# regfile_port_arbiter

$ cat src/rtl/regfile_pkg.sv
// Shared definitions for the register-file port arbiter and its helpers.
// Optional build macro used by the arbiter: REGFILE_ARB_LOCK_EN.
package regfile_pkg;

    localparam int RF_DATA_WIDTH = 32;
    localparam int RF_ADDR_WIDTH = 5;
    localparam int RF_DEPTH      = 32;

    // Widest requester index supported (up to 8 requesters).
    localparam int RSP_ID_W = 3;

    // Width of a requester index; never narrower than one bit.
    function automatic int req_idx_width(input int n);
        return (n <= 2) ? 1 : $clog2(n);
    endfunction

    // One response beat as seen by a requester.
    typedef struct packed {
        logic                     valid;
        logic [RSP_ID_W-1:0]      id;
        logic                     we;
        logic [RF_DATA_WIDTH-1:0] data;
    } rsp_t;

endpackage

$ cat src/rtl/regfile_port_arbiter_rr_priority_pick.sv
// Combinational round-robin picker: scans valid starting at ptr, wrapping
// mod N, and returns the first hit as a one-hot grant plus its index.
// With no valid bit set, grant is zero and idx is 0.
module rr_priority_pick #(
    parameter int N  = 4,
    parameter int IW = 2
) (
    input  logic [N-1:0]  valid,
    input  logic [IW-1:0] ptr,
    output logic [N-1:0]  grant,
    output logic [IW-1:0] idx,
    output logic          any
);

    // Walk the priority order ptr, ptr+1, ... and keep the first valid entry.
    always_comb begin
        int            c;
        logic [IW-1:0] cand;
        grant = '0;
        idx   = '0;
        any   = 1'b0;
        c     = 0;
        cand  = '0;
        for (int i = 0; i < N; i++) begin
            c = int'(ptr) + i;
            if (c >= N) c = c - N;
            cand = IW'(c);
            if (!any && valid[cand]) begin
                any         = 1'b1;
                grant[cand] = 1'b1;
                idx         = cand;
            end
        end
    end

endmodule

$ cat src/rtl/regfile_port_arbiter.sv
// Round-robin arbiter for the single read/write port of the register file.
// Grants at most one requester per cycle, drives the file's we/addr/wdata
// and returns a registered response one cycle after each accept.
// Build option: define REGFILE_ARB_LOCK_EN to add req_lock, which lets a
// requester hold the port across several accesses (atomic read-modify-write).
//
// Handshake: request i is accepted on a rising edge where req_valid[i] and
// req_ready[i] are both high; fields must stay stable while valid and not
// ready, and a requester may drop valid before acceptance. Responses carry
// no ready: rsp_valid is high for exactly one cycle per accept and must be
// consumed by the requester named in rsp_id.
module regfile_port_arbiter
    import regfile_pkg::*;
#(
    parameter int  N_REQ      = 4,
    parameter int  DATA_WIDTH = RF_DATA_WIDTH,
    parameter int  ADDR_WIDTH = RF_ADDR_WIDTH,
    localparam int IW         = req_idx_width(N_REQ)
) (
    input  logic                        clk,
    input  logic                        rst_n,
    input  logic [N_REQ-1:0]            req_valid,
    input  logic [N_REQ-1:0]            req_we,
    input  logic [N_REQ*ADDR_WIDTH-1:0] req_addr,
    input  logic [N_REQ*DATA_WIDTH-1:0] req_wdata,
`ifdef REGFILE_ARB_LOCK_EN
    input  logic [N_REQ-1:0]            req_lock,
`endif
    output logic [N_REQ-1:0]            req_ready,
    output logic                        rf_we,
    output logic [ADDR_WIDTH-1:0]       rf_addr,
    output logic [DATA_WIDTH-1:0]       rf_wdata,
    input  logic [DATA_WIDTH-1:0]       rf_rdata,
    output logic                        rsp_valid,
    output logic [IW-1:0]               rsp_id,
    output logic                        rsp_we,
    output logic [DATA_WIDTH-1:0]       rsp_data
);

    logic [IW-1:0]    rr_ptr;
    logic [N_REQ-1:0] eligible;
    logic [N_REQ-1:0] grant;
    logic [IW-1:0]    gidx;
    logic             gany;
    logic             accept;
    logic [IW-1:0]    next_ptr;

`ifdef REGFILE_ARB_LOCK_EN
    logic             lock_active;
    logic [IW-1:0]    lock_owner;
    logic [N_REQ-1:0] owner_mask;

    // While a lock is held only the owner may compete for the port.
    assign owner_mask = N_REQ'(1) << lock_owner;
    assign eligible   = lock_active ? (req_valid & owner_mask) : req_valid;
`else
    assign eligible = req_valid;
`endif

    rr_priority_pick #(
        .N  (N_REQ),
        .IW (IW)
    ) u_pick (
        .valid (eligible),
        .ptr   (rr_ptr),
        .grant (grant),
        .idx   (gidx),
        .any   (gany)
    );

    // Nothing is granted and nothing is written while reset is held, so the
    // file cannot be disturbed even though it has no reset of its own.
    assign accept    = gany & rst_n;
    assign req_ready = grant & {N_REQ{rst_n}};
    assign rf_we     = accept & req_we[gidx];
    assign rf_addr   = req_addr[gidx*ADDR_WIDTH +: ADDR_WIDTH];
    assign rf_wdata  = req_wdata[gidx*DATA_WIDTH +: DATA_WIDTH];

    // Next search starts just after the requester that was served.
    assign next_ptr = (gidx == IW'(N_REQ - 1)) ? '0 : gidx + 1'b1;

    // Pointer advance and registered response; reads capture the pre-write
    // file contents, writes echo the data that was written.
    always_ff @(posedge clk or negedge rst_n) begin
        if (!rst_n) begin
            rr_ptr    <= '0;
            rsp_valid <= 1'b0;
            rsp_id    <= '0;
            rsp_we    <= 1'b0;
            rsp_data  <= '0;
        end else if (accept) begin
            rr_ptr    <= next_ptr;
            rsp_valid <= 1'b1;
            rsp_id    <= gidx;
            rsp_we    <= req_we[gidx];
            rsp_data  <= req_we[gidx] ? rf_wdata : rf_rdata;
        end else begin
            rsp_valid <= 1'b0;
        end
    end

`ifdef REGFILE_ARB_LOCK_EN
    // Lock is taken by an accept with req_lock set and released by the
    // owner's next accept without it; only the owner can be accepted meanwhile.
    always_ff @(posedge clk or negedge rst_n) begin
        if (!rst_n) begin
            lock_active <= 1'b0;
            lock_owner  <= '0;
        end else if (accept) begin
            lock_active <= req_lock[gidx];
            lock_owner  <= gidx;
        end
    end
`endif

endmodule

$ cat config.mk
export PLATFORM = sky130hd
export DESIGN_NAME = regfile_port_arbiter
export DESIGN_NICKNAME = d
export VERILOG_FILES = /design/src/rtl/regfile_pkg.sv /design/src/rtl/regfile_port_arbiter_rr_priority_pick.sv /design/src/rtl/regfile_port_arbiter.sv
export SDC_FILE = /design/constraint.sdc
export NUM_CORES = 1
export LEC_CHECK = 0
export CORE_AREA = 2 2 105 107
export CTS_CLUSTER_DIAMETER = 200
export CTS_CLUSTER_SIZE = 30
export DETAILED_ROUTE_END_ITERATION = 6
export DIE_AREA = 0 0 107 109
export GPL_ROUTABILITY_DRIVEN = 0
export GPL_TIMING_DRIVEN = 0
export HOLD_SLACK_MARGIN = 0.02
export PLACE_DENSITY = 0.79
export SLEW_MARGIN = 20
export SYNTH_ARGS = -nofsm -noshare
export SYNTH_HDL_FRONTEND = slang
export SYNTH_SLANG_ARGS = --single-unit
$ cat constraint.sdc
create_clock -name clk -period 8.6 [get_ports clk]
set_input_delay 1.72 -clock clk [delete_from_list [all_inputs] [get_ports clk]]
set_output_delay 1.72 -clock clk [all_outputs]
set_load 0.02 [all_outputs]
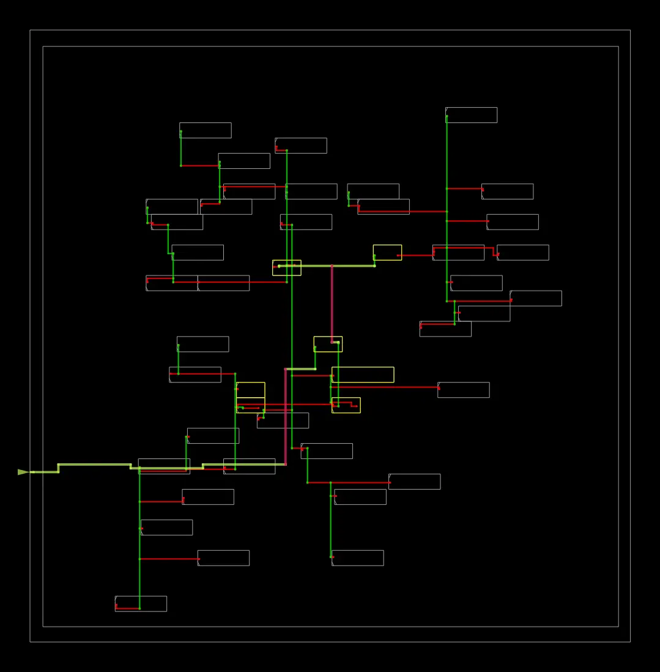
**Above:** regfile_port_arbiter (the clock network).
Flop Count: 38
clk sink count: 38
Worst Clk Skew: 0.00344 ns
Clock Power: 0.159 mW
Num CTS Buffers: 5

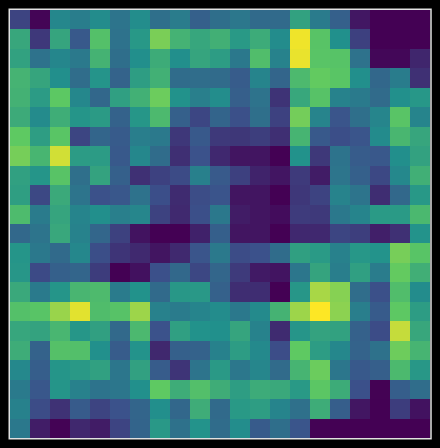
**Above:** regfile_port_arbiter (wire density map).
21 x 22 tiles, from dark purple (low) to yellow (high), scaled to the fullest tile. Values are wire area over tile area, all layers added.
fullest tile = 0.45
tiles over half the peak = 35%
nearly empty tiles = 5.4%
final wirelength: 13.4 mm
wire per inst: 17.6 um
GRT Util Overall: 22.2%
Vias: 3738

==> reports/results.ini <==
[run_status]
status=finished clean

[timing]
timing.setup.tns_ns=0
whs_ns=0.482

[drt]
first_pass_iters=4
drt_iter0_drc=108
drc=0

[clock_tree]
clk_latency_ns=0.28
cts_buffer_depth=2

[logic_synthesis]
synth-main-ff-cell=dfrtp_1
top_cell=mux2i_1
top_cell_area_share_pct=40.2
common_cells=137 x mux2i_1, 40 x nand2_1, 38 x dfrtp_1, 30 x o21ai_1, 11 x o21ai_0
ys_cells=346

[setup_path]
r2r_slack_ns=4.76
critPathSlowestCell=clkdlybuf4s50_1
r2r_end=rsp_data[10]$_DFFE_PN0P_
cp_cell_sequence=clkdlybuf4s50_1, mux4_2, or2_1, nand2b_1, a21oi_1, buf_4, buf_2, buf_2, nor2_1, a21oi_1, clkdlybuf4s50_1
cp-endpoint=rf_addr[4]
endpoint_kind=output port
rr_worst_depth=12
critical_path_class=in2out

[global_route]
grt_pass1_vias=3883

[power]
p_clk_share_pct=5.1
p_int_mw=1.62
top_power_group=combinational cells
swShare_pct=48.6

[placement]
place_ws_ns=1.70

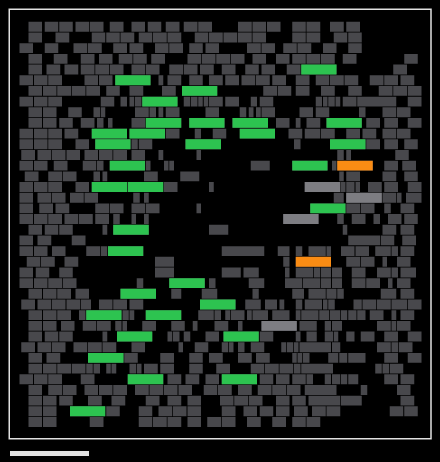
**Above:** regfile_port_arbiter (sequential cells grouped by signal name).
Scale bar: 20 um. Other sequential cells in the stronger gray, the rest of the logic in the fainter gray.
`rsp_data` -> green  # flops 32
`rsp_id` -> orange  # flops 2
not colored = 4
Seq/total area: 14.9%
Finished Core Util: 60.3%
register area: 951 um2
sequential power: 0.323 mW

## logic make-up after synthesis
group	share of synthesized area (%)
adder cells (fa/ha/maj)	2.94
XOR/XNOR	0.771
AND/OR/NAND/NOR	7.93
flip-flops	27.9
buffers and inverters	5.25
multiplexers	45.2
AND-OR/OR-AND	10.1
## cell type report
type,count,share of cell area [%]
clock inverters,1,0.469
repair buffers,268,42.1
flip-flops and latches,38,14.9
plain buffers,25,2.62
inverters,3,0.176
multi-input cells,280,35.7
clock buffers,6,1.29
well taps,140,2.74
## cells in the final DEF (no fill, tap or decap), types with 2 or more instances in the layout
master,Yosys,routed
o21ai_0,11,11
buf_4,3,3
and2_1,5,5
mux4_2,4,4
dfrtp_1,38,38
clkdlybuf4s50_1,0,266
clkbuf_8,0,6
a22oi_1,8,8
nor2_1,9,9
mux2i_1,137,137
clkbuf_1,7,7
o21ai_1,30,30
xnor2_1,2,2
mux2_2,5,5
buf_2,8,9
nand2_1,40,40
buf_6,7,7
nand2b_1,2,2
inv_1,3,3
a21oi_1,8,8
ha_1,8,8

# fifo_rd_arbiter

**fifo_rd_arbiter: sequential cells grouped by signal name**

Scale bar: 20 um. Other sequential cells in the stronger gray, the rest of the logic in the fainter gray.
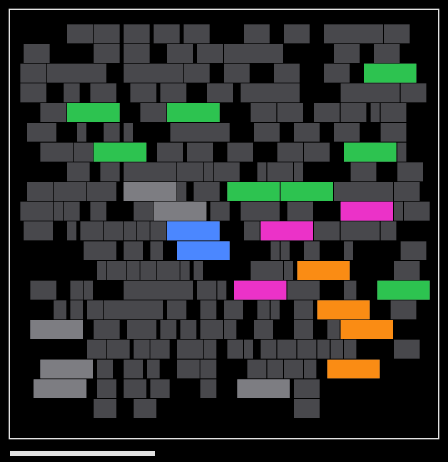
**fifo_rd_arbiter: the clock network**

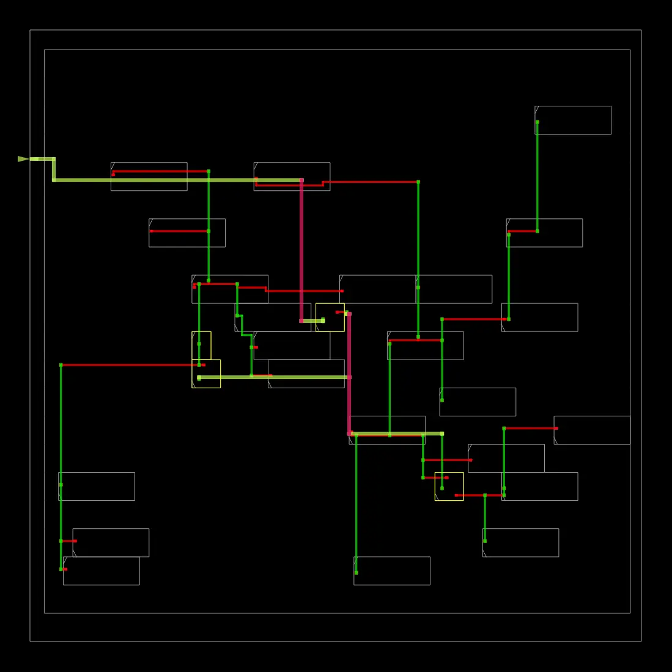
File: src/rtl/fifo_rd_arbiter.sv
// Round-robin burst scheduler that drains several sync FIFOs onto one
// valid/ready stream, tagging each registered word with its source index.
module fifo_rd_arbiter #(
  parameter  int unsigned NUM_SRC    = 4,
  parameter  int unsigned DATA_WIDTH = 8,
  parameter  int unsigned MAX_BURST  = 4,
  localparam int unsigned SRC_W      = $clog2(NUM_SRC)
) (
  input  logic                          i_Clk,
  input  logic                          i_Reset,
  input  logic [NUM_SRC-1:0]            i_Empty,
  input  logic [NUM_SRC*DATA_WIDTH-1:0] i_Rd_Data,
  output logic [NUM_SRC-1:0]            o_Rd_En,
  output logic [DATA_WIDTH-1:0]         o_Data,
  output logic [SRC_W-1:0]              o_Src_Id,
  output logic                          o_Valid,
  input  logic                          i_Ready,
  output logic [NUM_SRC-1:0]            o_Grant
);

  localparam int unsigned CNT_W = $clog2(MAX_BURST + 1);
  // one extra bit so rr_ptr + offset never overflows before the modulo fold
  localparam int unsigned IDX_W = SRC_W + 1;

  typedef enum logic {
    ST_IDLE,
    ST_BURST
  } state_t;

  state_t                r_state;
  state_t                w_state_nxt;
  logic [SRC_W-1:0]      r_rr_ptr;
  logic [SRC_W-1:0]      w_rr_ptr_nxt;
  logic [SRC_W-1:0]      r_g;
  logic [SRC_W-1:0]      w_g_nxt;
  logic [SRC_W-1:0]      w_g_inc;
  logic [CNT_W-1:0]      r_burst_cnt;
  logic [CNT_W-1:0]      w_burst_cnt_nxt;
  logic [NUM_SRC-1:0]    r_grant;
  logic [NUM_SRC-1:0]    w_grant_nxt;
  logic [IDX_W-1:0]      w_scan_idx;
  logic [SRC_W-1:0]      w_scan_sel;
  logic                  w_scan_found;
  logic                  w_loadable;
  logic                  w_pop;
  logic                  w_last;
  logic [DATA_WIDTH-1:0] w_head;
  logic [DATA_WIDTH-1:0] r_data;
  logic [SRC_W-1:0]      r_src_id;
  logic                  r_valid;

  // Find the first non-empty source starting at rr_ptr, wrapping modulo NUM_SRC
  always_comb begin
    w_scan_found = 1'b0;
    w_scan_sel   = '0;
    w_scan_idx   = '0;
    for (int unsigned k = 0; k < NUM_SRC; k++) begin
      w_scan_idx = {1'b0, r_rr_ptr} + IDX_W'(k);
      if (w_scan_idx >= IDX_W'(NUM_SRC)) begin
        w_scan_idx = w_scan_idx - IDX_W'(NUM_SRC);
      end
      if (!w_scan_found && !i_Empty[w_scan_idx[SRC_W-1:0]]) begin
        w_scan_found = 1'b1;
        w_scan_sel   = w_scan_idx[SRC_W-1:0];
      end
    end
  end

  // Pop decision, head-word select and successor of the granted index
  always_comb begin
    w_g_inc    = (r_g == SRC_W'(NUM_SRC - 1)) ? '0 : r_g + SRC_W'(1);
    w_head     = i_Rd_Data[32'(r_g) * DATA_WIDTH +: DATA_WIDTH];
    w_loadable = ~r_valid | i_Ready;
    w_pop      = (r_state == ST_BURST) & ~i_Empty[r_g] & w_loadable & ~i_Reset;
    w_last     = (r_burst_cnt == CNT_W'(MAX_BURST - 1));
    o_Rd_En    = w_pop ? (NUM_SRC'(1) << r_g) : '0;
  end

  // Arbitration next-state: grant in IDLE, count/exit in BURST
  always_comb begin
    w_state_nxt     = r_state;
    w_rr_ptr_nxt    = r_rr_ptr;
    w_g_nxt         = r_g;
    w_burst_cnt_nxt = r_burst_cnt;
    w_grant_nxt     = r_grant;
    case (r_state)
      ST_IDLE: begin
        if (w_scan_found) begin
          w_state_nxt     = ST_BURST;
          w_g_nxt         = w_scan_sel;
          w_grant_nxt     = NUM_SRC'(1) << w_scan_sel;
          w_burst_cnt_nxt = '0;
        end
      end
      ST_BURST: begin
        if (i_Empty[r_g]) begin
          w_state_nxt  = ST_IDLE;
          w_rr_ptr_nxt = w_g_inc;
          w_grant_nxt  = '0;
        end else if (w_pop) begin
          w_burst_cnt_nxt = r_burst_cnt + CNT_W'(1);
          if (w_last) begin
            w_state_nxt  = ST_IDLE;
            w_rr_ptr_nxt = w_g_inc;
            w_grant_nxt  = '0;
          end
        end
      end
      default: begin
        w_state_nxt = ST_IDLE;
        w_grant_nxt = '0;
      end
    endcase
  end

  // Arbitration state registers
  always_ff @(posedge i_Clk) begin
    if (i_Reset) begin
      r_state     <= ST_IDLE;
      r_rr_ptr    <= '0;
      r_g         <= '0;
      r_burst_cnt <= '0;
      r_grant     <= '0;
    end else begin
      r_state     <= w_state_nxt;
      r_rr_ptr    <= w_rr_ptr_nxt;
      r_g         <= w_g_nxt;
      r_burst_cnt <= w_burst_cnt_nxt;
      r_grant     <= w_grant_nxt;
    end
  end

  // Output slot: load on pop, drop valid when consumed without a refill
  always_ff @(posedge i_Clk) begin
    if (i_Reset) begin
      r_valid  <= 1'b0;
      r_data   <= '0;
      r_src_id <= '0;
    end else if (w_pop) begin
      r_valid  <= 1'b1;
      r_data   <= w_head;
      r_src_id <= r_g;
    end else if (r_valid && i_Ready) begin
      r_valid  <= 1'b0;
    end
  end

  assign o_Data   = r_data;
  assign o_Src_Id = r_src_id;
  assign o_Valid  = r_valid;
  assign o_Grant  = r_grant;

endmodule
File: config.mk
export PLATFORM = sky130hd
export DESIGN_NAME = fifo_rd_arbiter
export DESIGN_NICKNAME = d
export VERILOG_FILES = /design/src/rtl/fifo_rd_arbiter.sv
export SDC_FILE = /design/constraint.sdc
export NUM_CORES = 1
export LEC_CHECK = 0
export CORE_MARGIN = 1
export CORE_UTILIZATION = 42
export DETAILED_ROUTE_END_ITERATION = 8
export PLACE_DENSITY_LB_ADDON = 0.15
export REMOVE_ABC_BUFFERS = 1
export SYNTH_ARGS = -nofsm -noshare
export SYNTH_HDL_FRONTEND = slang
export SYNTH_SLANG_ARGS = --single-unit
File: constraint.sdc
create_clock -name i_Clk -period 2.5 [get_ports i_Clk]
set_input_delay 0.5 -clock i_Clk [delete_from_list [all_inputs] [get_ports i_Clk]]
set_output_delay 0.5 -clock i_Clk [all_outputs]
set_load 0.005 [all_outputs]
==> reports/results.ini <==
[run_status]
status=finished clean

[global_route]
grt_pass1_wl_mm=5.64
grt_pass1_vias=1267

[logic_synthesis]
edf_count=0

[clock_tree]
clk_latency_ns=0.33
holdBufCountCts=0

[layout]
design_area_um2=2070
utilization_pct=67.3
fill_cells=274

[placement]
dp_hpwl_mm=2.72
io_buffer_count=57

[timing]
tightest_slew_ns=0.427

[drt]
first_pass_iters=4

[setup_path]
critPathSlowestCell=mux4_2
cp_num_cells=6

[floorplan]
die_h_um=59.0

Notes on 'sequential cells grouped by signal name' of fifo_rd_arbiter above:
`o_Grant` -> orange  # flops 4, where bottom right
`r_burst_cnt` -> magenta  # flops 3
`o_Data` -> green  # flops 8
`r_rr_ptr` -> blue  # flops 2
not colored = 6

Notes on 'the clock network' of fifo_rd_arbiter above:
Num CTS Buffers: 3
Flop Count: 23
Worst Clk Skew: 0.0115 ns

==> routing by layer <==
metal	part of all wire [%]	wire, um	global-route usage (%)	vias up
li1	-	-	-	610
met5	0	0	0	-
met3	3.8	135	5.02	5
met1	40	1430	26.2	608
met4	0.71	25	7.14	0
met2	55	1950	37.5	36
==> final cells by class <==
cell class,count,area (um2),share of cell area (%)
multi-input cells,99,865,41.7
repair buffers,68,649,31.3
clock buffers,3,22.5,1.09
flip-flops and latches,23,460,22.2
inverters,4,15.0,0.725
well taps,44,55.1,2.66
clock inverters,1,5.00,0.242
==> power by group through the flow <==
stage | sequential (mW) | combinational [mW] | clock (mW)
3_3_place_gp | 0.417 | 0.270 | 0
4_1_cts | 0.411 | 0.279 | 0.189
3_5_place_dp | 0.419 | 0.278 | 0
6_report | 0.410 | 0.277 | 0.182
5_1_grt | 0.414 | 0.300 | 0.200
2_1_floorplan | 0.426 | 0.121 | 0
==> logic make-up (layout without fill, tap and decap cells) <==
logic type / Yosys count / count (layout)
fa+ha+maj: 6 / 6
simple gates: 49 / 49
mux: 23 / 23
buf+inv: 11 / 76
compound gates: 21 / 21
flops: 23 / 23

# warp_dispatcher

`src/rtl/warp_dispatcher.sv`:
```
// Warp dispatcher: fetches, decodes and broadcasts instructions to NUM_THREADS lanes for one run per start.
// Latency: start at cycle 0 -> INIT 1, EXEC 3,5,..,2n+1, HALT 2n+2, WAIT 2n+3, done pulse 2n+4.
// Backpressure: none on issue; WAIT stalls until every masked lane raises thread_complete; start ignored while busy.
//
// Ports:
//   clk, rst_n                  clock and asynchronous active-low reset
//   start, base_pc, instr_count, thread_mask
//                               run request and its parameters, latched in IDLE
//   imem_rd_en, imem_addr, imem_rdata
//                               instruction memory port; rdata is valid one cycle after rd_en
//   type_instruction, regnum_1, regnum_2, dest_reg, shammt, is_active
//                               broadcast to the functional units
//   thread_complete             per-lane completion from the functional units
//   busy, done, illegal_op      status: not idle, end-of-run pulse, sticky illegal opcode seen
module warp_dispatcher #(
    parameter int NUM_THREADS = 4,
    parameter int ADDR_W      = 8
) (
    input  logic                   clk,
    input  logic                   rst_n,
    input  logic                   start,
    input  logic [ADDR_W-1:0]      base_pc,
    input  logic [ADDR_W-1:0]      instr_count,
    input  logic [NUM_THREADS-1:0] thread_mask,
    output logic                   imem_rd_en,
    output logic [ADDR_W-1:0]      imem_addr,
    input  logic [31:0]            imem_rdata,
    output logic [2:0]             type_instruction,
    output logic [4:0]             regnum_1,
    output logic [4:0]             regnum_2,
    output logic [4:0]             dest_reg,
    output logic [5:0]             shammt,
    output logic [NUM_THREADS-1:0] is_active,
    input  logic [NUM_THREADS-1:0] thread_complete,
    output logic                   busy,
    output logic                   done,
    output logic                   illegal_op
);

    localparam logic [2:0] OP_INIT = 3'b110;
    localparam logic [2:0] OP_HALT = 3'b111;

    typedef enum logic [2:0] {
        S_IDLE,
        S_INIT,
        S_FETCH,
        S_EXEC,
        S_HALT,
        S_WAIT,
        S_DONE
    } state_t;

    state_t                 state;
    state_t                 state_nxt;
    logic [ADDR_W-1:0]      pc;
    logic [ADDR_W-1:0]      count;
    logic [NUM_THREADS-1:0] mask;
    logic                   illegal_q;

    // Instruction word fields; bits [7:0] carry nothing for the lanes.
    logic [2:0] dec_type;
    logic [4:0] dec_dest;
    logic [4:0] dec_rs1;
    logic [4:0] dec_rs2;
    logic [5:0] dec_sh;
    logic       unused_low_bits;

    assign dec_type        = imem_rdata[31:29];
    assign dec_dest        = imem_rdata[28:24];
    assign dec_rs1         = imem_rdata[23:19];
    assign dec_rs2         = imem_rdata[18:14];
    assign dec_sh          = imem_rdata[13:8];
    assign unused_low_bits = ^imem_rdata[7:0];

    // A halt or an out-of-place load-init ends the stream early.
    logic dec_stop;
    assign dec_stop = (dec_type == OP_HALT) || (dec_type == OP_INIT);

    always_ff @(posedge clk or negedge rst_n) begin
        if (!rst_n) begin
            state <= S_IDLE;
        end else begin
            state <= state_nxt;
        end
    end

    // Run context: pc, remaining count, lane mask and the sticky illegal flag.
    always_ff @(posedge clk or negedge rst_n) begin
        if (!rst_n) begin
            pc        <= '0;
            count     <= '0;
            mask      <= '0;
            illegal_q <= 1'b0;
        end else begin
            case (state)
                S_IDLE: begin
                    if (start) begin
                        pc        <= base_pc;
                        count     <= instr_count;
                        mask      <= thread_mask;
                        illegal_q <= 1'b0;
                    end
                end
                S_EXEC: begin
                    if (dec_type == OP_INIT) begin
                        illegal_q <= 1'b1;
                    end else if (dec_type != OP_HALT) begin
                        pc    <= pc + ADDR_W'(1);
                        count <= count - ADDR_W'(1);
                    end
                end
                default: ;
            endcase
        end
    end

    // Outside issue cycles the lanes see halt with is_active=0, so nothing
    // in a functional unit can be written.
    always_comb begin
        state_nxt        = state;
        type_instruction = OP_HALT;
        dest_reg         = '0;
        regnum_1         = '0;
        regnum_2         = '0;
        shammt           = '0;
        is_active        = '0;
        imem_rd_en       = 1'b0;
        done             = 1'b0;

        case (state)
            S_IDLE: begin
                if (start) state_nxt = S_INIT;
            end
            S_INIT: begin
                type_instruction = OP_INIT;
                is_active        = mask;
                state_nxt        = (count != '0) ? S_FETCH : S_HALT;
            end
            S_FETCH: begin
                imem_rd_en = 1'b1;
                state_nxt  = S_EXEC;
            end
            S_EXEC: begin
                is_active = mask;
                if (dec_stop) begin
                    // Issued as a clean halt; illegal load-init is replaced too.
                    state_nxt = S_WAIT;
                end else begin
                    type_instruction = dec_type;
                    dest_reg         = dec_dest;
                    regnum_1         = dec_rs1;
                    regnum_2         = dec_rs2;
                    shammt           = dec_sh;
                    // count still holds the pre-decrement value here.
                    state_nxt = (count != ADDR_W'(1)) ? S_FETCH : S_HALT;
                end
            end
            S_HALT: begin
                is_active = mask;
                state_nxt = S_WAIT;
            end
            S_WAIT: begin
                if ((thread_complete & mask) == mask) state_nxt = S_DONE;
            end
            S_DONE: begin
                done      = 1'b1;
                state_nxt = S_IDLE;
            end
            default: state_nxt = S_IDLE;
        endcase
    end

    assign imem_addr  = pc;
    assign busy       = (state != S_IDLE);
    assign illegal_op = illegal_q;

endmodule

```
`config.mk`:
```
export PLATFORM = sky130hd
export DESIGN_NAME = warp_dispatcher
export DESIGN_NICKNAME = d
export VERILOG_FILES = /design/src/rtl/warp_dispatcher.sv
export SDC_FILE = /design/constraint.sdc
export NUM_CORES = 1
export LEC_CHECK = 0
export ABC_AREA = 1
export CAP_MARGIN = 30
export CORE_AREA = 2 2 71 73
export DETAILED_ROUTE_END_ITERATION = 8
export DIE_AREA = 0 0 73 75
export GPL_TIMING_DRIVEN = 0
export MAX_ROUTING_LAYER = met4
export PLACE_DENSITY = 0.79
export SLEW_MARGIN = 20
export SYNTH_ARGS = -nofsm -noshare
export SYNTH_HDL_FRONTEND = slang
export SYNTH_SLANG_ARGS = --single-unit
```
`constraint.sdc`:
```
create_clock -name clk -period 2.5 [get_ports clk]
set_input_delay 0.25 -clock clk [delete_from_list [all_inputs] [get_ports clk]]
set_output_delay 0.25 -clock clk [all_outputs]
set_load 0.02 [all_outputs]
```
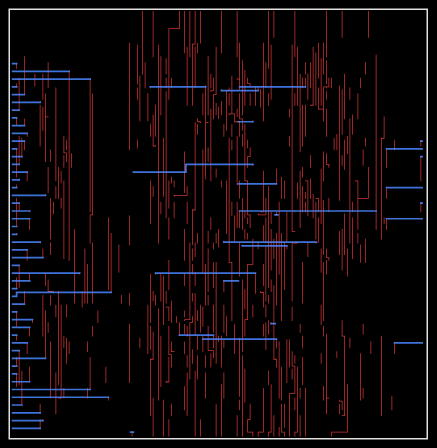
**Above:** warp_dispatcher (signal wires by layer).
Only two layers are drawn.
met2 -> red  # wire length 2420 um
met3 -> blue  # wire length 351 um
final wirelength: 5.06 mm
wire per inst: 11.2 um
Vias: 2134
GRT Util Overall: 20.1%

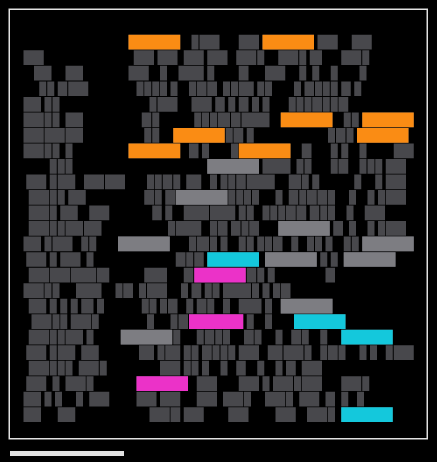
**Above:** warp_dispatcher (sequential cells grouped by signal name).
Scale bar: 20 um. Other sequential cells in the stronger gray, the rest of the logic in the fainter gray.
`state` -> magenta  # flops 3
`mask` -> cyan  # flops 4, where bottom right
`imem_addr` -> orange  # flops 8

==> reports/results.ini <==
[clock_tree]
cts_setup_buffers=0
ctsResizeCount=21
cts_buffer_depth=2

[timing]
max-slew-margin-rel_pct=62.4
hold_viol_final=0
fin_crit_sh_pct=93.8

[run_status]
status=finished clean

[drt]
viasPerCell=4.72

[setup_path]
cp.buffers_inverters=4
rr_worst_depth=9

[layout]
final_common_cell=nand2_1
final_cells=452
nets=462

[global_route]
grtUsageMet2_pct=32.7
antenna_found_initial=0

## worst max path at each step
stage	slack, ns	end
2_1_floorplan	0.85	dest_reg[0]
3_3_place_gp	0.17	shammt[5]
3_5_place_dp	0.18	regnum_2[1]
4_1_cts	0.03	type_instruction[1]
5_1_grt	-0.002	regnum_2[4]
6_report	0.15	regnum_2[4]
## layout make-up
cell class | count | area [um2] | area share [%]
Buffer | 10 | 48.8 | 1.73
Timing Repair Buffer | 91 | 888 | 31.6
Tap cell | 54 | 67.6 | 2.40
Sequential cell | 24 | 602 | 21.4
Multi-Input combinational cell | 234 | 1020 | 36.3
Inverter | 35 | 131 | 4.67
Clock buffer | 4 | 55.1 | 1.96
## power groups by stage
stage          clock network, mW  registers [mW]  logic (mW)
4_1_cts                    0.281           0.770        2.01
5_1_grt                    0.295           0.805        2.25
3_3_place_gp                   0           0.767        2.01
6_report                   0.274           0.773        1.99
2_1_floorplan                  0           0.810        1.23
3_5_place_dp                   0           0.775        2.05
## cells by family after synthesis
group           count (synthesis)  synth area share [%]
buf+inv                        45                  9.99
flops                          24                  33.3
simple gates                  204                  46.1
fa+ha+maj                       4                  2.78
compound gates                 26                  7.77

# pc_fetch_ctrl_flat

File: config.mk
export PLATFORM = sky130hd
export DESIGN_NAME = pc_fetch_ctrl_flat
export DESIGN_NICKNAME = d
export VERILOG_FILES = /design/src/rtl/pc_fetch_ctrl_if.sv /design/src/rtl/pc_fetch_ctrl.sv /design/src/flat_wrapper.sv
export SDC_FILE = /design/constraint.sdc
export NUM_CORES = 1
export LEC_CHECK = 0
export CORE_MARGIN = 4
export CORE_UTILIZATION = 45
export DETAILED_ROUTE_END_ITERATION = 8
export PLACE_DENSITY = 0.81
export RECOVER_POWER = 50
export SETUP_SLACK_MARGIN = 0.5
export SYNTH_ARGS = -nofsm -noshare
export SYNTH_HDL_FRONTEND = slang
export SYNTH_SLANG_ARGS = --single-unit
File: constraint.sdc
create_clock -name clk -period 7.8 [get_ports clk]
set_input_delay 1.17 -clock clk [delete_from_list [all_inputs] [get_ports clk]]
set_output_delay 1.17 -clock clk [all_outputs]
set_load 0.01 [all_outputs]
File: src/rtl/pc_fetch_ctrl_if.sv
// Instruction-fetch request bus between the PC/fetch controller
// and the instruction memory side: valid/ready style request.
interface pc_fetch_ctrl_if #(
  parameter int PC_W = 32
) ();
  logic            inst_req;
  logic [PC_W-1:0] inst_addr;
  logic            inst_addr_ok;

  modport master (
    output inst_req,
    output inst_addr,
    input  inst_addr_ok
  );

  modport slave (
    input  inst_req,
    input  inst_addr,
    output inst_addr_ok
  );
endinterface

File: src/rtl/pc_fetch_ctrl.sv
// Fetch-stage next-PC controller: MIPS branch/jump resolution with
// one delay slot, pending-redirect capture and flush priority.
module pc_fetch_ctrl #(
  parameter int              PC_W     = 32,
  parameter logic [PC_W-1:0] RESET_PC = 32'hbfc00000,
  parameter logic [PC_W-1:0] EXC_PC   = 32'hbfc00380,
  parameter int              LINK_OFS = 8
) (
  input  logic            clk,
  input  logic            reset,
  input  logic            stall,
  input  logic            br_valid,
  input  logic [PC_W-1:0] br_pc,
  input  logic            is_b,
  input  logic            is_j,
  input  logic            is_jr,
  input  logic [3:0]      b_type,
  input  logic [15:0]     b_offset,
  input  logic [25:0]     j_index,
  input  logic [PC_W-1:0] rdata1,
  input  logic [PC_W-1:0] rdata2,
  input  logic            exc_valid,
  input  logic            eret_valid,
  input  logic [PC_W-1:0] epc,
  pc_fetch_ctrl_if.master fetch,
  output logic            br_taken,
  output logic [PC_W-1:0] link_addr,
  output logic            fetch_adel
);

  typedef enum logic {
    NORMAL,
    PENDING
  } state_t;

  localparam logic [PC_W-1:0] FOUR = PC_W'(4);

  state_t          state;
  logic [PC_W-1:0] pc_q;
  logic [PC_W-1:0] pend_tgt;
  logic            req_hold;
  logic            adel_seen;

  logic            flush;
  logic            misal;
  logic            accept;
  logic            cond;
  logic            rs_neg;
  logic            rs_zero;
  logic [PC_W-1:0] seq_pc;
  logic [PC_W-1:0] b_tgt;
  logic [PC_W-1:0] j_tgt;
  logic [PC_W-1:0] tgt;

  assign flush   = exc_valid | eret_valid;
  assign misal   = pc_q[1:0] != 2'b00;
  assign rs_neg  = rdata1[PC_W-1];
  assign rs_zero = rdata1 == '0;

  assign fetch.inst_addr = pc_q;
  assign fetch.inst_req  = !reset && !flush && !misal
                        && (req_hold || !stall);
  assign accept = fetch.inst_req & fetch.inst_addr_ok;

  // Raised once on entering a misaligned PC; held off until flush.
  assign fetch_adel = !reset && !flush && misal && !adel_seen;

  always_comb begin
    cond = 1'b0;
    case (b_type)
      4'd0:    cond = rdata1 != rdata2;
      4'd1:    cond = rdata1 == rdata2;
      4'd2:    cond = !rs_neg;
      4'd3:    cond = !rs_neg && !rs_zero;
      4'd4:    cond = rs_neg || rs_zero;
      4'd5:    cond = rs_neg;
      default: cond = 1'b0;
    endcase
  end

  assign seq_pc = br_pc + FOUR;
  assign b_tgt  = seq_pc
                + {{(PC_W-18){b_offset[15]}}, b_offset, 2'b00};
  assign j_tgt  = {seq_pc[PC_W-1:28], j_index, 2'b00};

  always_comb begin
    tgt = b_tgt;
    priority case (1'b1)
      is_jr:   tgt = rdata1;
      is_j:    tgt = j_tgt;
      default: tgt = b_tgt;
    endcase
  end

  assign br_taken  = br_valid && ((is_b && cond) || is_j || is_jr);
  assign link_addr = br_pc + PC_W'(LINK_OFS);

  always_ff @(posedge clk) begin
    if (reset) begin
      pc_q      <= RESET_PC;
      state     <= NORMAL;
      pend_tgt  <= '0;
      req_hold  <= 1'b0;
      adel_seen <= 1'b0;
    end else if (exc_valid) begin
      pc_q      <= EXC_PC;
      state     <= NORMAL;
      req_hold  <= 1'b0;
      adel_seen <= 1'b0;
    end else if (eret_valid) begin
      pc_q      <= epc;
      state     <= NORMAL;
      req_hold  <= 1'b0;
      adel_seen <= 1'b0;
    end else begin
      req_hold <= fetch.inst_req & !fetch.inst_addr_ok;
      if (fetch_adel) adel_seen <= 1'b1;
      // The delay slot sits in pc_q; a redirect lands only once it is taken.
      if (accept && br_taken) begin
        pc_q  <= tgt;
        state <= NORMAL;
      end else if (accept && state == PENDING) begin
        pc_q  <= pend_tgt;
        state <= NORMAL;
      end else if (accept) begin
        pc_q <= pc_q + FOUR;
      end else if (br_taken) begin
        pend_tgt <= tgt;
        state    <= PENDING;
      end
    end
  end

endmodule

File: src/flat_wrapper.sv
// flat-port wrapper written by rule: the top's interface ports become plain ports
module pc_fetch_ctrl_flat 
#(
  parameter int              PC_W     = 32,
  parameter logic [PC_W-1:0] RESET_PC = 32'hbfc00000,
  parameter logic [PC_W-1:0] EXC_PC   = 32'hbfc00380,
  parameter int              LINK_OFS = 8
)
  (clk, reset, stall, br_valid, br_pc, is_b, is_j, is_jr, b_type, b_offset, j_index, rdata1, rdata2, exc_valid, eret_valid, epc, br_taken, link_addr, fetch_adel, fetch_inst_req, fetch_inst_addr, fetch_inst_addr_ok);
  pc_fetch_ctrl_if #(.PC_W(PC_W)) fetch_i ();
  input  logic clk;
  input  logic reset;
  input  logic stall;
  input  logic br_valid;
  input  logic [PC_W-1:0] br_pc;
  input  logic is_b;
  input  logic is_j;
  input  logic is_jr;
  input  logic [3:0] b_type;
  input  logic [15:0] b_offset;
  input  logic [25:0] j_index;
  input  logic [PC_W-1:0] rdata1;
  input  logic [PC_W-1:0] rdata2;
  input  logic exc_valid;
  input  logic eret_valid;
  input  logic [PC_W-1:0] epc;
  output logic br_taken;
  output logic [PC_W-1:0] link_addr;
  output logic fetch_adel;
  output wire logic [$bits(fetch_i.inst_req)-1:0] fetch_inst_req;
  output wire logic [$bits(fetch_i.inst_addr)-1:0] fetch_inst_addr;
  input wire logic [$bits(fetch_i.inst_addr_ok)-1:0] fetch_inst_addr_ok;
  assign fetch_inst_req = fetch_i.inst_req;
  assign fetch_inst_addr = fetch_i.inst_addr;
  assign fetch_i.inst_addr_ok = fetch_inst_addr_ok;
  pc_fetch_ctrl #(.PC_W(PC_W), .RESET_PC(RESET_PC), .EXC_PC(EXC_PC), .LINK_OFS(LINK_OFS)) u_core (.clk(clk), .reset(reset), .stall(stall), .br_valid(br_valid), .br_pc(br_pc), .is_b(is_b), .is_j(is_j), .is_jr(is_jr), .b_type(b_type), .b_offset(b_offset), .j_index(j_index), .rdata1(rdata1), .rdata2(rdata2), .exc_valid(exc_valid), .eret_valid(eret_valid), .epc(epc), .fetch(fetch_i), .br_taken(br_taken), .link_addr(link_addr), .fetch_adel(fetch_adel));
endmodule
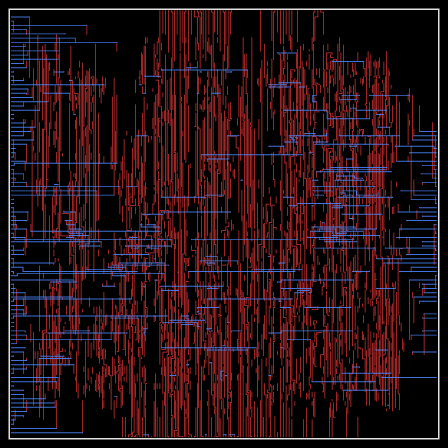
**Above:** pc_fetch_ctrl_flat (signal wires by layer).
Only two layers are drawn.
met2 -> red  # wire length 14300 um
met3 -> blue  # wire length 2640 um

==> reports/results.ini <==
[run_status]
status=finished clean

[global_route]
overflow=0
use_met1_pct=39.3
track_usage_pct=31.3

[logic_synthesis]
area_leaders=dfxtp_1 18%, xor2_1 8.2%, xnor2_1 7.0%
synth_seq_share_pct=17.9
synth_cells=1032
top_cell=nand2_1
edf_count=0
ys_ff=67
syn_area_um2=7510

[setup_path]
critPathSlowestCell=o21ai_0
timing.critical_path.from=rdata1[4]
r2r_slack_ns=4.76

[drt]
wl_per_cell_um=20.7
met1_length_mm=12.1

[layout]
largest_reg_flops=32
drive_gt1_share_pct=4.03
areaGrowthSynthToFinish_pct=37.0
utilization_pct=63.8
final_cells=1457

[clock_tree]
htreeDepth=3
path_clk_slew_ns=0.05
cts_setup_buffers=0

[floorplan]
fp.coreArea_um2=16100
io_pins=251

[placement]
place_ws_ns=2.19
dp_hpwl_mm=24.0

==> critical path: cells and delay by family <==
family / cells / cell delay, ns
AND/OR/NAND/NOR: 5 / 1.57
AND-OR/OR-AND: 3 / 1.66
XOR/XNOR: 1 / 0.20
buffers and inverters: 2 / 1.72
==> cell type report <==
class	count	area, um2
Inverter	29	111
Clock inverter	2	35.0
Multi-Input combinational cell	872	5710
Clock buffer	13	260
Sequential cell	67	1340
Fill cell	1443	5830
Tap cell	216	270
Timing Repair Buffer	258	2560
==> power by group <==
group	internal (mW)	leakage, nW	switching (mW)
combinational	0.234	3.25	0.258
clock	0.263	0.146	0.142
sequential	0.357	0.546	0.0156
total	0.853	3.94	0.416
==> cell families (layout without fill, tap and decap cells) <==
kind of cell             Yosys count  after routing  share of synthesized area (%)
adder cells (fa/ha/maj)           37             37                           6.26
XOR/XNOR                         130            130                           15.2
AND/OR/NAND/NOR                  389            389                           25.4
flip-flops                        67             67                           17.9
buffers and inverters             93            302                           5.81
multiplexers                      26             26                           3.53
AND-OR/OR-AND                    290            290                           26.0

# keyboard_decoder

[config.mk]
export PLATFORM = sky130hd
export DESIGN_NAME = keyboard_decoder
export DESIGN_NICKNAME = d
export VERILOG_FILES = /design/src/rtl/keyboard_decoder_pkg.sv /design/src/rtl/keyboard_decoder.sv
export SDC_FILE = /design/constraint.sdc
export NUM_CORES = 1
export LEC_CHECK = 0
export ABC_CLOCK_PERIOD_IN_PS = 1900
export CORE_MARGIN = 3
export CORE_UTILIZATION = 50
export DETAILED_ROUTE_END_ITERATION = 10
export PLACE_DENSITY = 0.75
export REMOVE_ABC_BUFFERS = 1
export SETUP_SLACK_MARGIN = 0.15
export SLEW_MARGIN = 0
export SYNTH_ARGS = -nofsm -noshare
export SYNTH_HDL_FRONTEND = slang
export SYNTH_SLANG_ARGS = --single-unit
[constraint.sdc]
create_clock -name clk -period 1.9 [get_ports clk]
set_clock_uncertainty 0.1 [all_clocks]
set_input_delay 0.19 -clock clk [delete_from_list [all_inputs] [get_ports clk]]
set_output_delay 0.19 -clock clk [all_outputs]
set_load 0.02 [all_outputs]
[src/rtl/keyboard_decoder_pkg.sv]
// Shared scan-code constants and decoder state type for the keyboard front end.
// Imported by keyboard_decoder and anything else that interprets PS/2 set-2 bytes.
package keyboard_decoder_pkg;

    localparam logic [7:0] SC_EXT   = 8'hE0;
    localparam logic [7:0] SC_BREAK = 8'hF0;
    localparam logic [7:0] SC_LEFT  = 8'h6B;
    localparam logic [7:0] SC_RIGHT = 8'h74;
    localparam logic [7:0] SC_UP    = 8'h75;
    localparam logic [7:0] SC_DOWN  = 8'h72;
    localparam logic [7:0] SC_SPACE = 8'h29;
    localparam logic [7:0] SC_ENTER = 8'h5A;

    // Three bits leave room for E1/pause handling later.
    typedef enum logic [2:0] {
        ST_IDLE      = 3'd0,
        ST_BREAK     = 3'd1,
        ST_EXT       = 3'd2,
        ST_EXT_BREAK = 3'd3
    } kbd_state_t;

endpackage

[src/rtl/keyboard_decoder.sv]
// Turns the PS/2 set-2 byte stream into registered key-held levels and a sticky
// start_game flag for the movement FSM; stalled prefixes are abandoned after a timeout.
module keyboard_decoder
    import keyboard_decoder_pkg::*;
#(
    parameter int unsigned TIMEOUT_CYCLES = 6_500_000,
    localparam int unsigned CNT_WIDTH     = $clog2(TIMEOUT_CYCLES + 1)
) (
    input  logic       clk,
    input  logic       rst,
    input  logic [7:0] rx_data,
    input  logic       rx_valid,
    input  logic       rx_error,
    input  logic       game_over,
    output logic       left,
    output logic       right,
    output logic       up,
    output logic       down,
    output logic       jump,
    output logic       start_game
);

    kbd_state_t           state_q, state_d;
    logic [CNT_WIDTH-1:0] cnt_q, cnt_d;
    logic                 left_d, right_d, up_d, down_d, jump_d, start_d;

    always_ff @(posedge clk or posedge rst) begin
        if (rst) begin
            state_q    <= ST_IDLE;
            cnt_q      <= '0;
            left       <= 1'b0;
            right      <= 1'b0;
            up         <= 1'b0;
            down       <= 1'b0;
            jump       <= 1'b0;
            start_game <= 1'b0;
        end else begin
            state_q    <= state_d;
            cnt_q      <= cnt_d;
            left       <= left_d;
            right      <= right_d;
            up         <= up_d;
            down       <= down_d;
            jump       <= jump_d;
            start_game <= start_d;
        end
    end

    always_comb begin
        state_d = state_q;
        cnt_d   = cnt_q;
        left_d  = left;
        right_d = right;
        up_d    = up;
        down_d  = down;
        jump_d  = jump;
        start_d = start_game;

        if (rx_error) begin
            // A corrupted byte could have been anything, so drop any partial sequence.
            state_d = ST_IDLE;
            cnt_d   = '0;
        end else if (rx_valid) begin
            cnt_d   = '0;
            state_d = ST_IDLE;
            case (state_q)
                ST_IDLE: begin
                    case (rx_data)
                        SC_EXT:   state_d = ST_EXT;
                        SC_BREAK: state_d = ST_BREAK;
                        SC_SPACE: jump_d  = 1'b1;
                        SC_ENTER: start_d = 1'b1;
                        default: ;
                    endcase
                end
                ST_BREAK: begin
                    if (rx_data == SC_SPACE)
                        jump_d = 1'b0;
                end
                ST_EXT: begin
                    case (rx_data)
                        SC_BREAK: state_d = ST_EXT_BREAK;
                        SC_LEFT:  left_d  = 1'b1;
                        SC_RIGHT: right_d = 1'b1;
                        SC_UP:    up_d    = 1'b1;
                        SC_DOWN:  down_d  = 1'b1;
                        default: ;
                    endcase
                end
                ST_EXT_BREAK: begin
                    case (rx_data)
                        SC_LEFT:  left_d  = 1'b0;
                        SC_RIGHT: right_d = 1'b0;
                        SC_UP:    up_d    = 1'b0;
                        SC_DOWN:  down_d  = 1'b0;
                        default: ;
                    endcase
                end
                default: ;
            endcase
        end else if (state_q != ST_IDLE) begin
            if (cnt_q == CNT_WIDTH'(TIMEOUT_CYCLES - 1)) begin
                state_d = ST_IDLE;
                cnt_d   = '0;
            end else begin
                cnt_d = cnt_q + 1'b1;
            end
        end

        if (game_over)
            start_d = 1'b0;
    end

endmodule

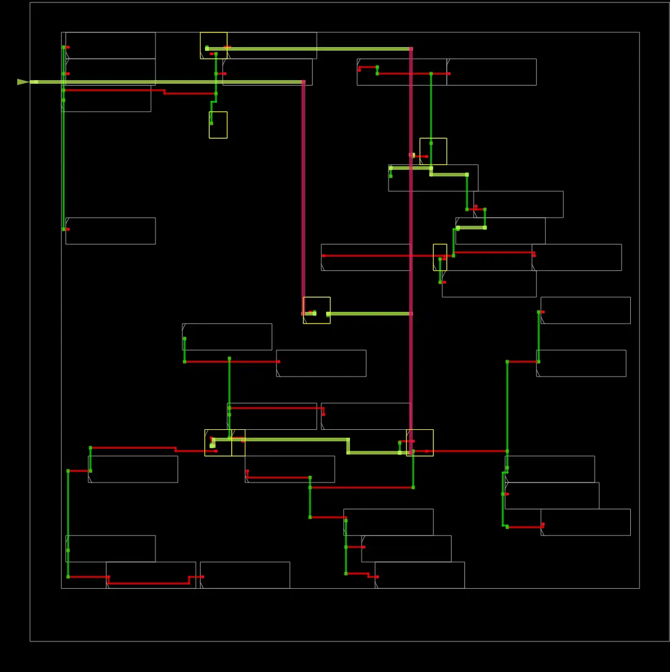
**Above:** keyboard_decoder (the clock network).
clk sink count: 31
Num CTS Buffers: 5

==> reports/results.ini <==
[placement]
io_buffer_count=18

[floorplan]
rows=21
die_x_um=65.6

[layout]
buffer_area_share_pct=16.6
sh_seq_area_pct=33.9

[global_route]
grt_pass1_vias=1679

[logic_synthesis]
ys_cells=187
top_logic_kind=simple AND/OR/NAND/NOR gates
area_leaders=dfrtp_1 44%, xor2_1 4.9%, nor2_1 4.6%
syn_area_um2=1780
xor_share_pct=5.42
synth_area_per_cell_um2=9.51

[setup_path]
slowest_delay_ns=0.37
timing.critical_path.from=cnt_q[1]$_DFFE_PP0P_

[run_status]
status=finished clean

[drt]
drt_iter0_drc=104
ant_nets=0

[timing]
worst_slack_ns=0.116
finalSetupViolCount=0

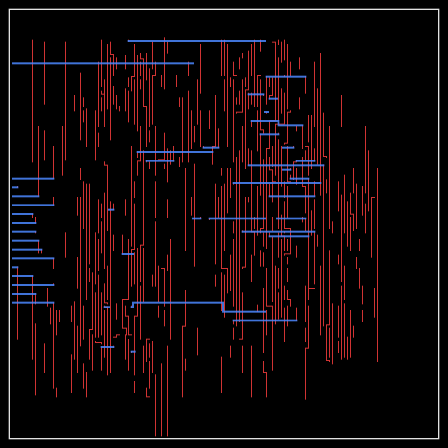
**Above:** keyboard_decoder (signal wires by layer).
Only two layers are drawn.
met3 -> blue  # wire length 257 um
met2 -> red  # wire length 2060 um

where the power goes:
group	internal (mW)	switching (mW)	leakage [nW]
Combinational	0.0648	0.0669	0.504
Sequential	0.663	0.00297	0.429
Clock	0.144	0.232	0.0293
cell usage in the layout (no fill, tap or decap), drive strengths merged, types with 2 or more instances in the layout:
master and n:
dfrtp 31, buf 25, nor2 23, nand2 21, clkdlybuf4s50 18, nand3 17, xor2 10, nand4 10
inv 8, clkbuf 7, o21ai 7, nor3 6, nor4 6, mux2 5, a21oi 4, a31oi 4
a22o 3, and3 3, or4 2, nand3b 2, nor4bb 2, nor3b 2, nor4b 2
per-layer routing:
metal	share of wire [%]	wire, um	GRT usage, %	vias up
li1	-	-	-	774
met1	43	1810	27.4	778
met2	49	2060	37.5	64
met3	6.0	256	5.81	14
met4	2.7	116	11.1	0
met5	0	0	0	-
worst max-delay path: cells and delay by family (launching register included):
kind                     cells  cell delay, ns
adder cells (fa/ha/maj)      1            0.21
buffers and inverters        1            0.12
flip-flops                   1            0.37
AND/OR/NAND/NOR              2            0.42
AND-OR/OR-AND                3            0.48
timing repair:
action	in CTS	in global routing
buffers inserted	1	1
setup endpoints to repair	17	17
pin swaps	2	4
gates resized	7	7

# ap_ctrl_sequencer_flat

<file path="src/rtl/ap_ctrl_sequencer_pkg.sv">
// ap_seq_pkg: shared types and sizing helpers for the ap_ctrl sequencer.
//   state_e  : sequencer FSM states
//   GAP_W    : width of the inter-issue gap setting
//   infl_w() : width needed to hold an in-flight count of 0..max_inflight
package ap_seq_pkg;

    typedef enum logic [2:0] {
        IDLE  = 3'd0,
        ISSUE = 3'd1,
        GAP   = 3'd2,
        DRAIN = 3'd3,
        DONE  = 3'd4
    } state_e;

    localparam int GAP_W = 8;

    function automatic int infl_w(input int max_inflight);
        return $clog2(max_inflight + 1);
    endfunction

endpackage

</file>
<file path="src/rtl/ap_ctrl_sequencer_if.sv">
// ap_ctrl_sequencer_if: HLS block-level handshake (ap_ctrl_hs / ap_ctrl_chain).
//   ap_start    : sequencer -> kernel, request an invocation
//   ap_ready    : kernel -> sequencer, invocation inputs accepted
//   ap_done     : kernel -> sequencer, output valid (held until ap_continue)
//   ap_continue : sequencer -> kernel, downstream can take the output
// master = sequencer side, slave = kernel side.
interface ap_ctrl_sequencer_if;
    logic ap_start;
    logic ap_ready;
    logic ap_done;
    logic ap_continue;

    modport master (output ap_start, output ap_continue,
                    input  ap_ready, input  ap_done);
    modport slave  (input  ap_start, input  ap_continue,
                    output ap_ready, output ap_done);
endinterface

</file>
<file path="src/rtl/ap_ctrl_sequencer_ts_fifo.sv">
// ap_seq_ts_fifo: issue-timestamp FIFO for latency statistics.
//   clock, reset : clock / synchronous active-high reset
//   flush        : empty the FIFO (new run)
//   push, push_data : write one timestamp
//   pop          : drop the head entry
//   head         : oldest timestamp (valid while not empty)
// Push and pop may coincide; the head is read from the old read pointer, so
// a same-cycle push never disturbs the entry being popped. The caller never
// pushes when full nor pops when empty (occupancy mirrors the in-flight count).
module ap_seq_ts_fifo #(
    parameter int DEPTH = 4,
    parameter int WIDTH = 32
) (
    input  logic             clock,
    input  logic             reset,
    input  logic             flush,
    input  logic             push,
    input  logic [WIDTH-1:0] push_data,
    input  logic             pop,
    output logic [WIDTH-1:0] head
);
    localparam int PTR_W = (DEPTH > 1) ? $clog2(DEPTH) : 1;

    logic [WIDTH-1:0] mem [DEPTH];
    logic [PTR_W-1:0] wr_ptr;
    logic [PTR_W-1:0] rd_ptr;

    function automatic logic [PTR_W-1:0] bump(input logic [PTR_W-1:0] p);
        return (p == PTR_W'(DEPTH - 1)) ? '0 : p + PTR_W'(1);
    endfunction

    always_ff @(posedge clock) begin
        if (reset || flush) begin
            wr_ptr <= '0;
            rd_ptr <= '0;
        end else begin
            if (push) wr_ptr <= bump(wr_ptr);
            if (pop)  rd_ptr <= bump(rd_ptr);
        end
    end

    always_ff @(posedge clock) begin
        if (push) mem[wr_ptr] <= push_data;
    end

    assign head = mem[rd_ptr];

endmodule

</file>
<file path="src/rtl/ap_ctrl_sequencer.sv">
// ap_ctrl_sequencer: drives an HLS kernel's ap_start/ap_ready/ap_done/ap_continue
// handshake for a run of cfg_num_txn back-to-back invocations, bounding the
// number in flight, counting issues/completions and run cycles, and aborting
// a stalled run with a watchdog.
//   clock, reset   : clock / synchronous active-high reset
//   cfg_start      : pulse, begin a run (only accepted in IDLE)
//   cfg_num_txn    : invocations per run, sampled on accepted cfg_start
//   cfg_gap        : idle cycles between issues, sampled with cfg_num_txn
//   sink_hold      : downstream stall; ap_continue = ~sink_hold
//   ap             : kernel handshake (master modport)
//   busy           : state != IDLE
//   run_done       : one-cycle pulse at run end (normal or abort)
//   err_timeout    : sticky watchdog abort flag, cleared by next accepted cfg_start
//   issued_cnt     : issue handshakes this run
//   done_cnt       : completion handshakes this run
//   run_cycles     : non-IDLE cycles this run, saturating
// Optional (`AP_SEQ_LAT_STATS_EN): lat_last/lat_min/lat_max invocation latency
// measured from issue handshake to completion handshake.
//
// state | meaning
// IDLE  | waiting for cfg_start
// ISSUE | raising ap_start while below the in-flight limit
// GAP   | ap_start held low for cfg_gap cycles after an issue
// DRAIN | all issued, waiting for the remaining completions
// DONE  | run_done pulse, back to IDLE
module ap_ctrl_sequencer
    import ap_seq_pkg::*;
#(
    parameter int CNT_W        = 16,
    parameter int MAX_INFLIGHT = 4,
    parameter int TS_W         = 32,
    parameter int TIMEOUT      = 4096
) (
    input  logic             clock,
    input  logic             reset,
    input  logic             cfg_start,
    input  logic [CNT_W-1:0] cfg_num_txn,
    input  logic [GAP_W-1:0] cfg_gap,
    input  logic             sink_hold,
    ap_ctrl_sequencer_if.master ap,
    output logic             busy,
    output logic             run_done,
    output logic             err_timeout,
    output logic [CNT_W-1:0] issued_cnt,
    output logic [CNT_W-1:0] done_cnt,
    output logic [TS_W-1:0]  run_cycles
`ifdef AP_SEQ_LAT_STATS_EN
    ,
    output logic [TS_W-1:0]  lat_last,
    output logic [TS_W-1:0]  lat_min,
    output logic [TS_W-1:0]  lat_max
`endif
);
    localparam int INFL_W = infl_w(MAX_INFLIGHT);
    localparam int WD_W   = $clog2(TIMEOUT + 1);
    localparam logic [INFL_W-1:0] INFL_MAX = INFL_W'(MAX_INFLIGHT);
    localparam logic [WD_W-1:0]   WD_LOAD  = WD_W'(TIMEOUT);

    state_e            state_q, state_d;
    logic [CNT_W-1:0]  num_q;
    logic [GAP_W-1:0]  gap_q;
    logic [GAP_W-1:0]  gap_cnt_q;
    logic [INFL_W-1:0] inflight_q;
    logic [WD_W-1:0]   wd_cnt_q;
    logic              cfg_accept;
    logic              issue;
    logic              comp;
    logic              wd_expired;
    logic              abort;

    assign cfg_accept     = (state_q == IDLE) && cfg_start;
    assign ap.ap_start    = (state_q == ISSUE) && (inflight_q < INFL_MAX);
    assign ap.ap_continue = ~sink_hold;
    assign issue          = ap.ap_start && ap.ap_ready;
    // A completion with nothing in flight is a stray ap_done and is dropped.
    assign comp           = (state_q != IDLE) && ap.ap_done && ap.ap_continue &&
                            (inflight_q != '0);
    // Any handshake this cycle counts as progress, even on the terminal count.
    assign wd_expired     = (wd_cnt_q == '0) && !issue && !comp;
    assign busy           = (state_q != IDLE);
    assign run_done       = (state_q == DONE);

    always_comb begin
        state_d = state_q;
        abort   = 1'b0;
        case (state_q)
            IDLE: begin
                if (cfg_start) state_d = (cfg_num_txn == '0) ? DONE : ISSUE;
            end
            ISSUE: begin
                if (issue) begin
                    if (issued_cnt + CNT_W'(1) == num_q) state_d = DRAIN;
                    else if (gap_q != '0)                state_d = GAP;
                end else if (wd_expired) begin
                    abort   = 1'b1;
                    state_d = DONE;
                end
            end
            GAP: begin
                if (wd_expired) begin
                    abort   = 1'b1;
                    state_d = DONE;
                end else if (gap_cnt_q == '0) begin
                    state_d = ISSUE;
                end
            end
            DRAIN: begin
                if (done_cnt == num_q) begin
                    state_d = DONE;
                end else if (wd_expired) begin
                    abort   = 1'b1;
                    state_d = DONE;
                end
            end
            DONE:    state_d = IDLE;
            default: state_d = IDLE;
        endcase
    end

    always_ff @(posedge clock) begin
        if (reset) begin
            state_q     <= IDLE;
            num_q       <= '0;
            gap_q       <= '0;
            gap_cnt_q   <= '0;
            inflight_q  <= '0;
            wd_cnt_q    <= WD_LOAD;
            issued_cnt  <= '0;
            done_cnt    <= '0;
            run_cycles  <= '0;
            err_timeout <= 1'b0;
        end else begin
            state_q <= state_d;

            if (cfg_accept) begin
                num_q       <= cfg_num_txn;
                gap_q       <= cfg_gap;
                inflight_q  <= '0;
                issued_cnt  <= '0;
                done_cnt    <= '0;
                run_cycles  <= '0;
                err_timeout <= 1'b0;
            end else begin
                if (issue) issued_cnt <= issued_cnt + CNT_W'(1);
                if (comp)  done_cnt   <= done_cnt + CNT_W'(1);
                case ({issue, comp})
                    2'b10:   inflight_q <= inflight_q + INFL_W'(1);
                    2'b01:   inflight_q <= inflight_q - INFL_W'(1);
                    default: inflight_q <= inflight_q;
                endcase
                if (busy && (run_cycles != '1)) run_cycles <= run_cycles + TS_W'(1);
                if (abort) err_timeout <= 1'b1;
            end

            // GAP occupies cfg_gap cycles: load gap-1 and leave on zero.
            if (issue)
                gap_cnt_q <= gap_q - GAP_W'(1);
            else if ((state_q == GAP) && (gap_cnt_q != '0))
                gap_cnt_q <= gap_cnt_q - GAP_W'(1);

            if ((state_q == IDLE) || (state_d != state_q) || issue || comp)
                wd_cnt_q <= WD_LOAD;
            else if (wd_cnt_q != '0)
                wd_cnt_q <= wd_cnt_q - WD_W'(1);
        end
    end

`ifdef AP_SEQ_LAT_STATS_EN
    logic [TS_W-1:0] ts_q;
    logic [TS_W-1:0] head_ts;
    logic [TS_W-1:0] lat_now;

    always_ff @(posedge clock) begin
        if (reset) ts_q <= '0;
        else       ts_q <= ts_q + TS_W'(1);
    end

    ap_seq_ts_fifo #(
        .DEPTH (MAX_INFLIGHT),
        .WIDTH (TS_W)
    ) u_ts_fifo (
        .clock     (clock),
        .reset     (reset),
        .flush     (cfg_accept),
        .push      (issue),
        .push_data (ts_q),
        .pop       (comp),
        .head      (head_ts)
    );

    // Modular difference keeps the latency right across timestamp wrap.
    assign lat_now = ts_q - head_ts;

    always_ff @(posedge clock) begin
        if (reset || cfg_accept) begin
            lat_last <= '0;
            lat_min  <= '1;
            lat_max  <= '0;
        end else if (comp) begin
            lat_last <= lat_now;
            if (lat_now < lat_min) lat_min <= lat_now;
            if (lat_now > lat_max) lat_max <= lat_now;
        end
    end
`endif

endmodule

</file>
<file path="src/flat_wrapper.sv">
// flat-port wrapper written by rule: the top's interface ports become plain ports
module ap_ctrl_sequencer_flat import ap_seq_pkg::*;
#(
    parameter int CNT_W        = 16,
    parameter int MAX_INFLIGHT = 4,
    parameter int TS_W         = 32,
    parameter int TIMEOUT      = 4096
)
  (clock, reset, cfg_start, cfg_num_txn, cfg_gap, sink_hold, busy, run_done, err_timeout, issued_cnt, done_cnt, run_cycles, ap_ap_start, ap_ap_continue, ap_ap_ready, ap_ap_done);
  ap_ctrl_sequencer_if ap_i ();
  input  logic clock;
  input  logic reset;
  input  logic cfg_start;
  input  logic [CNT_W-1:0] cfg_num_txn;
  input  logic [GAP_W-1:0] cfg_gap;
  input  logic sink_hold;
  output logic busy;
  output logic run_done;
  output logic err_timeout;
  output logic [CNT_W-1:0] issued_cnt;
  output logic [CNT_W-1:0] done_cnt;
  output logic [TS_W-1:0] run_cycles;
  output wire logic [$bits(ap_i.ap_start)-1:0] ap_ap_start;
  output wire logic [$bits(ap_i.ap_continue)-1:0] ap_ap_continue;
  input wire logic [$bits(ap_i.ap_ready)-1:0] ap_ap_ready;
  input wire logic [$bits(ap_i.ap_done)-1:0] ap_ap_done;
  assign ap_ap_start = ap_i.ap_start;
  assign ap_ap_continue = ap_i.ap_continue;
  assign ap_i.ap_ready = ap_ap_ready;
  assign ap_i.ap_done = ap_ap_done;
  ap_ctrl_sequencer #(.CNT_W(CNT_W), .MAX_INFLIGHT(MAX_INFLIGHT), .TS_W(TS_W), .TIMEOUT(TIMEOUT)) u_core (.clock(clock), .reset(reset), .cfg_start(cfg_start), .cfg_num_txn(cfg_num_txn), .cfg_gap(cfg_gap), .sink_hold(sink_hold), .ap(ap_i), .busy(busy), .run_done(run_done), .err_timeout(err_timeout), .issued_cnt(issued_cnt), .done_cnt(done_cnt), .run_cycles(run_cycles));
endmodule
</file>
<file path="config.mk">
export PLATFORM = sky130hd
export DESIGN_NAME = ap_ctrl_sequencer_flat
export DESIGN_NICKNAME = d
export VERILOG_FILES = /design/src/rtl/ap_ctrl_sequencer_pkg.sv /design/src/rtl/ap_ctrl_sequencer_if.sv /design/src/rtl/ap_ctrl_sequencer_ts_fifo.sv /design/src/rtl/ap_ctrl_sequencer.sv /design/src/flat_wrapper.sv
export SDC_FILE = /design/constraint.sdc
export NUM_CORES = 1
export LEC_CHECK = 0
export ABC_CLOCK_PERIOD_IN_PS = 6100
export CAP_MARGIN = 20
export CORE_MARGIN = 4
export CORE_UTILIZATION = 40
export CTS_CLUSTER_DIAMETER = 50
export DETAILED_ROUTE_END_ITERATION = 12
export GPL_ROUTABILITY_DRIVEN = 1
export GPL_TIMING_DRIVEN = 0
export SLEW_MARGIN = 30
export SYNTH_ARGS = -nofsm -noshare
export SYNTH_HDL_FRONTEND = slang
export SYNTH_SLANG_ARGS = --single-unit
</file>
<file path="constraint.sdc">
create_clock -name clock -period 6.1 [get_ports clock]
set_input_delay 1.22 -clock clock [delete_from_list [all_inputs] [get_ports clock]]
set_output_delay 1.22 -clock clock [all_outputs]
set_load 0.1 [all_outputs]
</file>
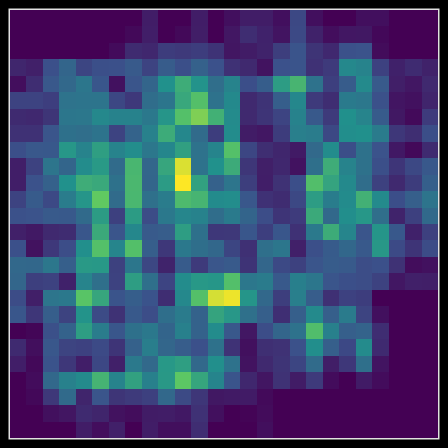
**Above:** ap_ctrl_sequencer_flat (wire density map).
26 x 26 tiles, from dark purple (low) to yellow (high), scaled to the fullest tile. Values are wire area over tile area, all layers added.
mean over tiles = 0.15
emptiest ninth of the die = bottom right
tiles over half the peak = 11%
nearly empty tiles = 15%
GRT Util Overall: 18.8%
wire per inst: 15.7 um
final wirelength: 16.4 mm
Vias: 5681

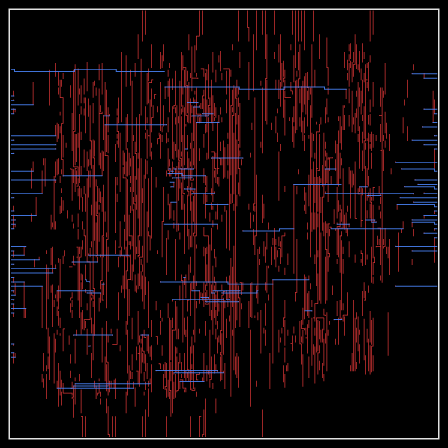
**Above:** ap_ctrl_sequencer_flat (signal wires by layer).
Only two layers are drawn.
met3 -> blue  # wire length 921 um
met2 -> red  # wire length 7600 um

==> reports/results.ini <==
[logic_synthesis]
edf_count=0
top_cell_area_share_pct=38.1
top_logic_kind=simple AND/OR/NAND/NOR gates
area_leaders=dfxtp_1 38%, xnor2_1 7.8%, xor2_1 7.8%

[setup_path]
critPathSlowestCell=clkdlybuf4s50_1
slowest_delay_ns=1.12
startpoint_type=primary input

[timing]
finalCriticalPeriod_ns=4.03
fmax_ghz=0.248
slew_viol_final=0

[clock_tree]
cts_sinks=116
cts_tree=yes
numCtsBuffers=17

[layout]
regArea_um2=2320
drive_gt1_share_pct=7.63
final_cells=1049

[floorplan]
die_x_um=131

[power]
leakagePower_nw=2.79

[placement]
dp_cells=1017

[run_status]
status=finished clean

metal layers:
layer	up-vias	track usage, %
li1	2816	-
met2	181	30.4
met4	0	5.89
met3	18	5.16
met5	-	0
met1	2666	24.6
cell usage in the layout, fill, tap and decap left out, types with 3 or more instances in the layout:
master           instances
o211ai_1                 3
clkbuf_1                21
a2111oi_0                3
buf_2                    7
xor2_1                  54
inv_1                   14
dfxtp_1                116
and3_1                  15
or4_1                    3
a211oi_1                 6
ha_1                     7
clkbuf_16               17
clkbuf_8                 8
a21oi_1                 44
clkdlybuf4s50_1         96
or2_2                    3
bufinv_16                4
nor2_1                 102
nand2_1                 85
buf_4                    3
nor3_1                  22
o2111ai_1                3
xnor2_1                 54
nor2b_1                  6
a31oi_1                  3
nand3_1                 21
o21ai_0                 17
nand4_1                 30
o31ai_1                  4
nor4_1                  11
and4_1                   9
or3_1                   15
mux2i_1                  3
nand2b_1                 5
report_power, final:
group / internal [mW] / leakage, nW / switching [mW] / total [mW]
Combinational: 0.259 / 1.53 / 0.374 / 0.633
Sequential: 0.815 / 0.941 / 0.0643 / 0.879
Clock: 0.726 / 0.310 / 0.345 / 1.07
Total: 1.80 / 2.79 / 0.783 / 2.58

# scpad_tile_seq

### src/rtl/scpad_pkg.sv
// Shared scratchpad geometry constants.
package scpad_pkg;
  localparam int unsigned NUM_COLS      = 32;
  localparam int unsigned ROW_IDX_WIDTH = 8;
endpackage

### src/rtl/scpad_tile_seq.sv
// Tile command sequencer: expands one tile command into per-row or per-column swizzle beats.
// Optional stall counter enabled by defining SCPAD_TILE_SEQ_PERF_EN.
module scpad_tile_seq #(
  parameter int unsigned NUM_COLS      = scpad_pkg::NUM_COLS,
  parameter int unsigned ROW_IDX_WIDTH = scpad_pkg::ROW_IDX_WIDTH,
  parameter int unsigned COL_IDX_WIDTH = $clog2(NUM_COLS)
) (
  input  logic                     clk,
  input  logic                     rst,
  input  logic                     cmd_valid,
  output logic                     cmd_ready,
  input  logic [ROW_IDX_WIDTH-1:0] cmd_spad_addr,
  input  logic [COL_IDX_WIDTH-1:0] cmd_num_rows,
  input  logic [COL_IDX_WIDTH-1:0] cmd_num_cols,
  input  logic                     cmd_row_or_col,
  input  logic                     abort,
  output logic                     req_valid,
  input  logic                     req_ready,
  output logic [ROW_IDX_WIDTH-1:0] req_spad_addr,
  output logic                     req_row_or_col,
  output logic [COL_IDX_WIDTH-1:0] req_num_rows,
  output logic [COL_IDX_WIDTH-1:0] req_num_cols,
  output logic [ROW_IDX_WIDTH-1:0] req_row_id,
  output logic [COL_IDX_WIDTH-1:0] req_col_id,
  output logic                     req_last,
  output logic                     busy,
  output logic                     done,
  output logic [31:0]              perf_stall_cycles
);

  typedef enum logic [1:0] {StIdle, StIssue, StDone} state_e;

  state_e                   state_q, state_d;
  logic [COL_IDX_WIDTH-1:0] beat_q, beat_d;
  logic [ROW_IDX_WIDTH-1:0] addr_q, addr_d;
  logic [COL_IDX_WIDTH-1:0] num_rows_q, num_rows_d;
  logic [COL_IDX_WIDTH-1:0] num_cols_q, num_cols_d;
  logic                     row_or_col_q, row_or_col_d;
  logic [COL_IDX_WIDTH-1:0] limit;
  logic                     at_limit;

  assign limit    = row_or_col_q ? num_rows_q : num_cols_q;
  assign at_limit = (beat_q == limit);

  // Abort blocks acceptance so a command offered alongside it is not lost silently.
  assign cmd_ready      = (state_q == StIdle) && !rst && !abort;
  assign req_valid      = (state_q == StIssue);
  assign req_last       = (state_q == StIssue) && at_limit;
  assign busy           = (state_q != StIdle);
  assign done           = (state_q == StDone);
  assign req_spad_addr  = addr_q;
  assign req_row_or_col = row_or_col_q;
  assign req_num_rows   = num_rows_q;
  assign req_num_cols   = num_cols_q;
  assign req_row_id     = row_or_col_q ? ROW_IDX_WIDTH'(beat_q) : '0;
  assign req_col_id     = row_or_col_q ? '0 : beat_q;

  always_comb begin
    state_d      = state_q;
    beat_d       = beat_q;
    addr_d       = addr_q;
    num_rows_d   = num_rows_q;
    num_cols_d   = num_cols_q;
    row_or_col_d = row_or_col_q;
    unique case (state_q)
      StIdle: begin
        if (cmd_valid && cmd_ready) begin
          addr_d       = cmd_spad_addr;
          num_rows_d   = cmd_num_rows;
          num_cols_d   = cmd_num_cols;
          row_or_col_d = cmd_row_or_col;
          beat_d       = '0;
          state_d      = StIssue;
        end
      end
      StIssue: begin
        if (req_ready) begin
          if (at_limit) state_d = StDone;
          else          beat_d  = beat_q + COL_IDX_WIDTH'(1);
        end
        // A beat handshaken alongside abort still went out; only the sequence stops.
        if (abort) state_d = StIdle;
      end
      StDone:  state_d = StIdle;
      default: state_d = StIdle;
    endcase
  end

  always_ff @(posedge clk) begin
    if (rst) begin
      state_q      <= StIdle;
      beat_q       <= '0;
      addr_q       <= '0;
      num_rows_q   <= '0;
      num_cols_q   <= '0;
      row_or_col_q <= 1'b0;
    end else begin
      state_q      <= state_d;
      beat_q       <= beat_d;
      addr_q       <= addr_d;
      num_rows_q   <= num_rows_d;
      num_cols_q   <= num_cols_d;
      row_or_col_q <= row_or_col_d;
    end
  end

`ifdef SCPAD_TILE_SEQ_PERF_EN
  logic [31:0] stall_q;

  always_ff @(posedge clk) begin
    if (rst) begin
      stall_q <= '0;
    end else if (req_valid && !req_ready && (stall_q != 32'hFFFF_FFFF)) begin
      stall_q <= stall_q + 32'd1;
    end
  end

  assign perf_stall_cycles = stall_q;
`else
  assign perf_stall_cycles = '0;
`endif

endmodule

### config.mk
export PLATFORM = sky130hd
export DESIGN_NAME = scpad_tile_seq
export DESIGN_NICKNAME = d
export VERILOG_FILES = /design/src/rtl/scpad_pkg.sv /design/src/rtl/scpad_tile_seq.sv
export SDC_FILE = /design/constraint.sdc
export NUM_CORES = 1
export LEC_CHECK = 0
export CAP_MARGIN = 30
export CORE_UTILIZATION = 36
export CTS_BUF_LIST = sky130_fd_sc_hd__clkbuf_8
export DETAILED_ROUTE_END_ITERATION = 8
export PLACE_DENSITY = 0.79
export SLEW_MARGIN = 20
export SYNTH_ARGS = -nofsm -noshare
export SYNTH_HDL_FRONTEND = slang
export SYNTH_SLANG_ARGS = --single-unit
### constraint.sdc
create_clock -name clk -period 1.5 [get_ports clk]
set_input_delay 0.3 -clock clk [delete_from_list [all_inputs] [get_ports clk]]
set_output_delay 0.3 -clock clk [all_outputs]
set_load 0.01 [all_outputs]
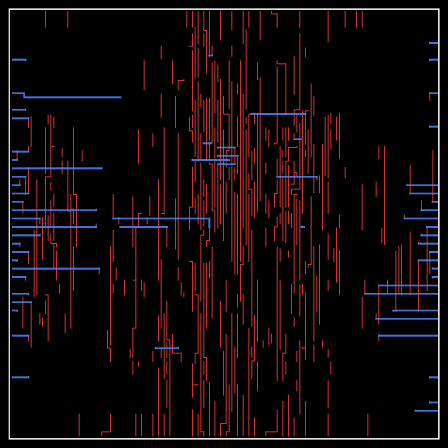
**Above:** scpad_tile_seq (signal wires by layer).
Only two layers are drawn.
met3 -> blue  # wire length 267 um
met2 -> red  # wire length 2030 um

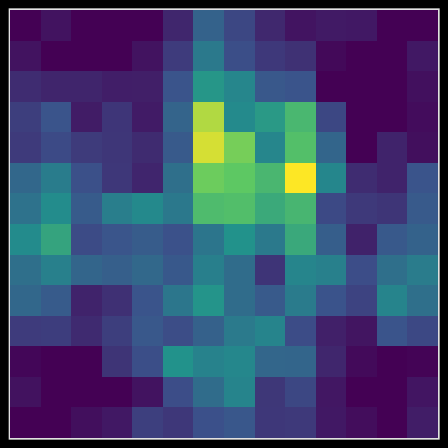
**Above:** scpad_tile_seq (wire density map).
14 x 14 tiles, from dark purple (low) to yellow (high), scaled to the fullest tile. Values are wire area over tile area, all layers added.
tiles over half the peak = 10%
fullest tile = 0.55
nearly empty tiles = 15%
densest ninth of the die = middle

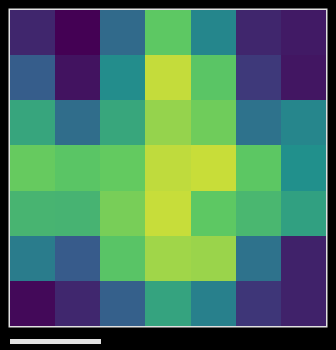
**Above:** scpad_tile_seq (local utilization).
Scale bar: 20 um. 7 x 7 tiles, from dark purple (low) to yellow (high), 0 to 100% covered.
tiles over 75% full = 22%
densest ninth of the die = middle
mean over tiles = 49%
nearly empty tiles = 2.0%
fullest tile = 92%
Finished Core Util: 56.1%
Initial Util: 37.6%

==> reports/results.ini <==
[run_status]
status=finished, violations left
violations=setup timing

[power]
p_comb_share_pct=25.7
top_power_group=registers
swShare_pct=27.5

[clock_tree]
numCtsBuffers=3
path_clk_slew_ns=0.09

[global_route]
grt_pass1_wl_mm=6.80

[placement]
io_buffer_count=57

[drt]
vias=1556
wl_per_cell_um=11.9

[timing]
slew_viol_final=0
rsz0062_at_grt=true
skew_ns=0.00893
finalSetupViolCount=14
worst_slack_ns=-0.484

[layout]
final_cells=341
antenna_cells=0
design_area_um2=2460
seq_cells=26

[logic_synthesis]
ys_cells=205
synth_cells=205
top_cell=nand2_1

[setup_path]
crit_family=flip-flops
cp_cell_sequence=mux2i_2, xor2_1, and2_4, nand2_4, nor2_4, buf_6

==> registers in the layout, summed over array words and instances (netlist names) <==
register        flops
state_q             2
beat_q              5
req_spad_addr       8
req_row_or_col      1
req_num_cols        5
req_num_rows        5
==> layer usage <==
metal | GRT usage, % | part of all wire [%] | up-vias
met5 | 0 | 0 | -
met4 | 4.67 | 1.2 | 0
met3 | 3.92 | 6.6 | 6
met2 | 30.6 | 50 | 69
met1 | 20.5 | 42 | 708
li1 | - | - | 773
==> worst max-delay path by stage <==
stage | depth (start not counted) | from | to | slack, ns
finish | 6 | req_row_or_col$_SDFFE_PP0P_ | req_last | -0.48
global route | 6 | req_row_or_col$_SDFFE_PP0P_ | req_last | -0.54
CTS | 6 | req_row_or_col$_SDFFE_PP0P_ | req_last | -0.41
detailed placement | 6 | req_row_or_col$_SDFFE_PP0P_ | req_last | -0.56
global placement | 6 | req_row_or_col$_SDFFE_PP0P_ | req_last | -0.48
floorplan | 6 | req_row_or_col$_SDFFE_PP0P_ | req_last | -0.14

# mc_control_fsm

--- config.mk ---
export PLATFORM = sky130hd
export DESIGN_NAME = mc_control_fsm
export DESIGN_NICKNAME = d
export VERILOG_FILES = /design/src/rtl/mc_control_fsm.sv
export SDC_FILE = /design/constraint.sdc
export NUM_CORES = 1
export LEC_CHECK = 0
export CAP_MARGIN = 25
export CORE_ASPECT_RATIO = 0.8
export CORE_UTILIZATION = 25
export CTS_CLUSTER_SIZE = 12
export DETAILED_ROUTE_END_ITERATION = 10
export PLACE_DENSITY = 0.53
export SLEW_MARGIN = 20
export SYNTH_ARGS = -nofsm -noshare
export SYNTH_HDL_FRONTEND = slang
export SYNTH_SLANG_ARGS = --single-unit
--- constraint.sdc ---
create_clock -name clk -period 1.75 [get_ports clk]
set_input_delay 0.35 -clock clk [delete_from_list [all_inputs] [get_ports clk]]
set_output_delay 0.35 -clock clk [all_outputs]
set_load 0.05 [all_outputs]
--- src/rtl/mc_control_fsm.sv ---
// Multicycle control FSM for the RV32I core: sequences fetch/execute/load/store,
// traps on illegal opcodes and memory timeouts, and parks the core for debug at instruction boundaries.
module mc_control_fsm #(
  parameter int TIMEOUT_CYCLES = 256,
  parameter int TIMER_W        = 9,
  parameter int HALT_ON_RESET  = 0
) (
  input  logic       clk,
  input  logic       rst_n,
  input  logic [6:0] opcode,
  input  logic       mem_ready,
  input  logic       halt_req,
  input  logic       resume_req,
  input  logic       step_req,
  output logic       mem_read,
  output logic       mem_write,
  output logic       addr_sel,
  output logic       rd_sel,
  output logic [1:0] alu_insel1,
  output logic [1:0] alu_insel2,
  output logic       write_ir,
  output logic       write_rd,
  output logic       write_pc,
  output logic       pc_sel,
  output logic       trap,
  output logic [1:0] trap_cause,
  output logic       halted,
  output logic [2:0] dbg_state
);

  typedef enum logic [2:0] {
    S_FETCH  = 3'd0,
    S_EXEC   = 3'd1,
    S_LD     = 3'd2,
    S_ST     = 3'd3,
    S_TRAP   = 3'd4,
    S_HALTED = 3'd5
  } state_e;

  localparam logic [6:0] OP_LUI     = 7'b0110111;
  localparam logic [6:0] OP_AUIPC   = 7'b0010111;
  localparam logic [6:0] OP_JAL     = 7'b1101111;
  localparam logic [6:0] OP_JALR    = 7'b1100111;
  localparam logic [6:0] OP_OPIMM   = 7'b0010011;
  localparam logic [6:0] OP_OP      = 7'b0110011;
  localparam logic [6:0] OP_BRANCH  = 7'b1100011;
  localparam logic [6:0] OP_MISCMEM = 7'b0001111;
  localparam logic [6:0] OP_SYSTEM  = 7'b1110011;
  localparam logic [6:0] OP_LOAD    = 7'b0000011;
  localparam logic [6:0] OP_STORE   = 7'b0100011;

  localparam logic [1:0] IN1_RS1  = 2'b00;
  localparam logic [1:0] IN1_PC   = 2'b01;
  localparam logic [1:0] IN1_ZERO = 2'b11;
  localparam logic [1:0] IN2_IMM  = 2'b01;
  localparam logic [1:0] IN2_FOUR = 2'b11;

  localparam logic [1:0] CAUSE_ILLEGAL = 2'b01;
  localparam logic [1:0] CAUSE_TIMEOUT = 2'b10;

  localparam bit WD_EN = (TIMEOUT_CYCLES != 0);
  localparam int TO_LAST_I = (TIMEOUT_CYCLES > 0) ? TIMEOUT_CYCLES - 1 : 0;
  localparam logic [TIMER_W-1:0] TO_LAST = TO_LAST_I[TIMER_W-1:0];

  state_e             state_q, state_d;
  logic [TIMER_W-1:0] timer_q, timer_d;
  logic [1:0]         cause_q, cause_d;
  logic               step_q, step_d;

  logic       mem_read_c, mem_write_c, addr_sel_c, rd_sel_c;
  logic [1:0] alu_insel1_c, alu_insel2_c;
  logic       write_ir_c, write_rd_c, write_pc_c, pc_sel_c, trap_c, halted_c;
  logic       wd_expired;
  state_e     boundary_state;

  always_ff @(posedge clk) begin
    if (!rst_n) begin
      state_q <= (HALT_ON_RESET != 0) ? S_HALTED : S_FETCH;
      timer_q <= '0;
      cause_q <= 2'b00;
      step_q  <= 1'b0;
    end else begin
      state_q <= state_d;
      timer_q <= timer_d;
      cause_q <= cause_d;
      step_q  <= step_d;
    end
  end

  // Memory handshake: mem_read/mem_write act as valid and, together with the
  // address select, stay constant until mem_ready is sampled high in the same
  // cycle (the transfer completes then) or the watchdog expires (request drops
  // on the next cycle). mem_ready while no request is raised has no effect.
  always_comb begin
    state_d      = state_q;
    timer_d      = '0;
    cause_d      = cause_q;
    step_d       = step_q;
    mem_read_c   = 1'b0;
    mem_write_c  = 1'b0;
    addr_sel_c   = 1'b0;
    rd_sel_c     = 1'b0;
    alu_insel1_c = IN1_RS1;
    alu_insel2_c = 2'b00;
    write_ir_c   = 1'b0;
    write_rd_c   = 1'b0;
    write_pc_c   = 1'b0;
    pc_sel_c     = 1'b0;
    trap_c       = 1'b0;
    halted_c     = 1'b0;
    wd_expired     = WD_EN && (timer_q == TO_LAST);
    boundary_state = (halt_req || step_q) ? S_HALTED : S_FETCH;

    case (state_q)
      S_FETCH: begin
        mem_read_c = 1'b1;
        addr_sel_c = 1'b1;
        if (mem_ready) begin
          write_ir_c = 1'b1;
          state_d    = S_EXEC;
        end else if (wd_expired) begin
          state_d = S_TRAP;
          cause_d = CAUSE_TIMEOUT;
        end else begin
          timer_d = timer_q + TIMER_W'(1);
        end
      end
      S_EXEC: begin
        state_d = boundary_state;
        case (opcode)
          OP_LUI: begin
            alu_insel1_c = IN1_ZERO;
            alu_insel2_c = IN2_IMM;
            write_rd_c   = 1'b1;
            write_pc_c   = 1'b1;
          end
          OP_AUIPC: begin
            alu_insel1_c = IN1_PC;
            alu_insel2_c = IN2_IMM;
            write_rd_c   = 1'b1;
            write_pc_c   = 1'b1;
          end
          OP_JAL, OP_JALR: begin
            alu_insel1_c = IN1_PC;
            alu_insel2_c = IN2_FOUR;
            write_rd_c   = 1'b1;
            write_pc_c   = 1'b1;
          end
          OP_OPIMM: begin
            alu_insel2_c = IN2_IMM;
            write_rd_c   = 1'b1;
            write_pc_c   = 1'b1;
          end
          OP_OP: begin
            write_rd_c = 1'b1;
            write_pc_c = 1'b1;
          end
          OP_BRANCH, OP_MISCMEM, OP_SYSTEM: write_pc_c = 1'b1;
          OP_LOAD:  state_d = S_LD;
          OP_STORE: state_d = S_ST;
          // Every listed opcode ends in 2'b11, so compressed encodings land here too.
          default: begin
            state_d = S_TRAP;
            cause_d = CAUSE_ILLEGAL;
          end
        endcase
      end
      S_LD: begin
        mem_read_c   = 1'b1;
        alu_insel2_c = IN2_IMM;
        if (mem_ready) begin
          write_rd_c = 1'b1;
          rd_sel_c   = 1'b1;
          write_pc_c = 1'b1;
          state_d    = boundary_state;
        end else if (wd_expired) begin
          state_d = S_TRAP;
          cause_d = CAUSE_TIMEOUT;
        end else begin
          timer_d = timer_q + TIMER_W'(1);
        end
      end
      S_ST: begin
        mem_write_c  = 1'b1;
        alu_insel2_c = IN2_IMM;
        if (mem_ready) begin
          write_pc_c = 1'b1;
          state_d    = boundary_state;
        end else if (wd_expired) begin
          state_d = S_TRAP;
          cause_d = CAUSE_TIMEOUT;
        end else begin
          timer_d = timer_q + TIMER_W'(1);
        end
      end
      S_TRAP: begin
        trap_c     = 1'b1;
        write_pc_c = 1'b1;
        pc_sel_c   = 1'b1;
        state_d    = boundary_state;
      end
      S_HALTED: begin
        halted_c = 1'b1;
        if (step_req) begin
          state_d = S_FETCH;
          step_d  = 1'b1;
        end else if (resume_req) begin
          state_d = S_FETCH;
        end
      end
      default: state_d = S_FETCH;
    endcase

    if (state_d == S_HALTED) step_d = 1'b0;
  end

  // Strobes are masked while rst_n is low so a reset mid-transfer drops the request at once.
  assign mem_read   = mem_read_c & rst_n;
  assign mem_write  = mem_write_c & rst_n;
  assign addr_sel   = addr_sel_c & rst_n;
  assign rd_sel     = rd_sel_c & rst_n;
  assign alu_insel1 = alu_insel1_c & {2{rst_n}};
  assign alu_insel2 = alu_insel2_c & {2{rst_n}};
  assign write_ir   = write_ir_c & rst_n;
  assign write_rd   = write_rd_c & rst_n;
  assign write_pc   = write_pc_c & rst_n;
  assign pc_sel     = pc_sel_c & rst_n;
  assign trap       = trap_c & rst_n;
  assign halted     = halted_c & rst_n;
  assign trap_cause = cause_q;
  assign dbg_state  = state_q;

endmodule

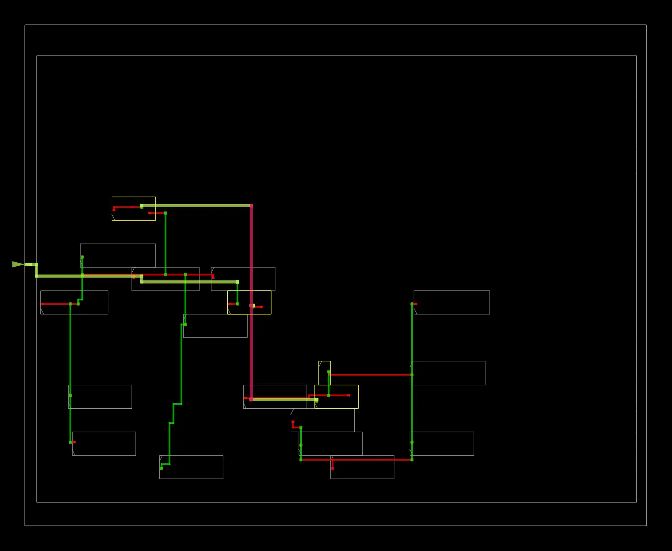
**Above:** mc_control_fsm (the clock network).
Flop Count: 15
Num CTS Buffers: 3
clock buf count: 4

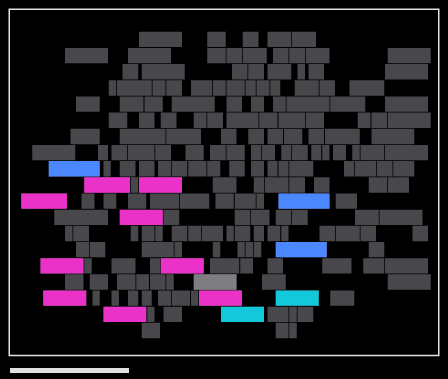
**Above:** mc_control_fsm (sequential cells grouped by signal name).
Scale bar: 20 um. Other sequential cells in the stronger gray, the rest of the logic in the fainter gray.
`dbg_state` -> blue  # flops 3
`timer_q` -> magenta  # flops 9
`trap_cause` -> cyan  # flops 2

==> reports/results.ini <==
[logic_synthesis]
mux_share_pct=0
ys_ff=15
xor_share_pct=5.36
postSynth.asyncResetShare_pct=0
synth_cells=132
synth_cell_types=36

[placement]
dp_hpwl_mm=2.62
io_buffer_count=31
placed_cell_area_um2=1850
gp_congestion=0.882

[timing]
worst_slack_ns=-0.137
finalSetupViolCount=3
slew_viol_final=0

[floorplan]
fp.coreArea_um2=3590

[drt]
drc=0
highest_layer=met4

[power]
p_clk_share_pct=25.6

[global_route]
grtUsageMet2_pct=29.1
top_usage_layer=met2
overflow=0

[layout]
drive_gt1_share_pct=54.5

[run_status]
violations=setup timing
status=finished, violations left

==> Yosys cell counts, drive strengths merged (4+ instances only) <==
master	n
clkbuf	5
nor2	17
o21ai	6
nand2b	5
a21oi	5
nand3	5
nand2	14
nor3	6
a211oi	4
and3	10
dfxtp	15
==> cell type report <==
cell class,count,area (um2)
inverters,3,11.3
repair buffers,71,772
well taps,52,65.1
fillers,309,1530
flip-flops and latches,15,314
clock buffers,4,45.0
multi-input cells,107,848
==> worst max-delay path: stages <==
cell and delay, ns:
buf_8 0.10, or3b_4 0.41, a211oi_4 0.25, o21ai_2 0.11, a21oi_4 0.16, buf_12 0.15
==> how the worst max path moves through the flow <==
stage | startpoint | to | depth (start not counted)
6_report | opcode[6] | write_pc | 6
5_1_grt | opcode[6] | write_pc | 6
4_1_cts | opcode[6] | write_pc | 6
3_5_place_dp | opcode[6] | write_pc | 6
3_3_place_gp | opcode[6] | write_pc | 6
2_1_floorplan | dbg_state[2]$_SDFF_PN0_ | write_ir | 4
==> flip-flops by register name, summed over array words and instances (netlist names) <==
| register | flops |
|---|---|
| timer_q | 9 |
| dbg_state | 3 |
| trap_cause | 2 |
| step_q | 1 |

# regfile_write_arbiter_flat

<file path="config.mk">
export PLATFORM = sky130hd
export DESIGN_NAME = regfile_write_arbiter_flat
export DESIGN_NICKNAME = d
export VERILOG_FILES = /design/src/rtl/regfile_write_arbiter_if.sv /design/src/rtl/regfile_write_arbiter.sv /design/src/flat_wrapper.sv
export SDC_FILE = /design/constraint.sdc
export NUM_CORES = 1
export LEC_CHECK = 0
export CAP_MARGIN = 10
export CORE_UTILIZATION = 30
export CTS_CLUSTER_DIAMETER = 150
export DETAILED_ROUTE_END_ITERATION = 10
export GPL_TIMING_DRIVEN = 0
export PLACE_DENSITY = 0.58
export RECOVER_POWER = 100
export SLEW_MARGIN = 40
export SYNTH_ARGS = -nofsm -noshare
export SYNTH_HDL_FRONTEND = slang
export SYNTH_SLANG_ARGS = --single-unit
export TNS_END_PERCENT = 100
</file>
<file path="constraint.sdc">
create_clock -name clk -period 2.1 [get_ports clk]
set_clock_uncertainty 0.2 [all_clocks]
set_input_delay 0.42 -clock clk [delete_from_list [all_inputs] [get_ports clk]]
set_output_delay 0.42 -clock clk [all_outputs]
set_load 0.01 [all_outputs]
</file>
<file path="src/rtl/regfile_write_arbiter_if.sv">
// Write-request and register-file-port bundle between the two writers and the write arbiter.
// The master side is the writer/consumer side; the slave side is the arbiter.
interface regfile_write_arbiter_if #(
  parameter int DATA_WIDTH = 32,
  parameter int ADDR_WIDTH = 4
);
  logic                     reqAValid;
  logic                     reqAReady;
  logic [DATA_WIDTH-1:0]    reqAData;
  logic [ADDR_WIDTH-1:0]    reqAReg;
  logic                     reqBValid;
  logic                     reqBReady;
  logic [DATA_WIDTH-1:0]    reqBData;
  logic [ADDR_WIDTH-1:0]    reqBReg;
  logic [DATA_WIDTH-1:0]    dataIn;
  logic [ADDR_WIDTH-1:0]    dataInRegister;
  logic                     enableSavingDataIn;
  logic [2**ADDR_WIDTH-1:0] pendingMask;
  logic                     lastGrantB;

  modport master (
    output reqAValid, reqAData, reqAReg,
    output reqBValid, reqBData, reqBReg,
    input  reqAReady, reqBReady,
    input  dataIn, dataInRegister, enableSavingDataIn, pendingMask, lastGrantB
  );

  modport slave (
    input  reqAValid, reqAData, reqAReg,
    input  reqBValid, reqBData, reqBReg,
    output reqAReady, reqBReady,
    output dataIn, dataInRegister, enableSavingDataIn, pendingMask, lastGrantB
  );
endinterface

</file>
<file path="src/rtl/regfile_write_arbiter.sv">
// Arbitrates the single register-file write port between writers A and B, each behind a
// one-entry buffer; round-robin, except same-register writes retire in arrival order.
module regfile_write_arbiter #(
  parameter int DATA_WIDTH = 32,
  parameter int ADDR_WIDTH = 4
) (
  input logic                   clk,
  input logic                   resetN,
  regfile_write_arbiter_if.slave bus
);
  localparam int NUM_REGS = 2**ADDR_WIDTH;

  logic                  bufAValid;
  logic [DATA_WIDTH-1:0] bufAData;
  logic [ADDR_WIDTH-1:0] bufAReg;
  logic                  bufBValid;
  logic [DATA_WIDTH-1:0] bufBData;
  logic [ADDR_WIDTH-1:0] bufBReg;
  logic                  aOlder;
  logic                  lastGrantBQ;
  logic                  enableQ;
  logic [DATA_WIDTH-1:0] dataInQ;
  logic [ADDR_WIDTH-1:0] dataInRegQ;

  logic                  grantA;
  logic                  grantB;
  logic                  readyA;
  logic                  readyB;
  logic                  acceptA;
  logic                  acceptB;
  logic [NUM_REGS-1:0]   pendingMask;

  // Same-register pairs go by age so the later write to a register always lands last.
  always_comb begin
    grantA = 1'b0;
    grantB = 1'b0;
    if (bufAValid && bufBValid) begin
      if (bufAReg == bufBReg) begin
        grantA = aOlder;
        grantB = !aOlder;
      end else begin
        grantA = lastGrantBQ;
        grantB = !lastGrantBQ;
      end
    end else begin
      grantA = bufAValid;
      grantB = bufBValid;
    end
  end

  assign readyA  = !bufAValid || grantA;
  assign readyB  = !bufBValid || grantB;
  assign acceptA = bus.reqAValid && readyA;
  assign acceptB = bus.reqBValid && readyB;

  always_ff @(posedge clk) begin
    if (!resetN) begin
      bufAValid   <= 1'b0;
      bufAData    <= '0;
      bufAReg     <= '0;
      bufBValid   <= 1'b0;
      bufBData    <= '0;
      bufBReg     <= '0;
      aOlder      <= 1'b1;
      lastGrantBQ <= 1'b1;
      enableQ     <= 1'b0;
      dataInQ     <= '0;
      dataInRegQ  <= '0;
    end else begin
      if (acceptA) begin
        bufAValid <= 1'b1;
        bufAData  <= bus.reqAData;
        bufAReg   <= bus.reqAReg;
      end else if (grantA) begin
        bufAValid <= 1'b0;
      end

      if (acceptB) begin
        bufBValid <= 1'b1;
        bufBData  <= bus.reqBData;
        bufBReg   <= bus.reqBReg;
      end else if (grantB) begin
        bufBValid <= 1'b0;
      end

      // A newcomer is younger than an entry that stays behind; a tie counts A as older.
      if (acceptA && acceptB) begin
        aOlder <= 1'b1;
      end else if (acceptA && bufBValid && !grantB) begin
        aOlder <= 1'b0;
      end else if (acceptB && bufAValid && !grantA) begin
        aOlder <= 1'b1;
      end

      if (grantA || grantB) begin
        enableQ     <= 1'b1;
        dataInQ     <= grantA ? bufAData : bufBData;
        dataInRegQ  <= grantA ? bufAReg : bufBReg;
        lastGrantBQ <= grantB;
      end else begin
        enableQ <= 1'b0;
      end
    end
  end

  always_comb begin
    pendingMask = '0;
    if (bufAValid) pendingMask[bufAReg] = 1'b1;
    if (bufBValid) pendingMask[bufBReg] = 1'b1;
    if (enableQ)   pendingMask[dataInRegQ] = 1'b1;
  end

  assign bus.reqAReady          = readyA;
  assign bus.reqBReady          = readyB;
  assign bus.dataIn             = dataInQ;
  assign bus.dataInRegister     = dataInRegQ;
  assign bus.enableSavingDataIn = enableQ;
  assign bus.pendingMask        = pendingMask;
  assign bus.lastGrantB         = lastGrantBQ;
endmodule

</file>
<file path="src/flat_wrapper.sv">
// flat-port wrapper written by rule: the top's interface ports become plain ports
module regfile_write_arbiter_flat 
#(
  parameter int DATA_WIDTH = 32,
  parameter int ADDR_WIDTH = 4
)
  (clk, resetN, bus_reqAValid, bus_reqAData, bus_reqAReg, bus_reqBValid, bus_reqBData, bus_reqBReg, bus_reqAReady, bus_reqBReady, bus_dataIn, bus_dataInRegister, bus_enableSavingDataIn, bus_pendingMask, bus_lastGrantB);
  regfile_write_arbiter_if #(.DATA_WIDTH(DATA_WIDTH), .ADDR_WIDTH(ADDR_WIDTH)) bus_i ();
  input logic clk;
  input logic resetN;
  input wire logic [$bits(bus_i.reqAValid)-1:0] bus_reqAValid;
  input wire logic [$bits(bus_i.reqAData)-1:0] bus_reqAData;
  input wire logic [$bits(bus_i.reqAReg)-1:0] bus_reqAReg;
  input wire logic [$bits(bus_i.reqBValid)-1:0] bus_reqBValid;
  input wire logic [$bits(bus_i.reqBData)-1:0] bus_reqBData;
  input wire logic [$bits(bus_i.reqBReg)-1:0] bus_reqBReg;
  output wire logic [$bits(bus_i.reqAReady)-1:0] bus_reqAReady;
  output wire logic [$bits(bus_i.reqBReady)-1:0] bus_reqBReady;
  output wire logic [$bits(bus_i.dataIn)-1:0] bus_dataIn;
  output wire logic [$bits(bus_i.dataInRegister)-1:0] bus_dataInRegister;
  output wire logic [$bits(bus_i.enableSavingDataIn)-1:0] bus_enableSavingDataIn;
  output wire logic [$bits(bus_i.pendingMask)-1:0] bus_pendingMask;
  output wire logic [$bits(bus_i.lastGrantB)-1:0] bus_lastGrantB;
  assign bus_i.reqAValid = bus_reqAValid;
  assign bus_i.reqAData = bus_reqAData;
  assign bus_i.reqAReg = bus_reqAReg;
  assign bus_i.reqBValid = bus_reqBValid;
  assign bus_i.reqBData = bus_reqBData;
  assign bus_i.reqBReg = bus_reqBReg;
  assign bus_reqAReady = bus_i.reqAReady;
  assign bus_reqBReady = bus_i.reqBReady;
  assign bus_dataIn = bus_i.dataIn;
  assign bus_dataInRegister = bus_i.dataInRegister;
  assign bus_enableSavingDataIn = bus_i.enableSavingDataIn;
  assign bus_pendingMask = bus_i.pendingMask;
  assign bus_lastGrantB = bus_i.lastGrantB;
  regfile_write_arbiter #(.DATA_WIDTH(DATA_WIDTH), .ADDR_WIDTH(ADDR_WIDTH)) u_core (.clk(clk), .resetN(resetN), .bus(bus_i));
endmodule
</file>
==> reports/results.ini <==
[run_status]
status=finished, violations left
violations=setup timing

[global_route]
grtUsageMet3_pct=3.68
grt_pass1_vias=6307

[logic_synthesis]
xor_share_pct=1.33
ys_ff=113
synth-main-ff-cell=dfxtp_1
area_leaders=dfxtp_1 35%, mux2i_1 17%, nand2_1 14%
top_logic_kind=simple AND/OR/NAND/NOR gates
synth_cells=804
top_cell=nand2_1

[timing]
whs_ns=0.274
max-slew-margin-rel_pct=58.5
tightest_slew_ns=0.615
worst_slack_ns=-0.324
finalSetupViolCount=19

[drt]
met1_length_mm=10.1
drc=0
vias=6599

[setup_path]
path_max_fanout=3
startpoint_type=flop
cp_cell_sequence=xor2_4, nor4_4, buf_6, a21o_1, inv_2, buf_6
worstPathArrival_ns=1.80
r2r_end=u_core.bus.dataIn[31]$_SDFFE_PN0P_

[power]
leakagePower_nw=3.91
p_per_area_nw_per_um2=737

[layout]
final_cells=1287
antenna_cells=0

[clock_tree]
cts_tree=yes

[floorplan]
fp.coreArea_um2=21000

==> how the worst max path moves through the flow <==
stage | from | end | slack (ns)
2_1_floorplan | u_core.bufBReg[0]$_SDFFE_PN0P_ | bus_reqBReady | 0.13
3_3_place_gp | u_core.bufAValid$_SDFFE_PN0P_ | bus_pendingMask[3] | -0.67
3_5_place_dp | u_core.bufAValid$_SDFFE_PN0P_ | bus_pendingMask[3] | -0.67
4_1_cts | u_core.bufBReg[1]$_SDFFE_PN0P_ | bus_reqBReady | -0.36
5_1_grt | u_core.bufAReg[2]$_SDFFE_PN0P_ | bus_reqBReady | -0.38
6_report | u_core.bufBReg[1]$_SDFFE_PN0P_ | bus_reqBReady | -0.32
==> area by class of cell <==
cell class                 instances  area (um2)  area share, %
multi-input combinational        611        4040           42.5
sequential                       113        2300           24.2
timing repair buffer             179        1680           17.7
buffer                            71         503           5.29
clock buffer                      22         464           4.88
tap                              275         344           3.62
clock inverter                    10         158           1.66
inverter                           6        22.5          0.237
==> where the power goes <==
part           switching, mW  total [mW]  internal [mW]
Sequential             0.173        2.47           2.30
Combinational          0.731        1.45          0.719
Clock                   1.04        3.08           2.04
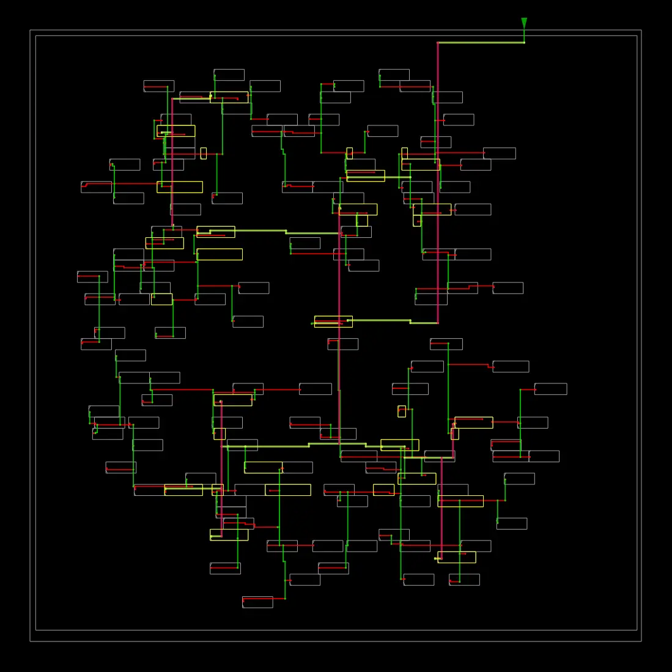
**Above:** regfile_write_arbiter_flat (the clock network).
Flop Count: 113
clock buf count: 22
Late-Pin Clk Latency: 0.42 ns
Num CTS Buffers: 17
clk sink count: 113

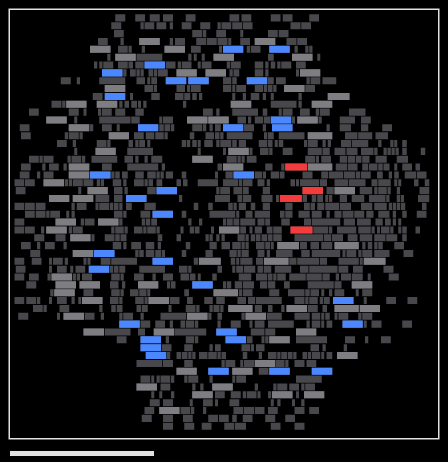
**Above:** regfile_write_arbiter_flat (sequential cells grouped by signal name).
Scale bar: 50 um. Other sequential cells in the stronger gray, the rest of the logic in the fainter gray.
`u_core.bus.dataIn` -> blue  # flops 32
`u_core.bus.dataInRegister` -> red  # flops 4
Finished Core Util: 45.2%
sequential power: 2.47 mW

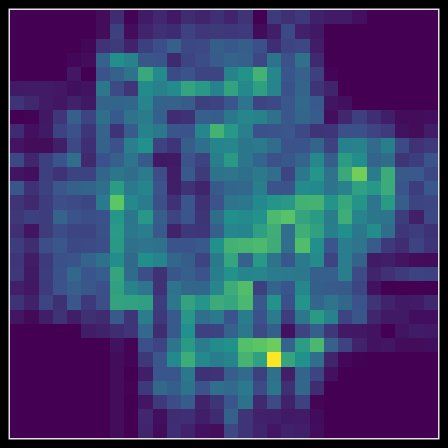
**Above:** regfile_write_arbiter_flat (wire density map).
30 x 30 tiles, from dark purple (low) to yellow (high), scaled to the fullest tile. Values are wire area over tile area, all layers added.
mean over tiles = 0.16
nearly empty tiles = 22%
tiles over half the peak = 8.8%
emptiest ninth of the die = bottom left
final wirelength: 22.5 mm
wire per inst: 17.5 um
GRT Util Overall: 20.3%


# button_event_unit

**button_event_unit: the clock network**

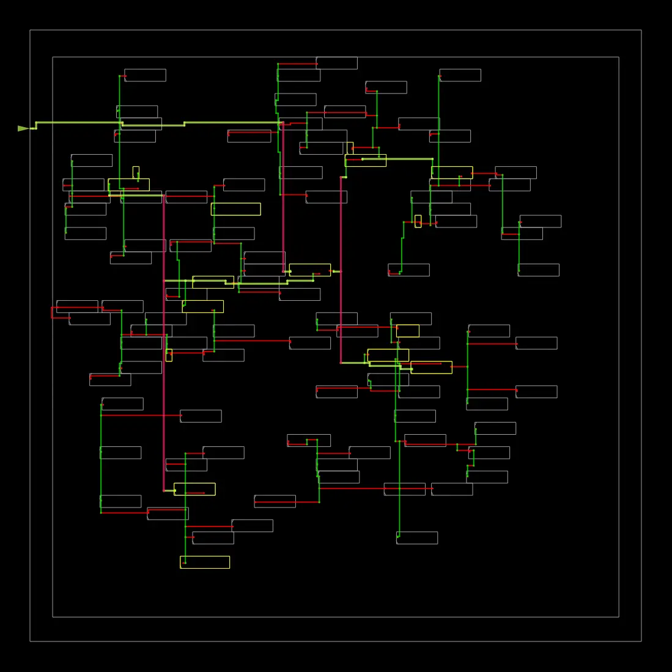
**button_event_unit: signal wires by layer**

Only two layers are drawn.
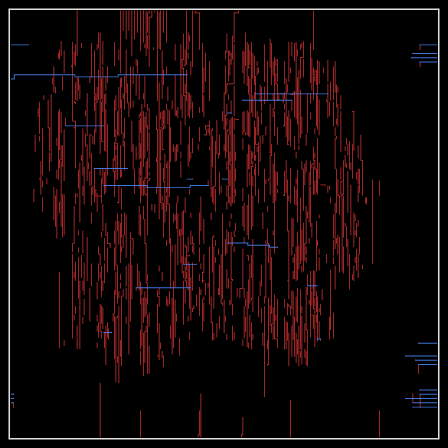
**button_event_unit: sequential cells grouped by signal name**

Scale bar: 50 um. Other sequential cells in the stronger gray, the rest of the logic in the fainter gray.
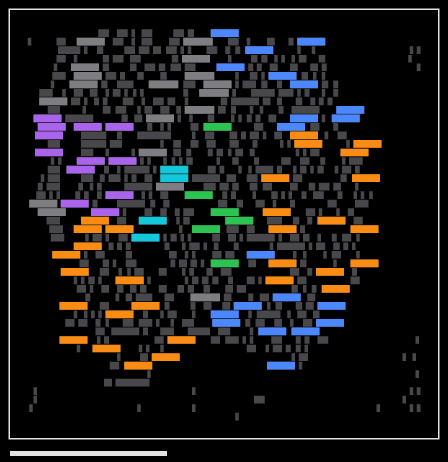
--- src/rtl/button_event_unit.sv ---
// N-channel debounced button classifier (single/double/long) with a shared event FIFO on AHB-Lite.
// Define BUTTON_LONG_PRESS_EN to build in LONG-press (code 3) classification.
//
// state  | meaning
// IDLE   | released, waiting for a falling edge
// DB1    | debouncing the first press
// HELD   | first press accepted, button held
// WAIT   | released, double-click window running
// DB2    | debouncing a second press inside the window
// REL    | event emitted, waiting for release
module button_event_unit #(
  parameter int N_BUTTONS       = 2,
  parameter int DEBOUNCE_CYCLES = 900,
  parameter int CLICK_CYCLES    = 16000,
  parameter int LONG_CYCLES     = 32000,
  parameter int FIFO_DEPTH      = 4
) (
  input  logic                 HCLK,
  input  logic                 HRESETn,
  input  logic [31:0]          HADDR,
  input  logic [31:0]          HWDATA,
  input  logic                 HWRITE,
  input  logic                 HREADY,
  input  logic                 HSEL,
  input  logic [2:0]           HSIZE,
  input  logic [1:0]           HTRANS,
  input  logic [N_BUTTONS-1:0] Buttons,
  output logic [31:0]          HRDATA,
  output logic                 HREADYOUT,
  output logic                 IRQ
);

  localparam int TMAX = (CLICK_CYCLES > LONG_CYCLES) ? CLICK_CYCLES : LONG_CYCLES;
  localparam int DW   = $clog2(DEBOUNCE_CYCLES + 1);
  localparam int TW   = $clog2(TMAX + 1);
  localparam int PW   = (FIFO_DEPTH > 1) ? $clog2(FIFO_DEPTH) : 1;
  localparam int CW   = PW + 1;
  localparam logic [DW-1:0] D_TC  = DW'(DEBOUNCE_CYCLES - 1);
  localparam logic [TW-1:0] C_TC  = TW'(CLICK_CYCLES - 1);
  localparam logic [TW-1:0] T_SAT = TW'(TMAX);
`ifdef BUTTON_LONG_PRESS_EN
  localparam logic [TW-1:0] L_TC  = TW'(LONG_CYCLES - 1);
`endif

  typedef enum logic [2:0] {S_IDLE, S_DB1, S_HELD, S_WAIT, S_DB2, S_REL} state_t;

  state_t               st_q   [N_BUTTONS];
  state_t               st_d   [N_BUTTONS];
  logic [DW-1:0]        dcnt_q [N_BUTTONS];
  logic [DW-1:0]        dcnt_d [N_BUTTONS];
  logic [TW-1:0]        tcnt_q [N_BUTTONS];
  logic [TW-1:0]        tcnt_d [N_BUTTONS];
  logic [1:0]           emit   [N_BUTTONS];
  logic [N_BUTTONS-1:0] btn_prev_q;
  logic [N_BUTTONS-1:0] fall;

  logic [N_BUTTONS-1:0] pend_q;
  logic [1:0]           pend_code_q [N_BUTTONS];
  logic                 ovf_q;
  logic                 push_v;
  logic [3:0]           push_ch;
  logic [1:0]           push_code;

  logic [5:0]           mem_q [FIFO_DEPTH];
  logic [PW-1:0]        wptr_q, rptr_q;
  logic [CW-1:0]        count_q;
  logic                 empty, full, pop;

  logic [2:0]           addr_q;
  logic                 wr_q;
  logic [1:0]           ctrl_q;
  logic                 clr_ovf;
  logic                 unused_ok;

  assign unused_ok = ^{HSIZE, HADDR[31:5], HADDR[1:0], HWDATA[31:2]};
  assign fall      = ~Buttons & btn_prev_q;
  assign empty     = (count_q == '0);
  assign full      = (count_q == CW'(FIFO_DEPTH));
  assign pop       = !wr_q && (addr_q == 3'd1) && !empty;
  assign clr_ovf   = wr_q && (addr_q == 3'd3) && HWDATA[0];
  assign HREADYOUT = 1'b1;
  assign IRQ       = ctrl_q[1] & ~empty;

  always_comb begin
    for (int i = 0; i < N_BUTTONS; i++) begin
      st_d[i]   = st_q[i];
      dcnt_d[i] = dcnt_q[i];
      tcnt_d[i] = (tcnt_q[i] == T_SAT) ? tcnt_q[i] : tcnt_q[i] + 1'b1;
      emit[i]   = 2'd0;
      if (!ctrl_q[0]) begin
        st_d[i]   = S_IDLE;
        dcnt_d[i] = '0;
        tcnt_d[i] = '0;
      end else begin
        case (st_q[i])
          S_IDLE: if (fall[i]) begin st_d[i] = S_DB1; dcnt_d[i] = '0; end
          S_DB1: begin
            if (Buttons[i]) st_d[i] = S_IDLE;
            else if (dcnt_q[i] == D_TC) begin st_d[i] = S_HELD; tcnt_d[i] = '0; end
            else dcnt_d[i] = dcnt_q[i] + 1'b1;
          end
          S_HELD: begin
            if (Buttons[i]) begin st_d[i] = S_WAIT; tcnt_d[i] = '0; end
`ifdef BUTTON_LONG_PRESS_EN
            else if (tcnt_q[i] == L_TC) begin emit[i] = 2'd3; st_d[i] = S_REL; end
`else
            else tcnt_d[i] = tcnt_q[i];
`endif
          end
          S_WAIT: begin
            if (fall[i]) begin st_d[i] = S_DB2; dcnt_d[i] = '0; end
            else if (tcnt_q[i] >= C_TC) begin emit[i] = 2'd1; st_d[i] = S_IDLE; end
          end
          S_DB2: begin
            if (dcnt_q[i] == D_TC) begin emit[i] = 2'd2; st_d[i] = S_REL; end
            else if (Buttons[i]) st_d[i] = S_WAIT;
            else if (tcnt_q[i] >= C_TC) begin
              // the second press restarts classification as a fresh first press
              emit[i] = 2'd1; st_d[i] = S_DB1; dcnt_d[i] = dcnt_q[i] + 1'b1;
            end else dcnt_d[i] = dcnt_q[i] + 1'b1;
          end
          S_REL: if (Buttons[i]) st_d[i] = S_IDLE;
          default: st_d[i] = S_IDLE;
        endcase
      end
    end
  end

  always_ff @(posedge HCLK or negedge HRESETn) begin
    if (!HRESETn) begin
      btn_prev_q <= '1;
      for (int i = 0; i < N_BUTTONS; i++) begin
        st_q[i] <= S_IDLE; dcnt_q[i] <= '0; tcnt_q[i] <= '0;
      end
    end else begin
      btn_prev_q <= Buttons;
      for (int i = 0; i < N_BUTTONS; i++) begin
        st_q[i] <= st_d[i]; dcnt_q[i] <= dcnt_d[i]; tcnt_q[i] <= tcnt_d[i];
      end
    end
  end

  // descending scan so the lowest-index occupied slot wins
  always_comb begin
    push_v = 1'b0; push_ch = '0; push_code = '0;
    if (!full) begin
      for (int i = N_BUTTONS - 1; i >= 0; i--) begin
        if (pend_q[i]) begin push_v = 1'b1; push_ch = 4'(i); push_code = pend_code_q[i]; end
      end
    end
  end

  always_ff @(posedge HCLK or negedge HRESETn) begin
    if (!HRESETn) begin
      pend_q <= '0; ovf_q <= 1'b0;
      for (int i = 0; i < N_BUTTONS; i++) pend_code_q[i] <= 2'd0;
    end else begin
      if (clr_ovf) ovf_q <= 1'b0;
      for (int i = 0; i < N_BUTTONS; i++) begin
        if (push_v && push_ch == 4'(i)) pend_q[i] <= 1'b0;
        if (!ctrl_q[0]) pend_q[i] <= 1'b0;
        else if (emit[i] != 2'd0) begin
          if (pend_q[i]) ovf_q <= 1'b1;
          else begin pend_q[i] <= 1'b1; pend_code_q[i] <= emit[i]; end
        end
      end
    end
  end

  always_ff @(posedge HCLK or negedge HRESETn) begin
    if (!HRESETn) begin
      wptr_q <= '0; rptr_q <= '0; count_q <= '0;
      for (int i = 0; i < FIFO_DEPTH; i++) mem_q[i] <= '0;
    end else begin
      if (push_v) begin mem_q[wptr_q] <= {push_ch, push_code}; wptr_q <= wptr_q + 1'b1; end
      if (pop) rptr_q <= rptr_q + 1'b1;
      count_q <= count_q + CW'(push_v) - CW'(pop);
    end
  end

  always_ff @(posedge HCLK or negedge HRESETn) begin
    if (!HRESETn) begin
      addr_q <= 3'd7; wr_q <= 1'b0; ctrl_q <= 2'b01;
    end else begin
      if (HSEL && HREADY && HTRANS != 2'b00) begin addr_q <= HADDR[4:2]; wr_q <= HWRITE; end
      else begin addr_q <= 3'd7; wr_q <= 1'b0; end
      if (wr_q && addr_q == 3'd2) ctrl_q <= HWDATA[1:0];
    end
  end

  always_comb begin
    HRDATA = '0;
    if (!wr_q) begin
      case (addr_q)
        3'd0: HRDATA = {19'b0, 5'(count_q), 5'b0, ovf_q, full, !empty};
        3'd1: if (!empty) HRDATA = {1'b1, 19'b0, mem_q[rptr_q][5:2], 6'b0, mem_q[rptr_q][1:0]};
        3'd2: HRDATA = {30'b0, ctrl_q};
        default: HRDATA = '0;
      endcase
    end
  end

endmodule

--- config.mk ---
export PLATFORM = sky130hd
export DESIGN_NAME = button_event_unit
export DESIGN_NICKNAME = d
export VERILOG_FILES = /design/src/rtl/button_event_unit.sv
export SDC_FILE = /design/constraint.sdc
export NUM_CORES = 1
export LEC_CHECK = 0
export ABC_AREA = 0
export CAP_MARGIN = 15
export CELL_PAD_IN_SITES_DETAIL_PLACEMENT = 1
export CELL_PAD_IN_SITES_GLOBAL_PLACEMENT = 1
export CORE_MARGIN = 5
export CORE_UTILIZATION = 33
export DETAILED_ROUTE_END_ITERATION = 10
export PLACE_DENSITY = 0.72
export SYNTH_ARGS = -nofsm -noshare
export SYNTH_HDL_FRONTEND = slang
export SYNTH_SLANG_ARGS = --single-unit
--- constraint.sdc ---
create_clock -name HCLK -period 3.7 [get_ports HCLK]
set_clock_uncertainty 0.15 [all_clocks]
set_input_delay 1.11 -clock HCLK [delete_from_list [all_inputs] [get_ports HCLK]]
set_output_delay 1.11 -clock HCLK [all_outputs]
set_load 0.01 [all_outputs]
==> reports/results.ini <==
[timing]
max-slew-margin-rel_pct=54.8
finalSetupViolCount=0
whs_ns=0.353
rsz0062_at_grt=false
fin_crit_sh_pct=92.8

[global_route]
overflow=0

[logic_synthesis]
synth-main-ff-cell=dfrtp_1
common_cells=84 x dfrtp_1, 68 x nor2_1, 56 x nand2_1, 27 x buf_4, 24 x a21oi_1
ys_sh_simple_pct=22.9
top_cell=dfrtp_1
area_leaders=dfrtp_1 40%, nor2_1 4.8%, nand2_1 4.0%
compound_area_share_pct=13.1

[floorplan]
die_h_um=137
rows=46
chipArea_um2=18700

[power]
p_per_area_nw_per_um2=558

[placement]
io_buffer_count=21
dp_hpwl_mm=8.98
place_ws_ns=0.253

[setup_path]
timing.critical_path.from=addr_q[0]$_DFF_PN1_

[layout]
final_common_cell=dfrtp_1
final_cell_mix=84 x dfrtp_1, 68 x nor2_1, 56 x nand2_1
utilization_pct=37.8
antenna_cells=0
drive_gt1_share_pct=10.3

[drt]
drt_iter0_drc=175
wirelength_mm=12.3

[hold_path]
min_to=pend_code_q[0]$_DFFE_PN0P_

[clock_tree]
cts_buffer_depth=2

[run_status]
status=finished clean

About 'the clock network' of button_event_unit:
Num CTS Buffers: 9
Flop Count: 90
clk sink count: 90
Clock Power: 0.975 mW

About 'signal wires by layer' of button_event_unit:
met2 -> red  # wire length 6490 um
met3 -> blue  # wire length 302 um

About 'sequential cells grouped by signal name' of button_event_unit:
`dcnt_q` -> blue  # flops 20
`mem_q` -> purple  # flops 12
`st_q` -> green  # flops 6, where middle
`pend_code_q` -> cyan  # flops 4
`tcnt_q` -> orange  # flops 30
not colored = 18

-- final cells by class --
class,instances,area (um2)
Tap cell,216,270
Clock inverter,2,60.1
Multi-Input combinational cell,436,2760
Inverter,21,78.8
Sequential cell,90,2260
Clock buffer,14,254
Timing Repair Buffer,31,295
Fill cell,1826,9850
-- critical path, cell delays in order (launching register included) --
cell and delay [ns]:
dfstp_2 0.61, nor4b_2 0.35, a22oi_1 0.13, nor2_1 0.17, clkdlybuf4s50_1 0.56
-- state kept, by name, summed over array words and instances (netlist names) --
name and flops:
dcnt_q 20, pend_q 2, ctrl_q 2, mem_q 12
ovf_q 1, pend_code_q 4, st_q 6, wr_q 1
wptr_q 2, btn_prev_q 2, rptr_q 2, count_q 3
addr_q 3, tcnt_q 30
-- where the power goes --
part / switching [mW] / leakage (nW) / internal [mW]
registers: 0.236 / 1.14 / 1.13
logic: 0.556 / 1.25 / 0.440
clock network: 0.363 / 0.151 / 0.612
total: 1.16 / 2.54 / 2.18
-- layer usage --
metal | up-vias | share of wire (%) | track usage, %
li1 | 1988 | - | -
met1 | 2106 | 43 | 16.3
met2 | 40 | 53 | 25.1
met3 | 12 | 2.5 | 2.50
met4 | 0 | 1.3 | 4.09
met5 | - | 0 | 0


==> screenshots <==
Sequential cells grouped by signal name.
picture 1
Scale bar: 20 um. Other sequential cells in the stronger gray, the rest of the logic in the fainter gray.
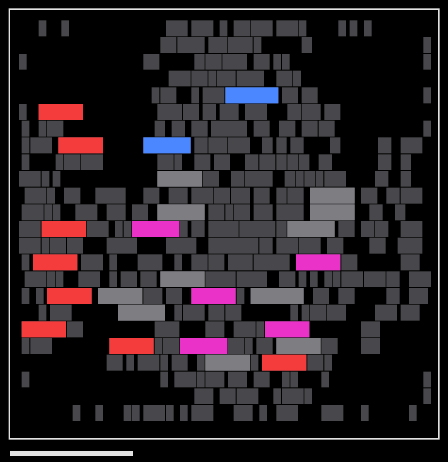
picture 2
Scale bar: 20 um. Other sequential cells in the stronger gray, the rest of the logic in the fainter gray.
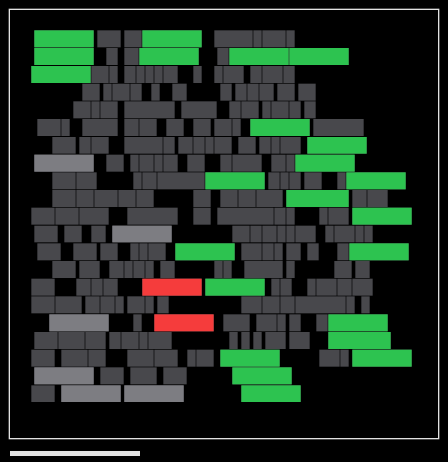
picture 3
Scale bar: 50 um. Other sequential cells in the stronger gray, the rest of the logic in the fainter gray.
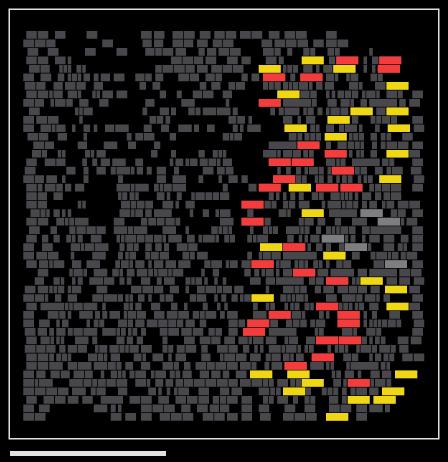
picture 4
Scale bar: 50 um. Other sequential cells in the stronger gray, the rest of the logic in the fainter gray.
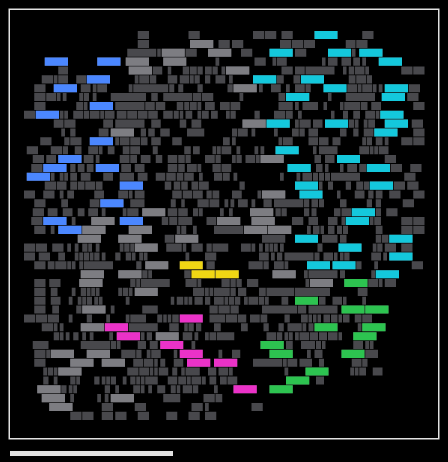
picture 3 -> pc_fetch_ctrl_flat
picture 4 -> ap_ctrl_sequencer_flat
picture 1 -> scpad_tile_seq
picture 2 -> keyboard_decoder

Key to picture 3:
`u_core.pend_tgt` -> red  # flops 32
`u_core.fetch.inst_addr` -> yellow  # flops 30
not colored = 5


==> layout pictures side by side <==
Signal wires by layer.
Only two layers are drawn.
image #1
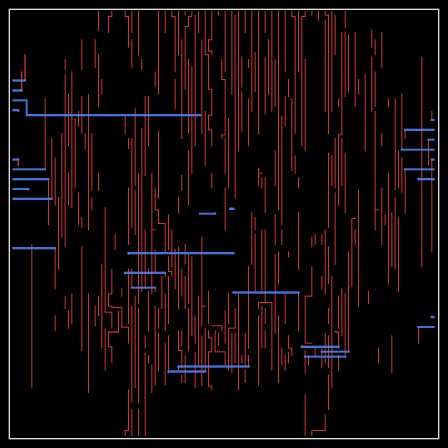
image #2
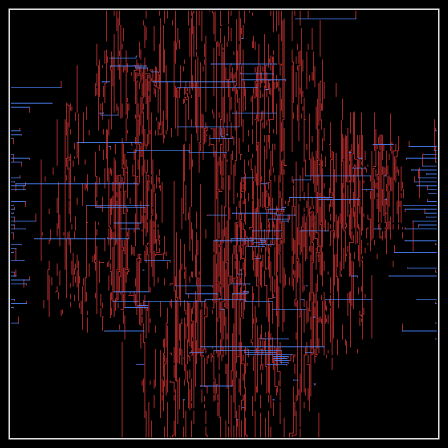
image #3
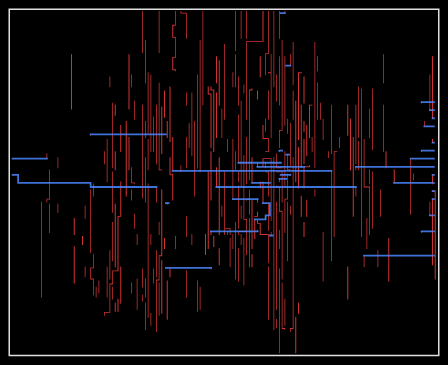
image #4
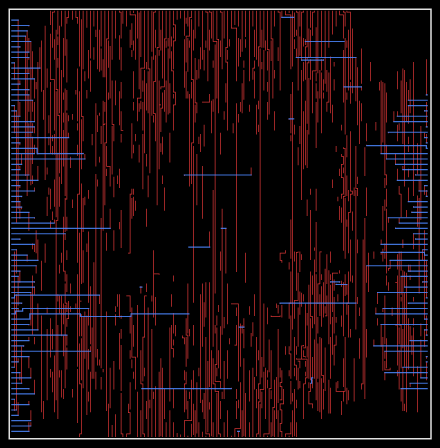
| from | picture |
|---|---|
| regfile_write_arbiter_flat | image #2 |
| mc_control_fsm | image #3 |
| regfile_port_arbiter | image #4 |
| fifo_rd_arbiter | image #1 |
Of these, most wire: image #2

Key to image #3:
met2 -> red  # wire length 1650 um
met3 -> blue  # wire length 189 um

No activity file was given, so power comes from the tool's default toggle rates.
